# ---- design 1 ----
==> design_1/congestion.png <==
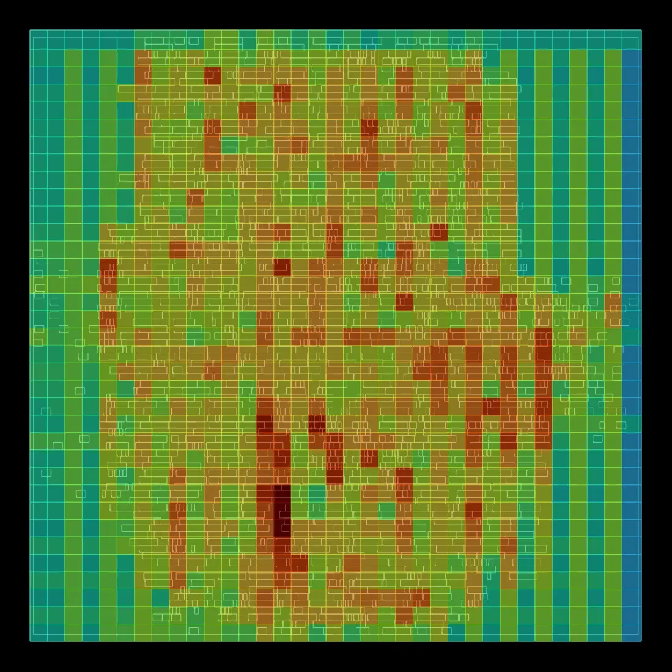

$ cat src/rtl/hermes_tx_monitor.sv
`default_nettype none
// ============================================================================
//  Module   : hermes_tx_monitor
//  Purpose  : Passive monitor on the Hermes DMNI -> router local link. Every
//             accepted flit (noc_tx_i && noc_credit_i) is snooped, and EOP
//             marks the end of a packet. One record per packet goes into a
//             small FIFO: header flit, flit count and start/end tick. The CPU
//             drains the FIFO through a word-addressed MMR port. irq_o stays
//             high while records are pending. The monitor never drives the
//             link.
//
//  Ports    : clk_i, rst_i            clock, synchronous active-high reset
//             tick_counter_i         free-running global tick
//             noc_tx_i/eop_i/credit_i/data_i   snooped link
//             cfg_en_i/we_i/addr_i/data_i      MMR access (word address)
//             cfg_data_o             registered read data
//             irq_o                  registered "record pending"
//             overflow_o             sticky record-drop flag
//
//  Map      : 0 STATUS  1 HEADER  2 START  3 END  4 COUNT  5 POP(w)
//             6 CTRL    7 CHECKSUM (0 unless the checksum build is selected)
//
//  Option   : `define HERMES_TX_MONITOR_CHECKSUM_EN adds a per-record 32-bit
//             XOR of all flits, readable at address 7.
//
//  Revision : 1.0  initial release
// ============================================================================
module hermes_tx_monitor #(
    parameter int FLIT_SIZE  = 32,
    parameter int FIFO_DEPTH = 4
) (
    input  logic                 clk_i,
    input  logic                 rst_i,
    input  logic [31:0]          tick_counter_i,
    input  logic                 noc_tx_i,
    input  logic                 noc_eop_i,
    input  logic                 noc_credit_i,
    input  logic [FLIT_SIZE-1:0] noc_data_i,
    input  logic                 cfg_en_i,
    input  logic [3:0]           cfg_we_i,
    input  logic [2:0]           cfg_addr_i,
    input  logic [31:0]          cfg_data_i,
    output logic [31:0]          cfg_data_o,
    output logic                 irq_o,
    output logic                 overflow_o
);

    localparam int c_idx_w = $clog2(FIFO_DEPTH);
    localparam int c_ptr_w = c_idx_w + 1;

    typedef enum logic [0:0] {
        IDLE    = 1'b0,
        PAYLOAD = 1'b1
    } state_t;

    state_t r_state, w_state_nxt;

    logic [31:0] w_flit32;
    logic        w_xfer;

    // In-flight packet fields
    logic [31:0] r_hdr, r_start;
    logic [15:0] r_cnt;
    logic        r_en_snap;
    logic        r_enable;

    // Record candidate presented to the FIFO on a commit
    logic        w_commit;
    logic [31:0] w_rec_hdr, w_rec_start;
    logic [15:0] w_rec_cnt, w_cnt_inc;
    logic        w_rec_en;

    // Record FIFO
    logic [31:0] r_mem_hdr   [FIFO_DEPTH];
    logic [31:0] r_mem_start [FIFO_DEPTH];
    logic [31:0] r_mem_end   [FIFO_DEPTH];
    logic [15:0] r_mem_cnt   [FIFO_DEPTH];
    logic [c_ptr_w-1:0] r_wr_ptr, r_rd_ptr, w_count;
    logic [c_idx_w-1:0] w_wr_idx, w_head;
    logic               w_empty, w_full;

`ifdef HERMES_TX_MONITOR_CHECKSUM_EN
    logic [31:0] r_csum, w_rec_csum;
    logic [31:0] r_mem_csum [FIFO_DEPTH];
`endif

    logic        r_overflow;
    logic [15:0] r_drop_cnt;
    logic [31:0] r_cfg_data, w_rd_data;
    logic        r_irq;

    logic w_cfg_rd, w_cfg_wr, w_pop, w_ctrl_wr, w_rec_keep, w_push, w_drop;
    logic w_unused;

    // Flits are zero-extended or truncated to a 32-bit record word
    generate
        if (FLIT_SIZE >= 32) begin : g_flit_trunc
            assign w_flit32 = noc_data_i[31:0];
        end else begin : g_flit_zext
            assign w_flit32 = {{(32 - FLIT_SIZE){1'b0}}, noc_data_i};
        end
    endgenerate

    assign w_xfer    = noc_tx_i && noc_credit_i;
    assign w_cnt_inc = (r_cnt == 16'hFFFF) ? r_cnt : r_cnt + 16'd1;

    // ---------------- packet delineation FSM ----------------
    always_ff @(posedge clk_i) begin
        if (rst_i) begin
            r_state <= IDLE;
        end else begin
            r_state <= w_state_nxt;
        end
    end

    always_comb begin
        w_state_nxt = r_state;
        w_commit    = 1'b0;
        w_rec_hdr   = r_hdr;
        w_rec_start = r_start;
        w_rec_cnt   = r_cnt;
        w_rec_en    = r_en_snap;
`ifdef HERMES_TX_MONITOR_CHECKSUM_EN
        w_rec_csum  = r_csum ^ w_flit32;
`endif
        case (r_state)
            IDLE: begin
                if (w_xfer) begin
                    w_rec_hdr   = w_flit32;
                    w_rec_start = tick_counter_i;
                    w_rec_cnt   = 16'd1;
                    w_rec_en    = r_enable;
`ifdef HERMES_TX_MONITOR_CHECKSUM_EN
                    w_rec_csum  = w_flit32;
`endif
                    if (noc_eop_i) begin
                        w_commit = 1'b1;
                    end else begin
                        w_state_nxt = PAYLOAD;
                    end
                end
            end
            PAYLOAD: begin
                if (w_xfer) begin
                    w_rec_cnt = w_cnt_inc;
                    if (noc_eop_i) begin
                        w_commit    = 1'b1;
                        w_state_nxt = IDLE;
                    end
                end
            end
            default: w_state_nxt = IDLE;
        endcase
    end

    // Packet fields follow the candidate on every accepted flit
    always_ff @(posedge clk_i) begin
        if (rst_i) begin
            r_hdr     <= 32'd0;
            r_start   <= 32'd0;
            r_cnt     <= 16'd0;
            r_en_snap <= 1'b0;
`ifdef HERMES_TX_MONITOR_CHECKSUM_EN
            r_csum    <= 32'd0;
`endif
        end else if (w_xfer) begin
            r_hdr     <= w_rec_hdr;
            r_start   <= w_rec_start;
            r_cnt     <= w_rec_cnt;
            r_en_snap <= w_rec_en;
`ifdef HERMES_TX_MONITOR_CHECKSUM_EN
            r_csum    <= w_rec_csum;
`endif
        end
    end

    // ---------------- record FIFO ----------------
    assign w_count  = r_wr_ptr - r_rd_ptr;
    assign w_empty  = (r_wr_ptr == r_rd_ptr);
    assign w_full   = (w_count == c_ptr_w'(FIFO_DEPTH));
    assign w_wr_idx = r_wr_ptr[c_idx_w-1:0];
    assign w_head   = r_rd_ptr[c_idx_w-1:0];

    assign w_cfg_rd   = cfg_en_i && (cfg_we_i == 4'd0);
    assign w_cfg_wr   = cfg_en_i && (cfg_we_i != 4'd0);
    assign w_pop      = w_cfg_wr && (cfg_addr_i == 3'd5) && !w_empty;
    assign w_ctrl_wr  = w_cfg_wr && (cfg_addr_i == 3'd6);
    assign w_rec_keep = w_commit && w_rec_en;
    // A same-cycle pop frees a slot before the commit is considered
    assign w_push     = w_rec_keep && (!w_full || w_pop);
    assign w_drop     = w_rec_keep && w_full && !w_pop;

    always_ff @(posedge clk_i) begin
        if (w_push) begin
            r_mem_hdr[w_wr_idx]   <= w_rec_hdr;
            r_mem_start[w_wr_idx] <= w_rec_start;
            r_mem_end[w_wr_idx]   <= tick_counter_i;
            r_mem_cnt[w_wr_idx]   <= w_rec_cnt;
`ifdef HERMES_TX_MONITOR_CHECKSUM_EN
            r_mem_csum[w_wr_idx]  <= w_rec_csum;
`endif
        end
    end

    always_ff @(posedge clk_i) begin
        if (rst_i) begin
            r_wr_ptr <= '0;
            r_rd_ptr <= '0;
        end else begin
            if (w_push) r_wr_ptr <= r_wr_ptr + 1'b1;
            if (w_pop)  r_rd_ptr <= r_rd_ptr + 1'b1;
        end
    end

    // ---------------- control / status ----------------
    // A clear request wins over a drop in the same cycle
    always_ff @(posedge clk_i) begin
        if (rst_i) begin
            r_enable   <= 1'b1;
            r_overflow <= 1'b0;
            r_drop_cnt <= 16'd0;
        end else begin
            if (w_ctrl_wr) r_enable <= cfg_data_i[0];
            if (w_ctrl_wr && cfg_data_i[1]) begin
                r_overflow <= 1'b0;
                r_drop_cnt <= 16'd0;
            end else if (w_drop) begin
                r_overflow <= 1'b1;
                if (r_drop_cnt != 16'hFFFF) r_drop_cnt <= r_drop_cnt + 16'd1;
            end
        end
    end

    always_comb begin
        w_rd_data = 32'd0;
        case (cfg_addr_i)
            3'd0: w_rd_data = {r_drop_cnt, 8'd0, 4'(w_count), 2'b00, r_overflow, !w_empty};
            3'd1: if (!w_empty) w_rd_data = r_mem_hdr[w_head];
            3'd2: if (!w_empty) w_rd_data = r_mem_start[w_head];
            3'd3: if (!w_empty) w_rd_data = r_mem_end[w_head];
            3'd4: if (!w_empty) w_rd_data = {16'd0, r_mem_cnt[w_head]};
            3'd6: w_rd_data = {31'd0, r_enable};
`ifdef HERMES_TX_MONITOR_CHECKSUM_EN
            3'd7: if (!w_empty) w_rd_data = r_mem_csum[w_head];
`endif
            default: w_rd_data = 32'd0;
        endcase
    end

    always_ff @(posedge clk_i) begin
        if (rst_i) begin
            r_cfg_data <= 32'd0;
            r_irq      <= 1'b0;
        end else begin
            if (w_cfg_rd) r_cfg_data <= w_rd_data;
            r_irq <= !w_empty;
        end
    end

    assign cfg_data_o = r_cfg_data;
    assign irq_o      = r_irq;
    assign overflow_o = r_overflow;

    // Only CTRL bits [1:0] carry meaning on writes
    assign w_unused = ^cfg_data_i[31:2];

endmodule
`default_nettype wire

$ cat config.mk
export PLATFORM = sky130hd
export DESIGN_NAME = hermes_tx_monitor
export DESIGN_NICKNAME = d
export VERILOG_FILES = /design/src/rtl/hermes_tx_monitor.sv
export SDC_FILE = /design/constraint.sdc
export NUM_CORES = 1
export LEC_CHECK = 0
export CORE_UTILIZATION = 40
export CTS_CLUSTER_DIAMETER = 100
export CTS_CLUSTER_SIZE = 28
export DETAILED_ROUTE_END_ITERATION = 7
export PLACE_DENSITY = 0.65
export SETUP_SLACK_MARGIN = 0.02
export SLEW_MARGIN = 0
export SYNTH_ARGS = -nofsm -noshare
export SYNTH_HDL_FRONTEND = slang
export SYNTH_SLANG_ARGS = --single-unit
$ cat constraint.sdc
create_clock -name clk_i -period 6.6 [get_ports clk_i]
set_input_delay 0.99 -clock clk_i [delete_from_list [all_inputs] [get_ports clk_i]]
set_output_delay 0.99 -clock clk_i [all_outputs]
set_load 0.02 [all_outputs]
# ---- design 2 ----
===== config.mk =====
export PLATFORM = sky130hd
export DESIGN_NAME = cnt_bank_sched
export DESIGN_NICKNAME = d
export VERILOG_FILES = /design/src/rtl/cnt_bank_pkg.sv /design/src/rtl/brent_kung.sv /design/src/rtl/cnt_bank_sched_rr_arbiter.sv /design/src/rtl/cnt_bank_sched.sv
export SDC_FILE = /design/constraint.sdc
export NUM_CORES = 1
export LEC_CHECK = 0
export CAP_MARGIN = 20
export CORE_ASPECT_RATIO = 0.8
export CORE_UTILIZATION = 60
export CTS_BUF_LIST = sky130_fd_sc_hd__clkbuf_16
export DETAILED_ROUTE_END_ITERATION = 7
export DONT_BUFFER_PORTS = 1
export GPL_ROUTABILITY_DRIVEN = 0
export PLACE_DENSITY_LB_ADDON = 0.25
export SLEW_MARGIN = 0
export SYNTH_ARGS = -nofsm -noshare
export SYNTH_HDL_FRONTEND = slang
export SYNTH_SLANG_ARGS = --single-unit

===== constraint.sdc =====
create_clock -name clk -period 11.4 [get_ports clk]
set_input_delay 1.71 -clock clk [delete_from_list [all_inputs] [get_ports clk]]
set_output_delay 1.71 -clock clk [all_outputs]
set_load 0.03 [all_outputs]

===== src/rtl/cnt_bank_pkg.sv =====
// Shared types and helpers for the counter bank scheduler.
//   state_e    : sweep FSM states (RUN, CLEAR)
//   cnt_word_t : counter word at the default width
//   idx_width  : index width for an n-entry bank (minimum 1 bit)
package cnt_bank_pkg;

  localparam int unsigned DEF_N   = 64;
  localparam int unsigned DEF_NCH = 4;
  localparam int unsigned DEF_IW  = 8;

  typedef enum logic [0:0] {
    RUN   = 1'b0,
    CLEAR = 1'b1
  } state_e;

  typedef logic [DEF_N-1:0] cnt_word_t;

  function automatic int unsigned idx_width(input int unsigned n);
    return (n > 1) ? $clog2(n) : 1;
  endfunction

endpackage


===== src/rtl/brent_kung.sv =====
// Parallel-prefix (Brent-Kung) adder, W bits, carry-in and carry-out.
//   a_i, b_i : operands
//   cin_i    : carry in
//   sum_o    : a_i + b_i + cin_i mod 2^W
//   cout_o   : carry out of bit W-1
module brent_kung #(
  parameter int unsigned W = 64
) (
  input  logic [W-1:0] a_i,
  input  logic [W-1:0] b_i,
  input  logic         cin_i,
  output logic [W-1:0] sum_o,
  output logic         cout_o
);

  localparam int unsigned L = (W > 1) ? $clog2(W) : 1;
  localparam int unsigned P = 1 << L;

  logic [P-1:0] pb;
  logic [P-1:0] g;
  logic [P-1:0] p;
  logic [W-1:0] c;

  // Carry-in is folded into bit 0's generate so g[i] ends up as carry out of bit i.
  always_comb begin
    pb   = P'(a_i) ^ P'(b_i);
    g    = P'(a_i) & P'(b_i);
    p    = pb;
    g[0] = g[0] | (p[0] & cin_i);

    // Up-sweep: build group (g,p) at positions 2^k-1 strides.
    for (int lvl = 0; lvl < int'(L); lvl++) begin
      for (int i = (2 << lvl) - 1; i < int'(P); i += (2 << lvl)) begin
        g[i] = g[i] | (p[i] & g[i - (1 << lvl)]);
        p[i] = p[i] & p[i - (1 << lvl)];
      end
    end

    // Down-sweep: fill in the remaining prefixes.
    for (int lvl = int'(L) - 2; lvl >= 0; lvl--) begin
      for (int i = (3 << lvl) - 1; i < int'(P); i += (2 << lvl)) begin
        g[i] = g[i] | (p[i] & g[i - (1 << lvl)]);
        p[i] = p[i] & p[i - (1 << lvl)];
      end
    end

    c[0] = cin_i;
    for (int i = 1; i < int'(W); i++) begin
      c[i] = g[i-1];
    end

    sum_o  = pb[W-1:0] ^ c;
    cout_o = g[W-1];
  end

endmodule


===== src/rtl/cnt_bank_sched_rr_arbiter.sv =====
// Combinational round-robin arbiter: first requester at or after ptr_i, cyclically.
//   req_i     : request vector
//   ptr_i     : highest-priority index this cycle
//   gnt_o     : one-hot grant (zero if no request)
//   gnt_idx_o : index of the granted requester
//   any_o     : a grant was issued
module rr_arbiter
  import cnt_bank_pkg::*;
#(
  parameter  int unsigned NCH  = 4,
  localparam int unsigned IDXW = idx_width(NCH)
) (
  input  logic [NCH-1:0]  req_i,
  input  logic [IDXW-1:0] ptr_i,
  output logic [NCH-1:0]  gnt_o,
  output logic [IDXW-1:0] gnt_idx_o,
  output logic            any_o
);

  // NCH is a power of two, so the index add wraps naturally.
  always_comb begin
    logic [IDXW-1:0] idx;
    idx       = '0;
    gnt_o     = '0;
    gnt_idx_o = '0;
    any_o     = 1'b0;
    for (int off = 0; off < int'(NCH); off++) begin
      idx = ptr_i + IDXW'(off);
      if (!any_o && req_i[idx]) begin
        any_o      = 1'b1;
        gnt_idx_o  = idx;
        gnt_o[idx] = 1'b1;
      end
    end
  end

endmodule


===== src/rtl/cnt_bank_sched.sv =====
// Bank of NCH accumulating counters sharing one adder, round-robin request
// scheduling and a one-channel-per-cycle clear sweep.
// Optional build macro CNT_BANK_SAT_EN: saturate on carry-out instead of wrapping.
//   clk, nrst  : clock, async active-low reset
//   req_valid  : per-channel increment request
//   req_inc    : per-channel increment, channel i at [i*IW +: IW]
//   req_ready  : per-channel grant (combinational)
//   clr_start  : start clear sweep
//   clr_done   : one-cycle pulse on the first RUN cycle after a sweep
//   busy       : sweep in progress
//   rd_sel     : readback channel select
//   rd_data    : counter[rd_sel] (combinational)
//   rd_ovf     : sticky overflow of channel rd_sel (combinational)
module cnt_bank_sched
  import cnt_bank_pkg::*;
#(
  parameter int unsigned N   = DEF_N,
  parameter int unsigned NCH = DEF_NCH,
  parameter int unsigned IW  = DEF_IW
) (
  input  logic                    clk,
  input  logic                    nrst,
  input  logic [NCH-1:0]          req_valid,
  input  logic [NCH*IW-1:0]       req_inc,
  output logic [NCH-1:0]          req_ready,
  input  logic                    clr_start,
  output logic                    clr_done,
  output logic                    busy,
  input  logic [$clog2(NCH)-1:0]  rd_sel,
  output logic [N-1:0]            rd_data,
  output logic                    rd_ovf
);

  localparam int unsigned IDXW = idx_width(NCH);

  state_e          state_q, state_d;
  logic [IDXW-1:0] idx_q, idx_d;
  logic [IDXW-1:0] ptr_q, ptr_d;
  logic            clr_done_q, clr_done_d;

  logic [N-1:0]    cnt_q [NCH];
  logic [NCH-1:0]  ovf_q;

  logic [NCH-1:0]  gnt;
  logic [IDXW-1:0] gnt_idx;
  logic            any_gnt;
  logic            xfer;

  logic [IW-1:0]   inc_sel;
  logic [N-1:0]    inc_ext;
  logic [N-1:0]    sum;
  logic            cout;
  logic [N-1:0]    new_val;

  rr_arbiter #(.NCH(NCH)) u_arb (
    .req_i     (req_valid),
    .ptr_i     (ptr_q),
    .gnt_o     (gnt),
    .gnt_idx_o (gnt_idx),
    .any_o     (any_gnt)
  );

  // Granted channel's increment; grant is one-hot so OR-reduce is a mux.
  always_comb begin
    inc_sel = '0;
    for (int i = 0; i < int'(NCH); i++) begin
      if (gnt[i]) inc_sel = inc_sel | req_inc[i*IW +: IW];
    end
  end

  assign inc_ext = N'(inc_sel);

  brent_kung #(.W(N)) u_add (
    .a_i    (cnt_q[gnt_idx]),
    .b_i    (inc_ext),
    .cin_i  (1'b0),
    .sum_o  (sum),
    .cout_o (cout)
  );

`ifdef CNT_BANK_SAT_EN
  assign new_val = cout ? '1 : sum;
`else
  assign new_val = sum;
`endif

  assign xfer = (state_q == RUN) && any_gnt;

  // State register.
  always_ff @(posedge clk or negedge nrst) begin
    if (!nrst) begin
      state_q    <= RUN;
      idx_q      <= '0;
      ptr_q      <= '0;
      clr_done_q <= 1'b0;
    end else begin
      state_q    <= state_d;
      idx_q      <= idx_d;
      ptr_q      <= ptr_d;
      clr_done_q <= clr_done_d;
    end
  end

  // Next-state logic: sweep sequencing and round-robin pointer.
  always_comb begin
    state_d    = state_q;
    idx_d      = idx_q;
    clr_done_d = 1'b0;
    ptr_d      = xfer ? (gnt_idx + IDXW'(1)) : ptr_q;
    unique case (state_q)
      RUN: begin
        if (clr_start) begin
          state_d = CLEAR;
          idx_d   = '0;
        end
      end
      CLEAR: begin
        if (idx_q == IDXW'(NCH - 1)) begin
          state_d    = RUN;
          clr_done_d = 1'b1;
        end else begin
          idx_d = idx_q + IDXW'(1);
        end
      end
      default: state_d = RUN;
    endcase
  end

  // Outputs decoded from state.
  always_comb begin
    req_ready = '0;
    busy      = 1'b0;
    if (state_q == RUN) begin
      req_ready = gnt;
    end else begin
      busy = 1'b1;
    end
  end

  // Counter bank: sweep clear has priority; transfers only occur in RUN.
  always_ff @(posedge clk or negedge nrst) begin
    if (!nrst) begin
      for (int i = 0; i < int'(NCH); i++) cnt_q[i] <= '0;
      ovf_q <= '0;
    end else begin
      for (int i = 0; i < int'(NCH); i++) begin
        if ((state_q == CLEAR) && (idx_q == IDXW'(i))) begin
          cnt_q[i] <= '0;
          ovf_q[i] <= 1'b0;
        end else if (xfer && (gnt_idx == IDXW'(i))) begin
          cnt_q[i] <= new_val;
          if (cout) ovf_q[i] <= 1'b1;
        end
      end
    end
  end

  assign clr_done = clr_done_q;
  assign rd_data  = cnt_q[rd_sel];
  assign rd_ovf   = ovf_q[rd_sel];

endmodule


==> gallery <==
Metal 3.
picture 1
Scale: 1.5 px per um.
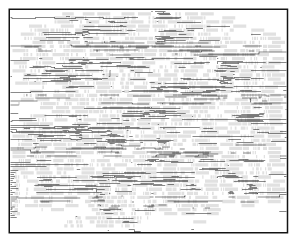
picture 2
Scale: 1 px per um.
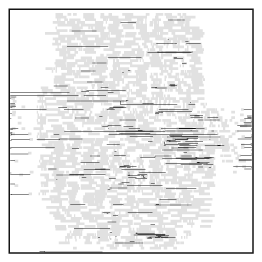
design 2 -> picture 1
design 1 -> picture 2
- largest die: picture 2

Key to picture 2:
nets with wire on the layer: 158
longest straight run: 109 um
main direction: horizontal
share of all routed wire: 6.4%
wire length on this layer: 3240 um

==> design_2/congestion.png <==
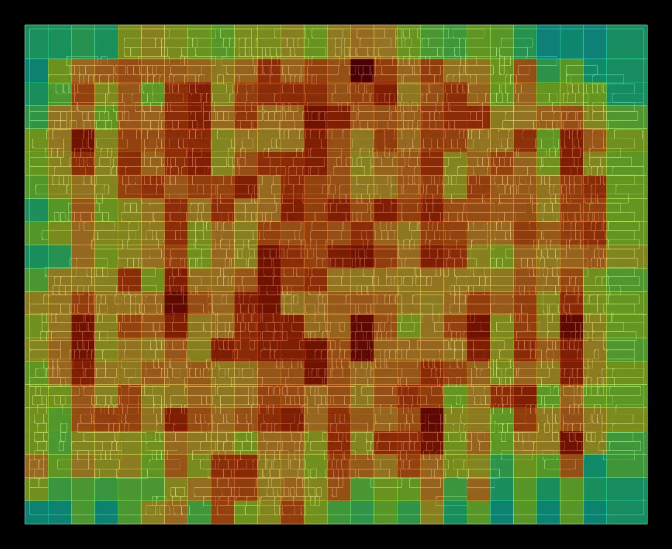
final design utilization: 64.61%
GRT busiest layer: met2

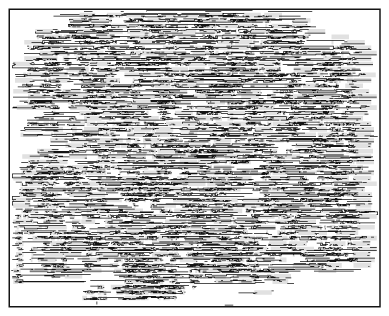
(design_2/layer_met1.png)
Scale: 2 px per um.
nets with wire on the layer: 1588
wire length on this layer: 19700 um
share of all routed wire: 41%
main direction: horizontal
met1 track demand over resource in global routing: 51.35%
sum of routed wire length over all layers: 48.45 mm
via count: 13800

==> summary.txt, design 2 <==
The synthesis and place-and-route flow finished, so here is a summary.

The number of ordinary and repair buffers in the finished layout is 18. The number of logged tool warnings is 41. The number of cell instances after yosys synthesis is 1714.

The main area contributors are dfrtp_1, nand2_1, mux4_2. The clock-pin slew on the worst setup and hold paths came out at 0.06 ns. The deepest clock path buffer count came out at 3. The share of the yosys chip area belonging to registers is 41.60%. The global routing usage summed across all routing layers came out at 35.88%. Buffers inserted to repair hold after CTS numbered 0. The DRC violations left is 0. The area taken by sequential standard cells is reported as 6656 um^2. Of all cell types, the one taking the most synthesized area is dfrtp_1. The number of buffers created by CTS came out at 28. Detailed routing placed a total of 5.782 mm of wire on met3. The multi-input combinational cells in the finished layout cover a total of 8732 um^2. The iteration-0 DRC count of the detailed router is 1525. Excluding fillers, the count of instances in the completed layout stands at 1998. The detail-routed via count per cell came out at 6.904. In the final routed layout, each cell accounts on average for 24.25 um.

The endpoint identified for the worst register-to-register timing path is cnt_q[251]. The total power is 0.006004 W. Measured against its own limit, the worst slew margin works out to 25.60%.

The multi-input combinational area share came out at 51.47%. The flow ran to the end, and the final reports show no timing, DRC or antenna violations. The clock buffer and inverter area fraction after layout came out at 5.251%.

The uppermost signal routing layer after detailed routing is met4. The async set-or-reset flop fraction in the synthesized netlist is 100.0%. In the layout the commonest cells are nand2_1, dfrtp_1, nand3_1.
## design 2: synthesized netlist by cell type, types with 5 or more instances
cell,n
mux4_2,71
xnor2_1,11
buf_2,13
mux2i_1,22
a21oi_1,60
a31oi_1,38
a21boi_0,6
a311oi_1,8
a31o_2,7
o21ai_1,8
nand3_1,119
a21o_1,5
nor3_1,10
a32o_1,5
and2_1,10
a22o_1,96
nand4_1,7
ha_1,51
a211oi_1,13
buf_1,18
and3_1,52
nor2_1,33
a22oi_1,35
inv_1,24
dfrtp_1,266
clkbuf_1,108
xor2_1,20
o21ai_0,82
nor2b_1,7
nand2_1,445
o31ai_1,6
## design 2: flip-flops by register name (all words and copies together) (netlist names)
| name | count |
|---|---|
| ptr_q | 2 |
| clr_done | 1 |
| ovf_q | 4 |
| state_q | 1 |
| cnt_q | 256 |
| idx_q | 2 |
## design 2: report_power, final
part | switching (W) | internal [W] | total (W) | leakage [nW]
Sequential | 0.000349 | 0.00128 | 0.00163 | 3.64
Combinational | 0.00235 | 0.00112 | 0.00347 | 3.65
Clock | 0.000382 | 0.000523 | 0.000905 | 0.464
Total | 0.00308 | 0.00292 | 0.00600 | 7.76
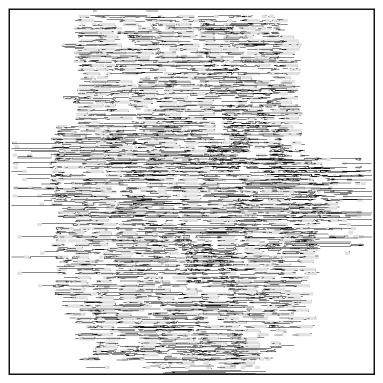
(design_1/layer_met1.png)
Scale: 1.5 px per um.
longest straight run: 76.8 um
nets with wire on the layer: 1594
share of all routed wire: 45%
main direction: horizontal
wire length on this layer: 22.9 mm
via count: 13100
met1 track demand over resource in global routing: 24.44%
sum of routed wire length over all layers: 50.77 mm

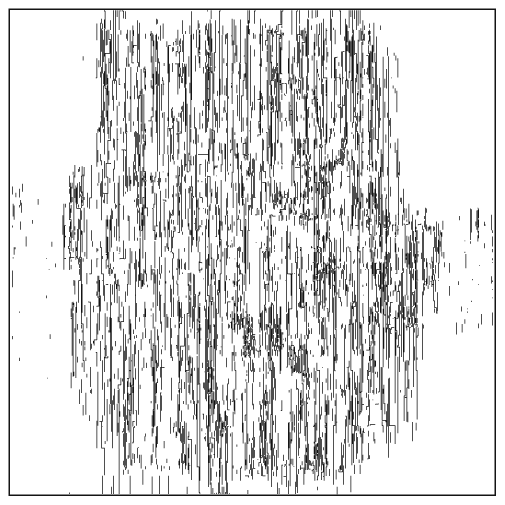
(design_1/layer_met2.png)
Scale: 2 px per um.
share of all routed wire: 47%
longest straight run: 80.9 um
met2 global-route usage: 27.74%

## Picture notes: design_1/congestion.png
per-cell routed wire length: 21.41 um
Tot GR Track Use: 17.16%

==> summary.txt, design 1 <==
The synthesis and place-and-route flow finished, so here is a summary.

The xor and xnor fraction of the mapped netlist area is 0.2167%. The reg2reg setup slack came out at 3.15 ns. The total grt overflow came out at 0. The count of library flops with an enable pin is 448.

The initial antenna violation count came out at 3. The transition at the pin with the smallest max-transition slack is 1.116 ns. The number of buffers added on ports came out at 112. The total number of nets in the final design is 1715. The run finished with clean final reports. The post-synth design cell area is 23100 um^2. Broken down by cell family, the worst path's largest delay share belongs to simple AND/OR/NAND/NOR gates. The flow reports that combinational logic draws 4.9% of the design power.

The number of cell instances after yosys synthesis is 1505. Along the critical path, the tally of buffer and inverter instances is 3. In the final report, the number of pins over their slew limit comes to 0. The maximum clock frequency came out at 0.2417 GHz. Post-synthesis, Yosys gives the total cell area as 23100 um^2.
-- design 1: placed cells by master (no fill, tap or decap), types with 9 or more instances in the layout --
master	instances
edfxtp_1	448
nand2_1	263
dfxtp_1	139
mux4_2	112
clkdlybuf4s50_1	110
a21oi_1	102
nor2_1	34
mux2i_1	34
nand3_1	32
nor2b_1	28
clkbuf_16	25
buf_4	25
o21ai_0	20
or2_2	19
clkbuf_1	18
o22ai_1	16
a22o_1	13
nor3_1	12
or4_1	12
a22oi_1	11
inv_1	10
nand4_1	9
ha_1	9
-- design 1: power groups by stage --
stage / Combinational (W) / Clock, W / Sequential, W
2_1_floorplan: 0.000158 / 0 / 0.00413
3_5_place_dp: 0.000302 / 0 / 0.00413
5_1_grt: 0.000327 / 0.00199 / 0.00405
6_report: 0.000301 / 0.00182 / 0.00405
4_1_cts: 0.000302 / 0.00187 / 0.00405
3_3_place_gp: 0.000293 / 0 / 0.00413
-- design 1: metal layers --
layer | up-vias | wire, um | global-route usage, %
met3 | 50 | 3237 | 2.792
met4 | 6 | 765 | 3.649
met2 | 388 | 23840 | 27.74
met1 | 6684 | 22900 | 24.44
li1 | 5973 | - | -
met5 | - | 41 | 0

# ---- design 3 ----
==> design_3/layer_met2.png <==
Scale: 1 px per um.
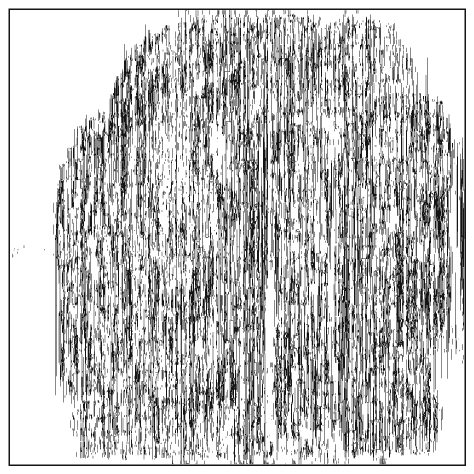

[src/rtl/muldiv_pkg.sv]
// muldiv_pkg: shared op codes, FSM states and helpers for the HI/LO multiply/divide unit
package muldiv_pkg;
  typedef enum logic [3:0] {
    MULT  = 4'd0,
    MULTU = 4'd1,
    MADD  = 4'd2,
    MADDU = 4'd3,
    MSUB  = 4'd4,
    MSUBU = 4'd5,
    DIV   = 4'd6,
    DIVU  = 4'd7,
    MTHI  = 4'd8,
    MTLO  = 4'd9
  } mdop_t;
  typedef enum logic [1:0] {S_IDLE, S_DIV, S_FIX} md_state_t;
  function automatic logic is_div(mdop_t op);
    return op == DIV || op == DIVU;
  endfunction
endpackage

[src/rtl/ffd.sv]
// ffd: register cell with synchronous reset and enable
module ffd #(parameter int W = 1) (
  input  logic         clk,
  input  logic         rst,
  input  logic         en,
  input  logic [W-1:0] d,
  output logic [W-1:0] q
);
  always_ff @(posedge clk)
    if (rst) q <= '0;
    else if (en) q <= d;
endmodule

[src/rtl/muldiv_seq_div_iter.sv]
// div_iter: unsigned restoring divider retiring one quotient bit per step
module div_iter #(parameter int W = 32, parameter int STEPS = W) (
  input  logic         clk,
  input  logic         rst,
  input  logic         load,
  input  logic         step,
  input  logic [W-1:0] dividend,
  input  logic [W-1:0] divisor,
  output logic [W-1:0] quotient,
  output logic [W-1:0] remainder,
  output logic         last
);
  localparam int CW = $clog2(STEPS);
  logic [W-1:0]  dvs;
  logic [CW-1:0] cnt;
  logic [W:0]    diff;
  // quotient doubles as the dividend shifter: dividend bits leave the top, quotient bits enter the bottom
  assign diff = {remainder, quotient[W-1]} - {1'b0, dvs};
  assign last = cnt == '0;
  always_ff @(posedge clk)
    if (rst) begin
      remainder <= '0;
      quotient  <= '0;
      dvs       <= '0;
      cnt       <= '0;
    end else if (load) begin
      remainder <= '0;
      quotient  <= dividend;
      dvs       <= divisor;
      cnt       <= CW'(STEPS - 1);
    end else if (step) begin
      remainder <= diff[W] ? {remainder[W-2:0], quotient[W-1]} : diff[W-1:0];
      quotient  <= {quotient[W-2:0], ~diff[W]};
      cnt       <= cnt - 1'b1;
    end
endmodule

[src/rtl/muldiv_seq.sv]
// muldiv_seq: sequential HI/LO multiply, multiply-accumulate and iterative divide unit
module muldiv_seq import muldiv_pkg::*; #(
  parameter int W = 32,
  parameter int DIV_STEPS = W
) (
  input  logic         clk,
  input  logic         reset,
  input  logic         start,
  input  mdop_t        op,
  input  logic [W-1:0] a,
  input  logic [W-1:0] b,
  output logic         busy,
  output logic         done,
  output logic [W-1:0] hi,
  output logic [W-1:0] lo
);
  md_state_t state;
  logic neg_q, neg_r, accept, sgn, mul_op, fix, last, hi_en, lo_en;
  logic [W-1:0] mag_a, mag_b, q, r, hi_d, lo_d;
  logic [2*W-1:0] ext_a, ext_b, prod, res;
  assign accept = start && state == S_IDLE;
  assign sgn    = !op[0];
  assign mul_op = op <= MSUBU;
  assign fix    = state == S_FIX;
  assign busy   = state != S_IDLE;
  // the low 2W bits of a 2W x 2W product are correct for both signednesses once extended
  assign ext_a  = {{W{sgn & a[W-1]}}, a};
  assign ext_b  = {{W{sgn & b[W-1]}}, b};
  assign prod   = ext_a * ext_b;
  assign res    = op inside {MADD, MADDU} ? {hi, lo} + prod :
                  op inside {MSUB, MSUBU} ? {hi, lo} - prod : prod;
  assign mag_a  = sgn && a[W-1] ? -a : a;
  assign mag_b  = sgn && b[W-1] ? -b : b;
  assign hi_en  = fix || accept && (mul_op || op == MTHI);
  assign lo_en  = fix || accept && (mul_op || op == MTLO);
  assign hi_d   = fix ? (neg_r ? -r : r) : op == MTHI ? a : res[2*W-1:W];
  assign lo_d   = fix ? (neg_q ? -q : q) : op == MTLO ? a : res[W-1:0];
  div_iter #(.W(W), .STEPS(DIV_STEPS)) u_div (
    .clk(clk), .rst(reset), .load(accept && is_div(op)), .step(state == S_DIV),
    .dividend(mag_a), .divisor(mag_b), .quotient(q), .remainder(r), .last(last)
  );
  ffd #(.W(W)) u_hi (.clk(clk), .rst(reset), .en(hi_en), .d(hi_d), .q(hi));
  ffd #(.W(W)) u_lo (.clk(clk), .rst(reset), .en(lo_en), .d(lo_d), .q(lo));
  always_ff @(posedge clk)
    if (reset) begin
      state <= S_IDLE;
      done  <= 1'b0;
      neg_q <= 1'b0;
      neg_r <= 1'b0;
    end else begin
      done <= fix || accept && (mul_op || op == MTHI || op == MTLO);
      if (accept && is_div(op)) begin
        state <= S_DIV;
        neg_q <= sgn && (a[W-1] ^ b[W-1]);
        neg_r <= sgn && a[W-1];
      end else if (state == S_DIV && last) state <= S_FIX;
      else if (fix) state <= S_IDLE;
    end
endmodule

[config.mk]
export PLATFORM = sky130hd
export DESIGN_NAME = muldiv_seq
export DESIGN_NICKNAME = d
export VERILOG_FILES = /design/src/rtl/muldiv_pkg.sv /design/src/rtl/ffd.sv /design/src/rtl/muldiv_seq_div_iter.sv /design/src/rtl/muldiv_seq.sv
export SDC_FILE = /design/constraint.sdc
export NUM_CORES = 2
export LEC_CHECK = 0
export CELL_PAD_IN_SITES_DETAIL_PLACEMENT = 0
export CELL_PAD_IN_SITES_GLOBAL_PLACEMENT = 2
export CORE_UTILIZATION = 29
export DETAILED_ROUTE_END_ITERATION = 7
export GPL_TIMING_DRIVEN = 1
export PLACE_DENSITY = 0.62
export SLEW_MARGIN = 5
export SYNTH_ARGS = -nofsm -noshare
export SYNTH_HDL_FRONTEND = slang
export SYNTH_HIERARCHICAL = 1
export SYNTH_SLANG_ARGS = --single-unit
[constraint.sdc]
create_clock -name clk -period 16.9 [get_ports clk]
set_input_delay 3.38 -clock clk [delete_from_list [all_inputs] [get_ports clk]]
set_output_delay 3.38 -clock clk [all_outputs]
set_load 0.03 [all_outputs]
# ---- design 4 ----
<file path="config.mk">
export PLATFORM = sky130hd
export DESIGN_NAME = demux_4_flat
export DESIGN_NICKNAME = d
export VERILOG_FILES = /design/src/rtl/demux_4_if.sv /design/src/rtl/demux_4.sv /design/src/flat_wrapper.sv
export SDC_FILE = /design/constraint.sdc
export NUM_CORES = 1
export LEC_CHECK = 0
export CAP_MARGIN = 40
export CORE_MARGIN = 8
export CORE_UTILIZATION = 54
export DETAILED_ROUTE_END_ITERATION = 16
export PLACE_DENSITY = 0.89
export SLEW_MARGIN = 20
export SYNTH_ARGS = -nofsm -noshare
export SYNTH_HDL_FRONTEND = slang
export SYNTH_SLANG_ARGS = --single-unit
</file>
<file path="constraint.sdc">
create_clock -name CLK -period 12.3 [get_ports CLK]
set_input_delay 3.69 -clock CLK [delete_from_list [all_inputs] [get_ports CLK]]
set_output_delay 3.69 -clock CLK [all_outputs]
set_load 0.1 [all_outputs]
</file>
<file path="src/rtl/demux_4_if.sv">
// Producer/consumer bundle for the 1-to-4 word demultiplexer.
// The producer side carries one word plus a destination code; the consumer
// side carries four independent valid/ready/data lanes.
interface demux_4_if;
  logic        in_valid;
  logic        in_ready;
  logic [31:0] in_data;
  logic [2:0]  in_control;
  logic [3:0]  out_valid;
  logic [3:0]  out_ready;
  logic [31:0] out_data [0:3];

  // Demultiplexer side: receives the producer stream, drives the lanes.
  modport slave (
    input  in_valid,
    input  in_data,
    input  in_control,
    input  out_ready,
    output in_ready,
    output out_valid,
    output out_data
  );

  // Environment side: producer and the four consumers.
  modport master (
    output in_valid,
    output in_data,
    output in_control,
    output out_ready,
    input  in_ready,
    input  out_valid,
    input  out_data
  );
endinterface

</file>
<file path="src/rtl/demux_4.sv">
// Registered 1-to-4 word demultiplexer. Each accepted word is steered by its
// destination code into one of four FIFOs that drain independently. Words with
// an unrecognised code are accepted, discarded and counted.
module demux_4 #(
  parameter int DEPTH = 2
) (
  input  logic        CLK,
  input  logic        nRST,
  demux_4_if.slave    bus,
  output logic        drop_pulse,
  output logic [15:0] drop_count
);

  localparam int PW = $clog2(DEPTH);
  localparam int CW = $clog2(DEPTH) + 1;
  localparam logic [CW-1:0] FULL_CNT = CW'(DEPTH);

  logic       code_valid;
  logic [1:0] dest;
  logic [3:0] full_w;
  logic       accept;

  logic        drop_pulse_reg;
  logic [15:0] drop_count_reg;

  // Decode the one-hot-ish destination code; anything else is a drop.
  always_comb begin
    code_valid = 1'b1;
    dest       = 2'd0;
    case (bus.in_control)
      3'b000:  dest = 2'd0;
      3'b001:  dest = 2'd1;
      3'b010:  dest = 2'd2;
      3'b100:  dest = 2'd3;
      default: code_valid = 1'b0;
    endcase
  end

  // Ready depends only on the code and FIFO occupancy; drops are always taken.
  // No credit is given for a same-cycle pop, so out_ready never reaches here.
  assign bus.in_ready = nRST && (!code_valid || !full_w[dest]);
  assign accept       = bus.in_valid && bus.in_ready;

  generate
    for (genvar gi = 0; gi < 4; gi++) begin : g_fifo
      logic [31:0]   mem_reg [DEPTH];
      logic [PW-1:0] wr_ptr_reg;
      logic [PW-1:0] rd_ptr_reg;
      logic [CW-1:0] count_reg;
      logic          push;
      logic          pop;

      assign push = accept && code_valid && (dest == 2'(gi));
      // An empty FIFO has no head, so out_ready is ignored there.
      assign pop  = (count_reg != '0) && bus.out_ready[gi];

      assign full_w[gi]        = (count_reg == FULL_CNT);
      assign bus.out_valid[gi] = (count_reg != '0);
      assign bus.out_data[gi]  = mem_reg[rd_ptr_reg];

      // FIFO storage, pointers and occupancy; reset clears contents too.
      always_ff @(posedge CLK) begin
        if (!nRST) begin
          wr_ptr_reg <= '0;
          rd_ptr_reg <= '0;
          count_reg  <= '0;
          for (int k = 0; k < DEPTH; k++) begin
            mem_reg[k] <= '0;
          end
        end else begin
          if (push) begin
            mem_reg[wr_ptr_reg] <= bus.in_data;
            wr_ptr_reg          <= wr_ptr_reg + PW'(1);
          end
          if (pop) begin
            rd_ptr_reg <= rd_ptr_reg + PW'(1);
          end
          count_reg <= count_reg + CW'(push) - CW'(pop);
        end
      end
    end
  endgenerate

  // Drop flag for the cycle after a discarded word, plus a saturating tally.
  always_ff @(posedge CLK) begin
    if (!nRST) begin
      drop_pulse_reg <= 1'b0;
      drop_count_reg <= '0;
    end else begin
      drop_pulse_reg <= accept && !code_valid;
      if (accept && !code_valid && (drop_count_reg != 16'hFFFF)) begin
        drop_count_reg <= drop_count_reg + 16'd1;
      end
    end
  end

  assign drop_pulse = drop_pulse_reg;
  assign drop_count = drop_count_reg;

endmodule

</file>
<file path="src/flat_wrapper.sv">
// flat-port wrapper written by rule: the top's interface ports become plain ports
module demux_4_flat 
#(
  parameter int DEPTH = 2
)
  (CLK, nRST, drop_pulse, drop_count, bus_in_valid, bus_in_data, bus_in_control, bus_out_ready, bus_in_ready, bus_out_valid, bus_out_data);
  demux_4_if bus_i ();
  input  logic CLK;
  input  logic nRST;
  output logic drop_pulse;
  output logic [15:0] drop_count;
  input wire logic [$bits(bus_i.in_valid)-1:0] bus_in_valid;
  input wire logic [$bits(bus_i.in_data)-1:0] bus_in_data;
  input wire logic [$bits(bus_i.in_control)-1:0] bus_in_control;
  input wire logic [$bits(bus_i.out_ready)-1:0] bus_out_ready;
  output wire logic [$bits(bus_i.in_ready)-1:0] bus_in_ready;
  output wire logic [$bits(bus_i.out_valid)-1:0] bus_out_valid;
  output wire logic [$bits(bus_i.out_data)-1:0] bus_out_data;
  assign bus_i.in_valid = bus_in_valid;
  assign bus_i.in_data = bus_in_data;
  assign bus_i.in_control = bus_in_control;
  assign bus_i.out_ready = bus_out_ready;
  assign bus_in_ready = bus_i.in_ready;
  assign bus_out_valid = bus_i.out_valid;
  assign bus_out_data = {>>{bus_i.out_data}};
  demux_4 #(.DEPTH(DEPTH)) u_core (.CLK(CLK), .nRST(nRST), .bus(bus_i), .drop_pulse(drop_pulse), .drop_count(drop_count));
endmodule
</file>
# ---- design 5 ----
==> src/rtl/lsu_pkg.sv <==
// Shared types and helpers for the load/store unit and its extension stage.
package lsu_pkg;

    typedef enum logic [1:0] {
        BYTE = 2'd0,
        HALF = 2'd1,
        WORD = 2'd2,
        RSVD = 2'd3
    } width_e;

    typedef enum logic [1:0] {
        IDLE   = 2'd0,
        ACCESS = 2'd1,
        SPLIT  = 2'd2,
        RESP   = 2'd3
    } lsu_state_e;

    function automatic logic [2:0] bytes_of(width_e w);
        case (w)
            BYTE:    return 3'd1;
            HALF:    return 3'd2;
            WORD:    return 3'd4;
            default: return 3'd0;
        endcase
    endfunction

    function automatic logic is_aligned(logic [1:0] addr_lo, width_e w);
        case (w)
            BYTE:    return 1'b1;
            HALF:    return ~addr_lo[0];
            WORD:    return (addr_lo == 2'b00);
            default: return 1'b0;
        endcase
    endfunction

endpackage

==> src/rtl/lsu_extend.sv <==
// Zero/sign extension of a byte or half value to XLEN; words pass through.
module lsu_extend import lsu_pkg::*; #(
    parameter int XLEN = 32
) (
    input  logic [XLEN-1:0] i_data,
    input  logic [1:0]      i_width,
    input  logic            i_sign_extend,
    output logic [XLEN-1:0] o_data
);

    // Replicate the top bit of the accessed field when sign extension is requested.
    always_comb begin
        o_data = i_data;
        case (width_e'(i_width))
            BYTE:    o_data = {{(XLEN-8){i_sign_extend & i_data[7]}}, i_data[7:0]};
            HALF:    o_data = {{(XLEN-16){i_sign_extend & i_data[15]}}, i_data[15:0]};
            default: o_data = i_data;
        endcase
    end

endmodule

==> src/rtl/load_store_unit.sv <==
// Load/store master for the unified data memory port.
// MISALIGN_SPLIT_EN builds byte-beat splitting of misaligned accesses; otherwise they fault.
module load_store_unit import lsu_pkg::*; #(
    parameter int XLEN = 32
) (
    input  logic            clock,
    input  logic            reset_n,
    input  logic            req_valid,
    output logic            req_ready,
    input  logic            req_write,
    input  logic [XLEN-1:0] req_addr,
    input  logic [XLEN-1:0] req_wdata,
    input  logic [1:0]      req_width,
    input  logic            req_sign_extend,
    output logic            resp_valid,
    input  logic            resp_ready,
    output logic [XLEN-1:0] resp_data,
    output logic            resp_fault,
    output logic [XLEN-1:0] mem_addr,
    output logic [XLEN-1:0] mem_wdata,
    output logic [1:0]      mem_width,
    output logic            mem_sign_extend,
    output logic            mem_read_en,
    output logic            mem_write_en,
    input  logic [XLEN-1:0] mem_valM,
    input  logic            mem_fault
);

    lsu_state_e      r_state;
    logic            r_req_ready, r_resp_valid, r_resp_fault;
    logic            r_mem_read_en, r_mem_write_en, r_write, r_sext;
    logic [XLEN-1:0] r_resp_data, r_mem_addr, r_mem_wdata;
    logic [1:0]      r_mem_width;
    width_e          r_width;
    width_e          w_req_width;
    logic [XLEN-1:0] w_ext_in, w_ext_out;
`ifdef MISALIGN_SPLIT_EN
    logic [XLEN-1:0] r_addr, r_wdata, r_rdata;
    logic [1:0]      r_beat, w_next_beat;
    logic            w_last_beat;

    assign w_next_beat = r_beat + 2'd1;
    assign w_last_beat = ({1'b0, r_beat} == (bytes_of(r_width) - 3'd1));
`endif

    assign w_req_width     = width_e'(req_width);
    assign mem_sign_extend = 1'b0;

    // Split loads extend the assembled bytes with the current beat merged in.
    always_comb begin
        w_ext_in = mem_valM;
`ifdef MISALIGN_SPLIT_EN
        if (r_state == SPLIT) begin
            w_ext_in = r_rdata;
            w_ext_in[{r_beat, 3'b000} +: 8] = mem_valM[7:0];
        end else begin
            w_ext_in = mem_valM;
        end
`endif
    end

    lsu_extend #(.XLEN(XLEN)) u_extend (
        .i_data        (w_ext_in),
        .i_width       (r_width),
        .i_sign_extend (r_sext),
        .o_data        (w_ext_out)
    );

    // Transaction FSM; every port-facing output is a register.
    always_ff @(posedge clock or negedge reset_n) begin
        if (!reset_n) begin
            r_state        <= IDLE;
            r_req_ready    <= 1'b1;
            r_resp_valid   <= 1'b0;
            r_resp_data    <= {XLEN{1'b0}};
            r_resp_fault   <= 1'b0;
            r_mem_addr     <= {XLEN{1'b0}};
            r_mem_wdata    <= {XLEN{1'b0}};
            r_mem_width    <= 2'd0;
            r_mem_read_en  <= 1'b0;
            r_mem_write_en <= 1'b0;
            r_write        <= 1'b0;
            r_sext         <= 1'b0;
            r_width        <= BYTE;
`ifdef MISALIGN_SPLIT_EN
            r_addr         <= {XLEN{1'b0}};
            r_wdata        <= {XLEN{1'b0}};
            r_rdata        <= {XLEN{1'b0}};
            r_beat         <= 2'd0;
`endif
        end else begin
            case (r_state)
                IDLE: begin
                    if (req_valid) begin
                        r_req_ready <= 1'b0;
                        r_write     <= req_write;
                        r_sext      <= req_sign_extend;
                        r_width     <= w_req_width;
`ifdef MISALIGN_SPLIT_EN
                        r_addr      <= req_addr;
                        r_wdata     <= req_wdata;
`endif
                        if (w_req_width == RSVD) begin
                            r_state      <= RESP;
                            r_resp_valid <= 1'b1;
                            r_resp_fault <= 1'b1;
                            r_resp_data  <= {XLEN{1'b0}};
                        end else if (is_aligned(req_addr[1:0], w_req_width)) begin
                            r_state        <= ACCESS;
                            r_mem_addr     <= req_addr;
                            r_mem_wdata    <= req_wdata;
                            r_mem_width    <= req_width;
                            r_mem_read_en  <= ~req_write;
                            r_mem_write_en <= req_write;
                        end else begin
`ifdef MISALIGN_SPLIT_EN
                            r_state        <= SPLIT;
                            r_beat         <= 2'd0;
                            r_rdata        <= {XLEN{1'b0}};
                            r_mem_addr     <= req_addr;
                            r_mem_wdata    <= {{(XLEN-8){1'b0}}, req_wdata[7:0]};
                            r_mem_width    <= 2'd0;
                            r_mem_read_en  <= ~req_write;
                            r_mem_write_en <= req_write;
`else
                            r_state      <= RESP;
                            r_resp_valid <= 1'b1;
                            r_resp_fault <= 1'b1;
                            r_resp_data  <= {XLEN{1'b0}};
`endif
                        end
                    end
                end
                ACCESS: begin
                    r_mem_read_en  <= 1'b0;
                    r_mem_write_en <= 1'b0;
                    r_state        <= RESP;
                    r_resp_valid   <= 1'b1;
                    r_resp_fault   <= mem_fault;
                    r_resp_data    <= (mem_fault | r_write) ? {XLEN{1'b0}} : w_ext_out;
                end
`ifdef MISALIGN_SPLIT_EN
                SPLIT: begin
                    if (mem_fault || w_last_beat) begin
                        r_mem_read_en  <= 1'b0;
                        r_mem_write_en <= 1'b0;
                        r_state        <= RESP;
                        r_resp_valid   <= 1'b1;
                        r_resp_fault   <= mem_fault;
                        r_resp_data    <= (mem_fault | r_write) ? {XLEN{1'b0}} : w_ext_out;
                    end else begin
                        r_beat      <= w_next_beat;
                        r_rdata     <= w_ext_in;
                        r_mem_addr  <= r_addr + {{(XLEN-2){1'b0}}, w_next_beat};
                        r_mem_wdata <= {{(XLEN-8){1'b0}}, r_wdata[{w_next_beat, 3'b000} +: 8]};
                    end
                end
`endif
                RESP: begin
                    if (resp_ready) begin
                        r_state      <= IDLE;
                        r_resp_valid <= 1'b0;
                        r_resp_fault <= 1'b0;
                        r_resp_data  <= {XLEN{1'b0}};
                        r_req_ready  <= 1'b1;
                    end
                end
                default: begin
                    r_state        <= IDLE;
                    r_req_ready    <= 1'b1;
                    r_resp_valid   <= 1'b0;
                    r_mem_read_en  <= 1'b0;
                    r_mem_write_en <= 1'b0;
                end
            endcase
        end
    end

    assign req_ready    = r_req_ready;
    assign resp_valid   = r_resp_valid;
    assign resp_data    = r_resp_data;
    assign resp_fault   = r_resp_fault;
    assign mem_addr     = r_mem_addr;
    assign mem_wdata    = r_mem_wdata;
    assign mem_width    = r_mem_width;
    assign mem_read_en  = r_mem_read_en;
    assign mem_write_en = r_mem_write_en;

endmodule
==> config.mk <==
export PLATFORM = sky130hd
export DESIGN_NAME = load_store_unit
export DESIGN_NICKNAME = d
export VERILOG_FILES = /design/src/rtl/lsu_pkg.sv /design/src/rtl/lsu_extend.sv /design/src/rtl/load_store_unit.sv
export SDC_FILE = /design/constraint.sdc
export NUM_CORES = 1
export LEC_CHECK = 0
export CORE_MARGIN = 5
export CORE_UTILIZATION = 38
export CTS_CLUSTER_SIZE = 16
export DETAILED_ROUTE_END_ITERATION = 12
export PLACE_DENSITY = 0.75
export RECOVER_POWER = 50
export SYNTH_ARGS = -nofsm -noshare
export SYNTH_HDL_FRONTEND = slang
export SYNTH_SLANG_ARGS = --single-unit
==> constraint.sdc <==
create_clock -name clock -period 1.6 [get_ports clock]
set_input_delay 0.32 -clock clock [delete_from_list [all_inputs] [get_ports clock]]
set_output_delay 0.32 -clock clock [all_outputs]
set_load 0.01 [all_outputs]
# ---- design 6 ----
===== src/rtl/note_period_pkg.sv =====
// Shared constants for the note period timer: note index width,
// rest index and the half-period lookup table.
package note_period_pkg;

  localparam int NOTE_IDX_W = 3;

  typedef logic [NOTE_IDX_W-1:0] note_idx_t;

  localparam note_idx_t REST_IDX = 3'd7;

  // Half-period in count ticks per note.
  // The rest entry is zero, so its load reads as done at once.
  function automatic logic [31:0] half_period(
    input note_idx_t idx
  );
    logic [31:0] v;
    unique case (idx)
      3'd0: v = 32'd20;
      3'd1: v = 32'd18;
      3'd2: v = 32'd16;
      3'd3: v = 32'd15;
      3'd4: v = 32'd13;
      3'd5: v = 32'd12;
      3'd6: v = 32'd11;
      3'd7: v = 32'd0;
    endcase
    return v;
  endfunction

endpackage


===== src/rtl/note_down_counter.sv =====
// Loadable down-counter with tick enable that holds at zero.
// Ports: clk, rst (async low), load_i, load_val_i, tick_i, count_o, zero_o.
module note_down_counter #(
  parameter int WIDTH = 16
) (
  input  logic             clk,
  input  logic             rst,
  input  logic             load_i,
  input  logic [WIDTH-1:0] load_val_i,
  input  logic             tick_i,
  output logic [WIDTH-1:0] count_o,
  output logic             zero_o
);

  logic [WIDTH-1:0] cnt_q;
  logic [WIDTH-1:0] cnt_d;
  logic             is_zero;

  assign is_zero = (cnt_q == '0);

  // Load wins over decrement; zero holds instead of wrapping.
  always_comb begin
    cnt_d = cnt_q;
    if (load_i) begin
      cnt_d = load_val_i;
    end else if (tick_i && !is_zero) begin
      cnt_d = cnt_q - 1'b1;
    end
  end

  always_ff @(posedge clk or negedge rst) begin
    if (!rst) begin
      cnt_q <= '0;
    end else begin
      cnt_q <= cnt_d;
    end
  end

  assign count_o = cnt_q;
  assign zero_o  = is_zero;

endmodule


===== src/rtl/note_period_timer.sv =====
// Note half-period timer: counter side of the count_load/count_done
// handshake. Ports: clk, rst (async low), note_sel, count_load,
// count_done, count, note_idx, rest. Optional prescaler built when
// NOTE_PERIOD_TIMER_PRESCALE_EN is defined.
module note_period_timer
  import note_period_pkg::*;
#(
  parameter int WIDTH    = 16,
  parameter int PRESCALE = 4
) (
  input  logic             clk,
  input  logic             rst,
  input  logic [2:0]       note_sel,
  input  logic             count_load,
  output logic             count_done,
  output logic [WIDTH-1:0] count,
  output logic [2:0]       note_idx,
  output logic             rest
);

  logic [31:0]      hp_full;
  logic [WIDTH-1:0] load_val;
  logic             tick;
  note_idx_t        idx_q;
  note_idx_t        idx_d;

  // Table entries are truncated to the counter width.
  assign hp_full  = half_period(note_sel);
  assign load_val = WIDTH'(hp_full);

  always_comb begin
    idx_d = idx_q;
    if (count_load) begin
      idx_d = note_sel;
    end
  end

  always_ff @(posedge clk or negedge rst) begin
    if (!rst) begin
      idx_q <= REST_IDX;
    end else begin
      idx_q <= idx_d;
    end
  end

`ifdef NOTE_PERIOD_TIMER_PRESCALE_EN
  localparam int PW =
    (PRESCALE > 2) ? $clog2(PRESCALE) : 1;

  logic [PW-1:0] pre_q;
  logic [PW-1:0] pre_d;

  // Tick fires on the wrap from PRESCALE-1 to 0; a load
  // restarts the phase so the first tick is a full period away.
  always_comb begin
    pre_d = pre_q;
    tick  = 1'b0;
    if (PRESCALE < 2) begin
      tick = 1'b1;
    end else if (count_load) begin
      pre_d = '0;
    end else if (pre_q == PW'(PRESCALE - 1)) begin
      pre_d = '0;
      tick  = 1'b1;
    end else begin
      pre_d = pre_q + 1'b1;
    end
  end

  always_ff @(posedge clk or negedge rst) begin
    if (!rst) begin
      pre_q <= '0;
    end else begin
      pre_q <= pre_d;
    end
  end
`else
  assign tick = 1'b1;
`endif

  note_down_counter #(
    .WIDTH (WIDTH)
  ) u_cnt (
    .clk        (clk),
    .rst        (rst),
    .load_i     (count_load),
    .load_val_i (load_val),
    .tick_i     (tick),
    .count_o    (count),
    .zero_o     (count_done)
  );

  assign note_idx = idx_q;
  assign rest     = (idx_q == REST_IDX);

endmodule


===== config.mk =====
export PLATFORM = sky130hd
export DESIGN_NAME = note_period_timer
export DESIGN_NICKNAME = d
export VERILOG_FILES = /design/src/rtl/note_period_pkg.sv /design/src/rtl/note_down_counter.sv /design/src/rtl/note_period_timer.sv
export SDC_FILE = /design/constraint.sdc
export NUM_CORES = 1
export LEC_CHECK = 0
export CAP_MARGIN = 20
export CORE_ASPECT_RATIO = 1.75
export CORE_MARGIN = 3
export CORE_UTILIZATION = 54
export CTS_CLUSTER_SIZE = 8
export DETAILED_ROUTE_END_ITERATION = 10
export HOLD_SLACK_MARGIN = 0.06
export PLACE_DENSITY = 0.84
export SYNTH_ARGS = -nofsm -noshare
export SYNTH_HDL_FRONTEND = slang
export SYNTH_HIERARCHICAL = 1
export SYNTH_SLANG_ARGS = --single-unit

===== constraint.sdc =====
create_clock -name clk -period 3.2 [get_ports clk]
set_input_delay 0.48 -clock clk [delete_from_list [all_inputs] [get_ports clk]]
set_output_delay 0.48 -clock clk [all_outputs]
set_load 0.02 [all_outputs]

==> design_6/congestion.png <==
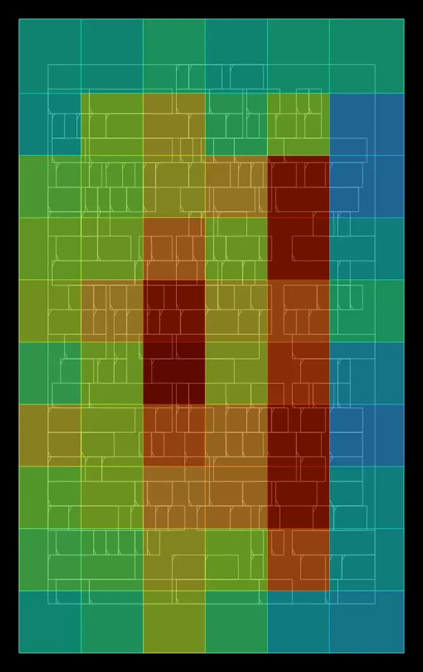
Tot GR Track Use: 21.86%
met2 global-route usage: 39.80%
met1 track demand over resource in global routing: 22.28%
final design utilization: 73.99%
per-cell routed wire length: 14.87 um

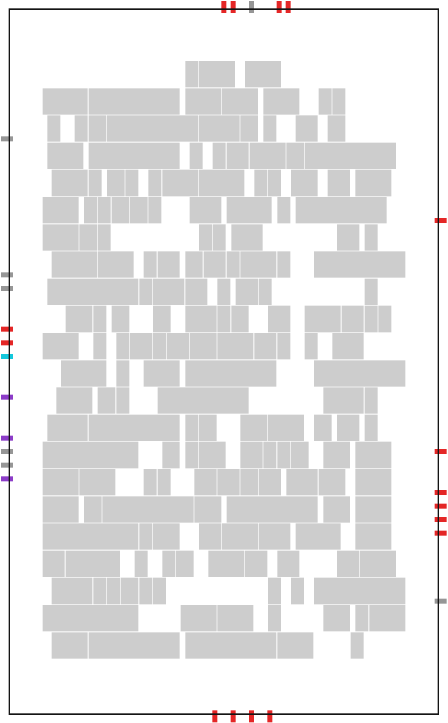
(design_6/io_placement.png)
Scale: 10 px per um. Pins as bars across the die edge, other pins in grey.
legend:
  `count_load`:
    colour: cyan
    pins: 1
    direction: input
    edge: left
  `note_idx`:
    colour: purple
    pins: 3
    direction: output
    edge: left
  `count`:
    colour: red
    pins: 16
    direction: output
    edge: 6 right, 4 top, 4 bottom, 2 left
all pins by edge: 11 left, 7 right, 5 top, 4 bottom
Chip Height: 70.34 um
count of buffers inserted at the top-level ports: 26

==> summary.txt, design 6 <==
The synthesis and place-and-route flow finished, so here is a summary.

The final report lists the setup-violating endpoint count as 0. The first detailed-routing pass took 4 iterations. The count of nets left with antenna violations after detail routing is 0. The placer's final routability congestion estimate came out at 0.8692. The iteration-0 DRC count of the detailed router is 26. The commonest cells after synthesis are dfrtp_1, nand2_1, nor2_1, inv_1. The number of library cell types mapped by synthesis came out at 38.

The total area of sequential cells is 479.2 um^2. The initial antenna violation count came to 0. The clock skew after layout is 0.006018 ns. The number of flip-flops and latches in the synthesized netlist is 19. For reference, the mux area share after synthesis is 6.954%.

The deepest clock path buffer count is 2. After the flow finishes, the layout carries non-filler instances totaling 210. Max fanout on the critical path was recorded as 5. The flow ran to the end, and the final reports show no timing, DRC or antenna violations.

The critical path in this run is classified as flop to primary output. For reference, full adder, half adder and majority cells occupy 3.918% of the area reported after synthesis. By area the synthesized netlist is led by dfrtp_1, dfstp_2, nand2_1.

In this run, placement finished with an instance count of 206. After detailed routing, the number of vias per cell comes to 5.810. The total setup buffers inserted after CTS is 0.

The fraction of met3 tracks used by global routing came out at 2.577%. The H-tree depth is 1. The total inserted antenna cells is 0. The total wire length is 3.122 mm.

The data required time of the worst path is 2.72 ns.
==> design 6: routing by layer <==
metal / part of all wire (%) / up-vias
met4: 3.2 / 0
met1: 37 / 563
met5: 0 / -
li1: - / 599
met2: 55 / 48
met3: 4.8 / 10
==> design 6: worst max-delay path: stages, from the launching register on <==
cell and delay [ns]:
dfrtp_1 0.42, inv_1 0.11, ha_1 0.19, nor4b_1 0.44
nand4_1 0.33, inv_1 0.12, clkdlybuf4s50_1 0.60
==> design 6: final timing paths <==
path	startpoint	endpoint	slack (ns)	cells past startpoint
min in group asynchronous	rst	u_cnt/count_o[11]	0.67	1
max in group asynchronous	rst	u_cnt/count_o[2]	1.99	1
max	u_cnt/count_o[0]	count_done	0.21	6
min reg2reg	note_idx[0]	note_idx[0]	0.64	1
min	note_idx[0]	note_idx[0]	0.64	1
max reg2reg	u_cnt/count_o[0]	u_cnt/count_o[7]	1.08	6
==> design 6: layout make-up <==
type / instances / area share (%)
Inverter: 10 / 2.333
Tap cell: 24 / 1.866
Clock buffer: 4 / 1.633
Timing Repair Buffer: 27 / 16.64
Multi-Input combinational cell: 126 / 47.75
Sequential cell: 19 / 29.78
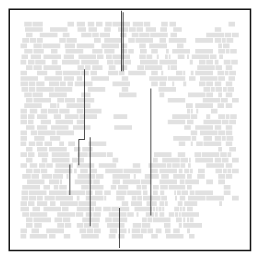
(design_5/layer_met4.png)
Scale: 2 px per um.
main direction: vertical
nets with wire on the layer: 5
longest straight run: 63.2 um

==> summary.txt, design 5 <==
The synthesis and place-and-route flow finished, so here is a summary.

The run finished with clean final reports. The yosys synthesis warning count is 0. The via count of the first global-routing pass is 3840.

At the later pin of the worst-skew pair, clock insertion delay measures 0.34 ns. The path with the worst hold slack has its endpoint at r_width[1]. The count of nets left with antenna violations after detail routing is 0. The routed layout has 3457 vias. TritonCTS built the clock tree. The worst register-to-register path ends at mem_addr[0]. Traced cell by cell, the critical path runs through nor3b_4 > o21ai_4 > buf_12 > clkbuf_16 > mux2_4. The core box area is 11910 um^2. The cell accounting for the most synthesized area is dfrtp_1. The maximum net fanout on the critical path is 9. The synthesized design contains 0 enable-type register cells. Data on the critical path is required at its endpoint by 1.82 ns. The setup path with the least slack is of type flop to flop. The post-layout minimum cycle time came out at 1.586 ns. The worst slew margin relative to its limit is 54.74%. The script logs the ratio of routed vias to standard cells as 5.025.

The reg2reg setup slack is 0.01 ns. The area figure in the yosys stat output came out at 4592 um^2. Synthesis produced a netlist whose cell count is 306.

The post-synth design cell area came out at 4592 um^2. The fraction of post-synthesis cell area in the top cell type by area is 58.86%. The worst min-delay path class is input pin to flop. Per the post-run analysis, buffers plus inverters along the critical path come to 2. The count of pins on the block boundary is 209. According to the timing report, the critical path is launched from r_state[0]. Post-CTS repair ended up resizing 26 cells.
[design 5: routing by layer]
layer  GRT usage, %  routed length, um  up-vias
met5              0                  0        -
met4          6.586                251        0
met3          6.456               1164       18
met2          29.12               6258      147
met1          21.18               5166     1706
li1               -                  -     1586
[design 5: cells by family (layout without fill, tap and decap cells)]
family	count (synthesis)	count (layout)	synth area share, %
AOI/OAI and AO/OA	58	58	10.95
buffers and inverters	25	260	3.161
DFF	109	109	59.43
muxes	71	71	20.68
other	1	1	0.08167
and+or+nand+nor	42	42	5.695
[design 5: synth_stat cells (all sizes together) (2+ instances only)]
cell type and number:
a21oi 2, a32o 32, buf 10, clkbuf 12, dfrtp 108, inv 3
mux2 71, nand2 10, nand2b 17, nand3 2, nor2 4, nor3 3
o211ai 3, o21a 2, o21ai 12
[design 5: cell type report]
type | instances | area [um^2]
clock buffers | 11 | 242.7
repair buffers | 241 | 2429
clock inverters | 5 | 33.78
well taps | 147 | 183.9
inverters | 3 | 11.26
fillers | 944 | 4537
multi-input cells | 172 | 1745
flip-flops and latches | 109 | 2729
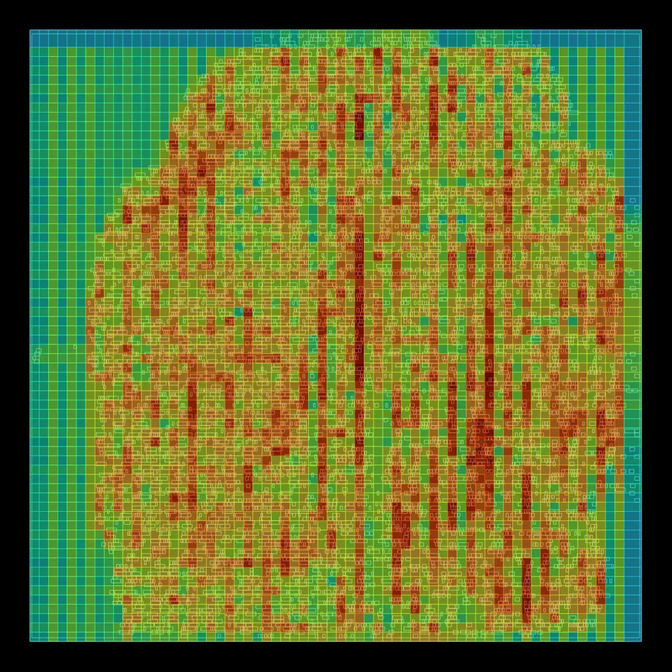
(design_3/congestion.png)
met1 track demand over resource in global routing: 33.86%
final design utilization: 31.34%

## Picture notes: design_3/layer_met2.png
longest straight run: 199 um
wire length on this layer: 114 mm
main direction: vertical
share of all routed wire: 47%
met2 global-route usage: 38.81%
via count: 49830
sum of routed wire length over all layers: 243.8 mm

==> summary.txt, design 3 <==
The synthesis and place-and-route flow finished, so here is a summary.

The HPWL after detailed placement is 196.4 mm. The beginning of the worst hold path is neg_q. The maximum clock frequency came out at 0.06175 GHz. The worst register-to-register path ends at u_hi/q[31]. After floorplanning, the core was sized to cover 202700 um^2.

The tool warning count for the run is 97. The net count after synthesis came out at 8810. Per the synthesis report, the single largest cell type by area occupies 38.04% of cell area. For this run, the chip area from Yosys synthesis comes to 59370 um^2. The endpoint class of the critical path is a flop.

The flow ran to the end, and the final reports show no timing, DRC or antenna violations. The origin of the critical flop-to-flop path is u_lo/q[22]. The worst setup path is launched from an input pin.
==> design 3: metal layers <==
metal  track usage, %  wire, um  share of wire, %
met5                0         0                 0
met3            1.418      8298               3.4
met2            38.81    114100                47
met4            4.851      5003               2.1
met1            33.86    116400                48
==> design 3: area by class of cell <==
type,instances,area (um^2),area share (%)
flip-flops and latches,170,3403,5.357
clock inverters,11,86.33,0.1359
repair buffers,269,2110,3.321
clock buffers,21,460.4,0.7248
multi-input cells,5297,49260,77.54
diodes,6,15.01,0.02363
well taps,2672,3343,5.262
inverters,1292,4850,7.634
==> design 3: worst max-delay path: cells and delay by family <==
family | cells | cell delay, ns
AND-OR/OR-AND | 12 | 3.89
XOR/XNOR | 1 | 0.79
adder cells (fa/ha/maj) | 10 | 4.72
buffers and inverters | 4 | 1.44
multiplexers | 1 | 0.15
AND/OR/NAND/NOR | 10 | 2.17
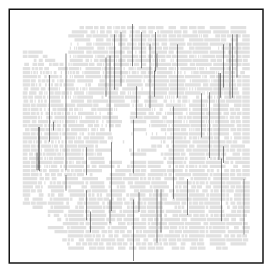
(design_4/layer_met4.png)
Scale: 1.5 px per um.
nets with wire on the layer: 35
longest straight run: 77.5 um

==> summary.txt, design 4 <==
The synthesis and place-and-route flow finished, so here is a summary.

The fraction of the mapped netlist area in simple logic gates came out at 15.41%. The startpoint identified for the worst register-to-register timing path is u_core.g_fifo[1].count_reg[0]. In the final run the clock tree shows a worst skew of 0.01225 ns. The final timing summary puts the cycle share of the worst path at 78.30%. The buffering stage count on the worst path with inverters included came out at 5. The portion of the layout cell area used by non-clock buffers came out at 25.44%. The number of buffers added on ports is 191. Looking at the clock tree report, the root buffer type is clkbuf_16. Max-slew check failures listed in the final report amount to 0.

The share of synthesized cell area in and-or and or-and compound cells is 1.410%. The layout has 360 buffers outside the clock class. The multi-input gate area in the final layout came out at 3887 um^2. met2 is the most crowded layer. The share of the yosys chip area belonging to registers came out at 67.36%.

The flow measured a signed area growth from synthesis to layout of 47.04%. The maximum net fanout on the critical path came out at 51.

The total grt overflow came out at 0. The smallest setup slack after layout is 2.669 ns. Entering global routing, the biggest net connects 52 pins.

The first detailed-routing pass ran for 6 iterations. The total setup buffers inserted after CTS is 0. The run finished with clean final reports.

The die is 168.2 um tall. The uppermost signal routing layer after detailed routing is met4. The main area contributors are edfxtp_1, mux2_2, and2_1.
design 4: worst min-delay path, stage by stage, from the launching register on:
cell and delay (ns):
dfxtp_1 0.32, nand2_1 0.06, a21oi_1 0.06
design 4: placed cells by master, fill, tap and decap left out, types with 2 or more instances in the layout:
cell type / netlist / routed
nand2_1: 52 / 52
clkinvlp_4: 0 / 4
xor2_1: 5 / 5
nor3_1: 7 / 7
ha_1: 5 / 5
inv_1: 11 / 11
and4_1: 3 / 3
mux2_2: 128 / 128
nor2_2: 2 / 3
a21oi_1: 9 / 9
o21ai_0: 14 / 10
o21ai_4: 0 / 4
mux2i_1: 3 / 3
or3_1: 6 / 6
or2_2: 7 / 7
clkdlybuf4s50_1: 0 / 190
nand4_1: 7 / 7
edfxtp_1: 256 / 256
bufinv_16: 0 / 3
buf_8: 0 / 131
nand2b_1: 2 / 2
nand3_1: 8 / 8
nor2b_1: 2 / 2
nor4b_1: 2 / 2
nor4_1: 2 / 2
nor2_1: 154 / 152
clkinv_2: 0 / 7
clkbuf_16: 0 / 32
xnor2_1: 16 / 16
and2_1: 135 / 135
dfxtp_1: 37 / 37
clkbuf_1: 32 / 3
clkinv_4: 0 / 2
buf_4: 0 / 12
buf_16: 0 / 26

==> notes/layouts.md <==
Pictures saved along the way, in no particular order.

Metal 2.
shot_01.png
Scale: 3 px per um.
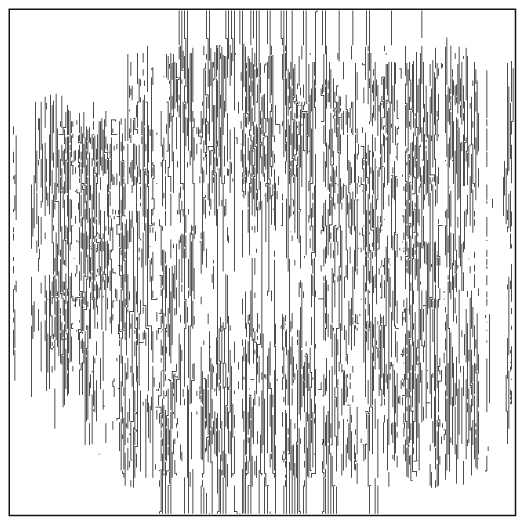
shot_02.png
Scale: 10 px per um.
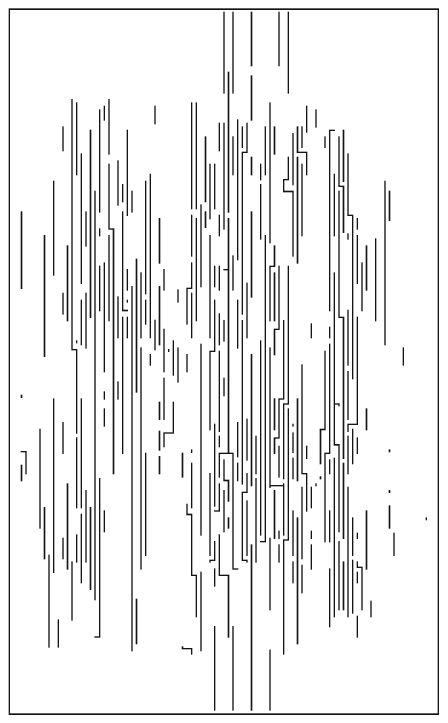
shot_03.png
Scale: 4 px per um.
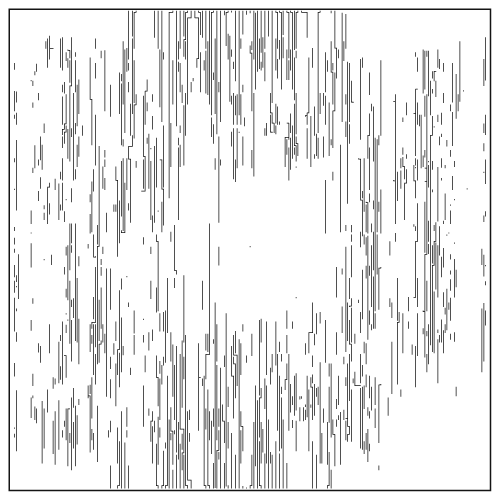
design 4 -> shot_01.png
design 6 -> shot_02.png
design 5 -> shot_03.png

Key to shot_01.png:
nets with wire on the layer: 1214
longest straight run: 64.9 um
share of all routed wire: 54%



==> layout pictures side by side <==
Met1 routing.
(a)
Scale: 1 px per um.
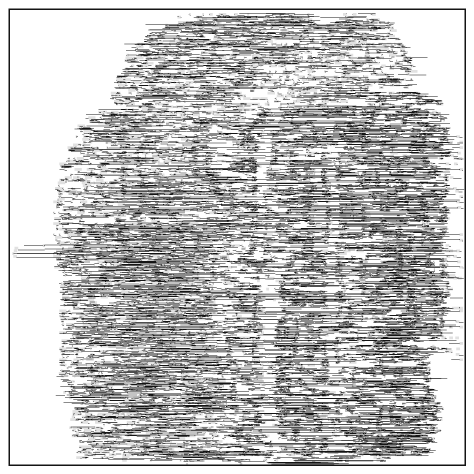
(b)
Scale: 6 px per um.
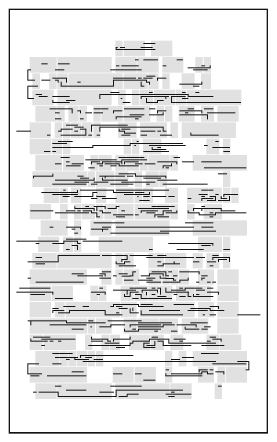
(c)
Scale: 2 px per um.
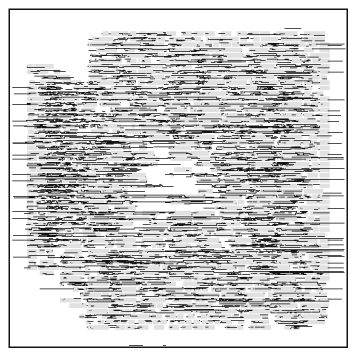
(d)
Scale: 3 px per um.
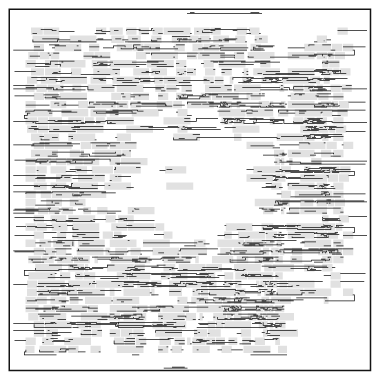
The one with the largest die is (a).
The one with the smallest die is (b).
(d) comes from design 5.
(b) comes from design 6.
(a) comes from design 3.
(c) comes from design 4.

Key to (d):
longest straight run: 30.4 um
nets with wire on the layer: 567
main direction: horizontal


## Gallery

Signal wires on met4.
image #1
Scale: 1 px per um.
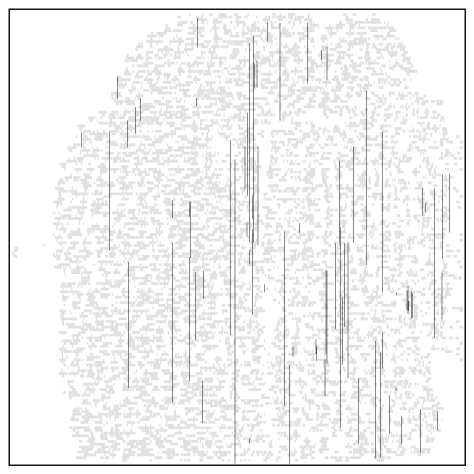
image #2
Scale: 1 px per um.
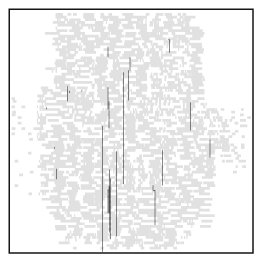
image #3
Scale: 1.5 px per um.
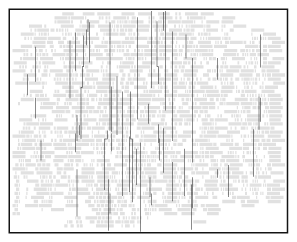
The one with the largest die is image #1.
image #2 -> design 1
image #1 -> design 3
image #3 -> design 2

Key to image #1:
longest straight run: 304 um
wire length on this layer: 5000 um
share of all routed wire: 2.1%
main direction: vertical

Power figures rest on the tool's default switching activity, not on a simulated workload.
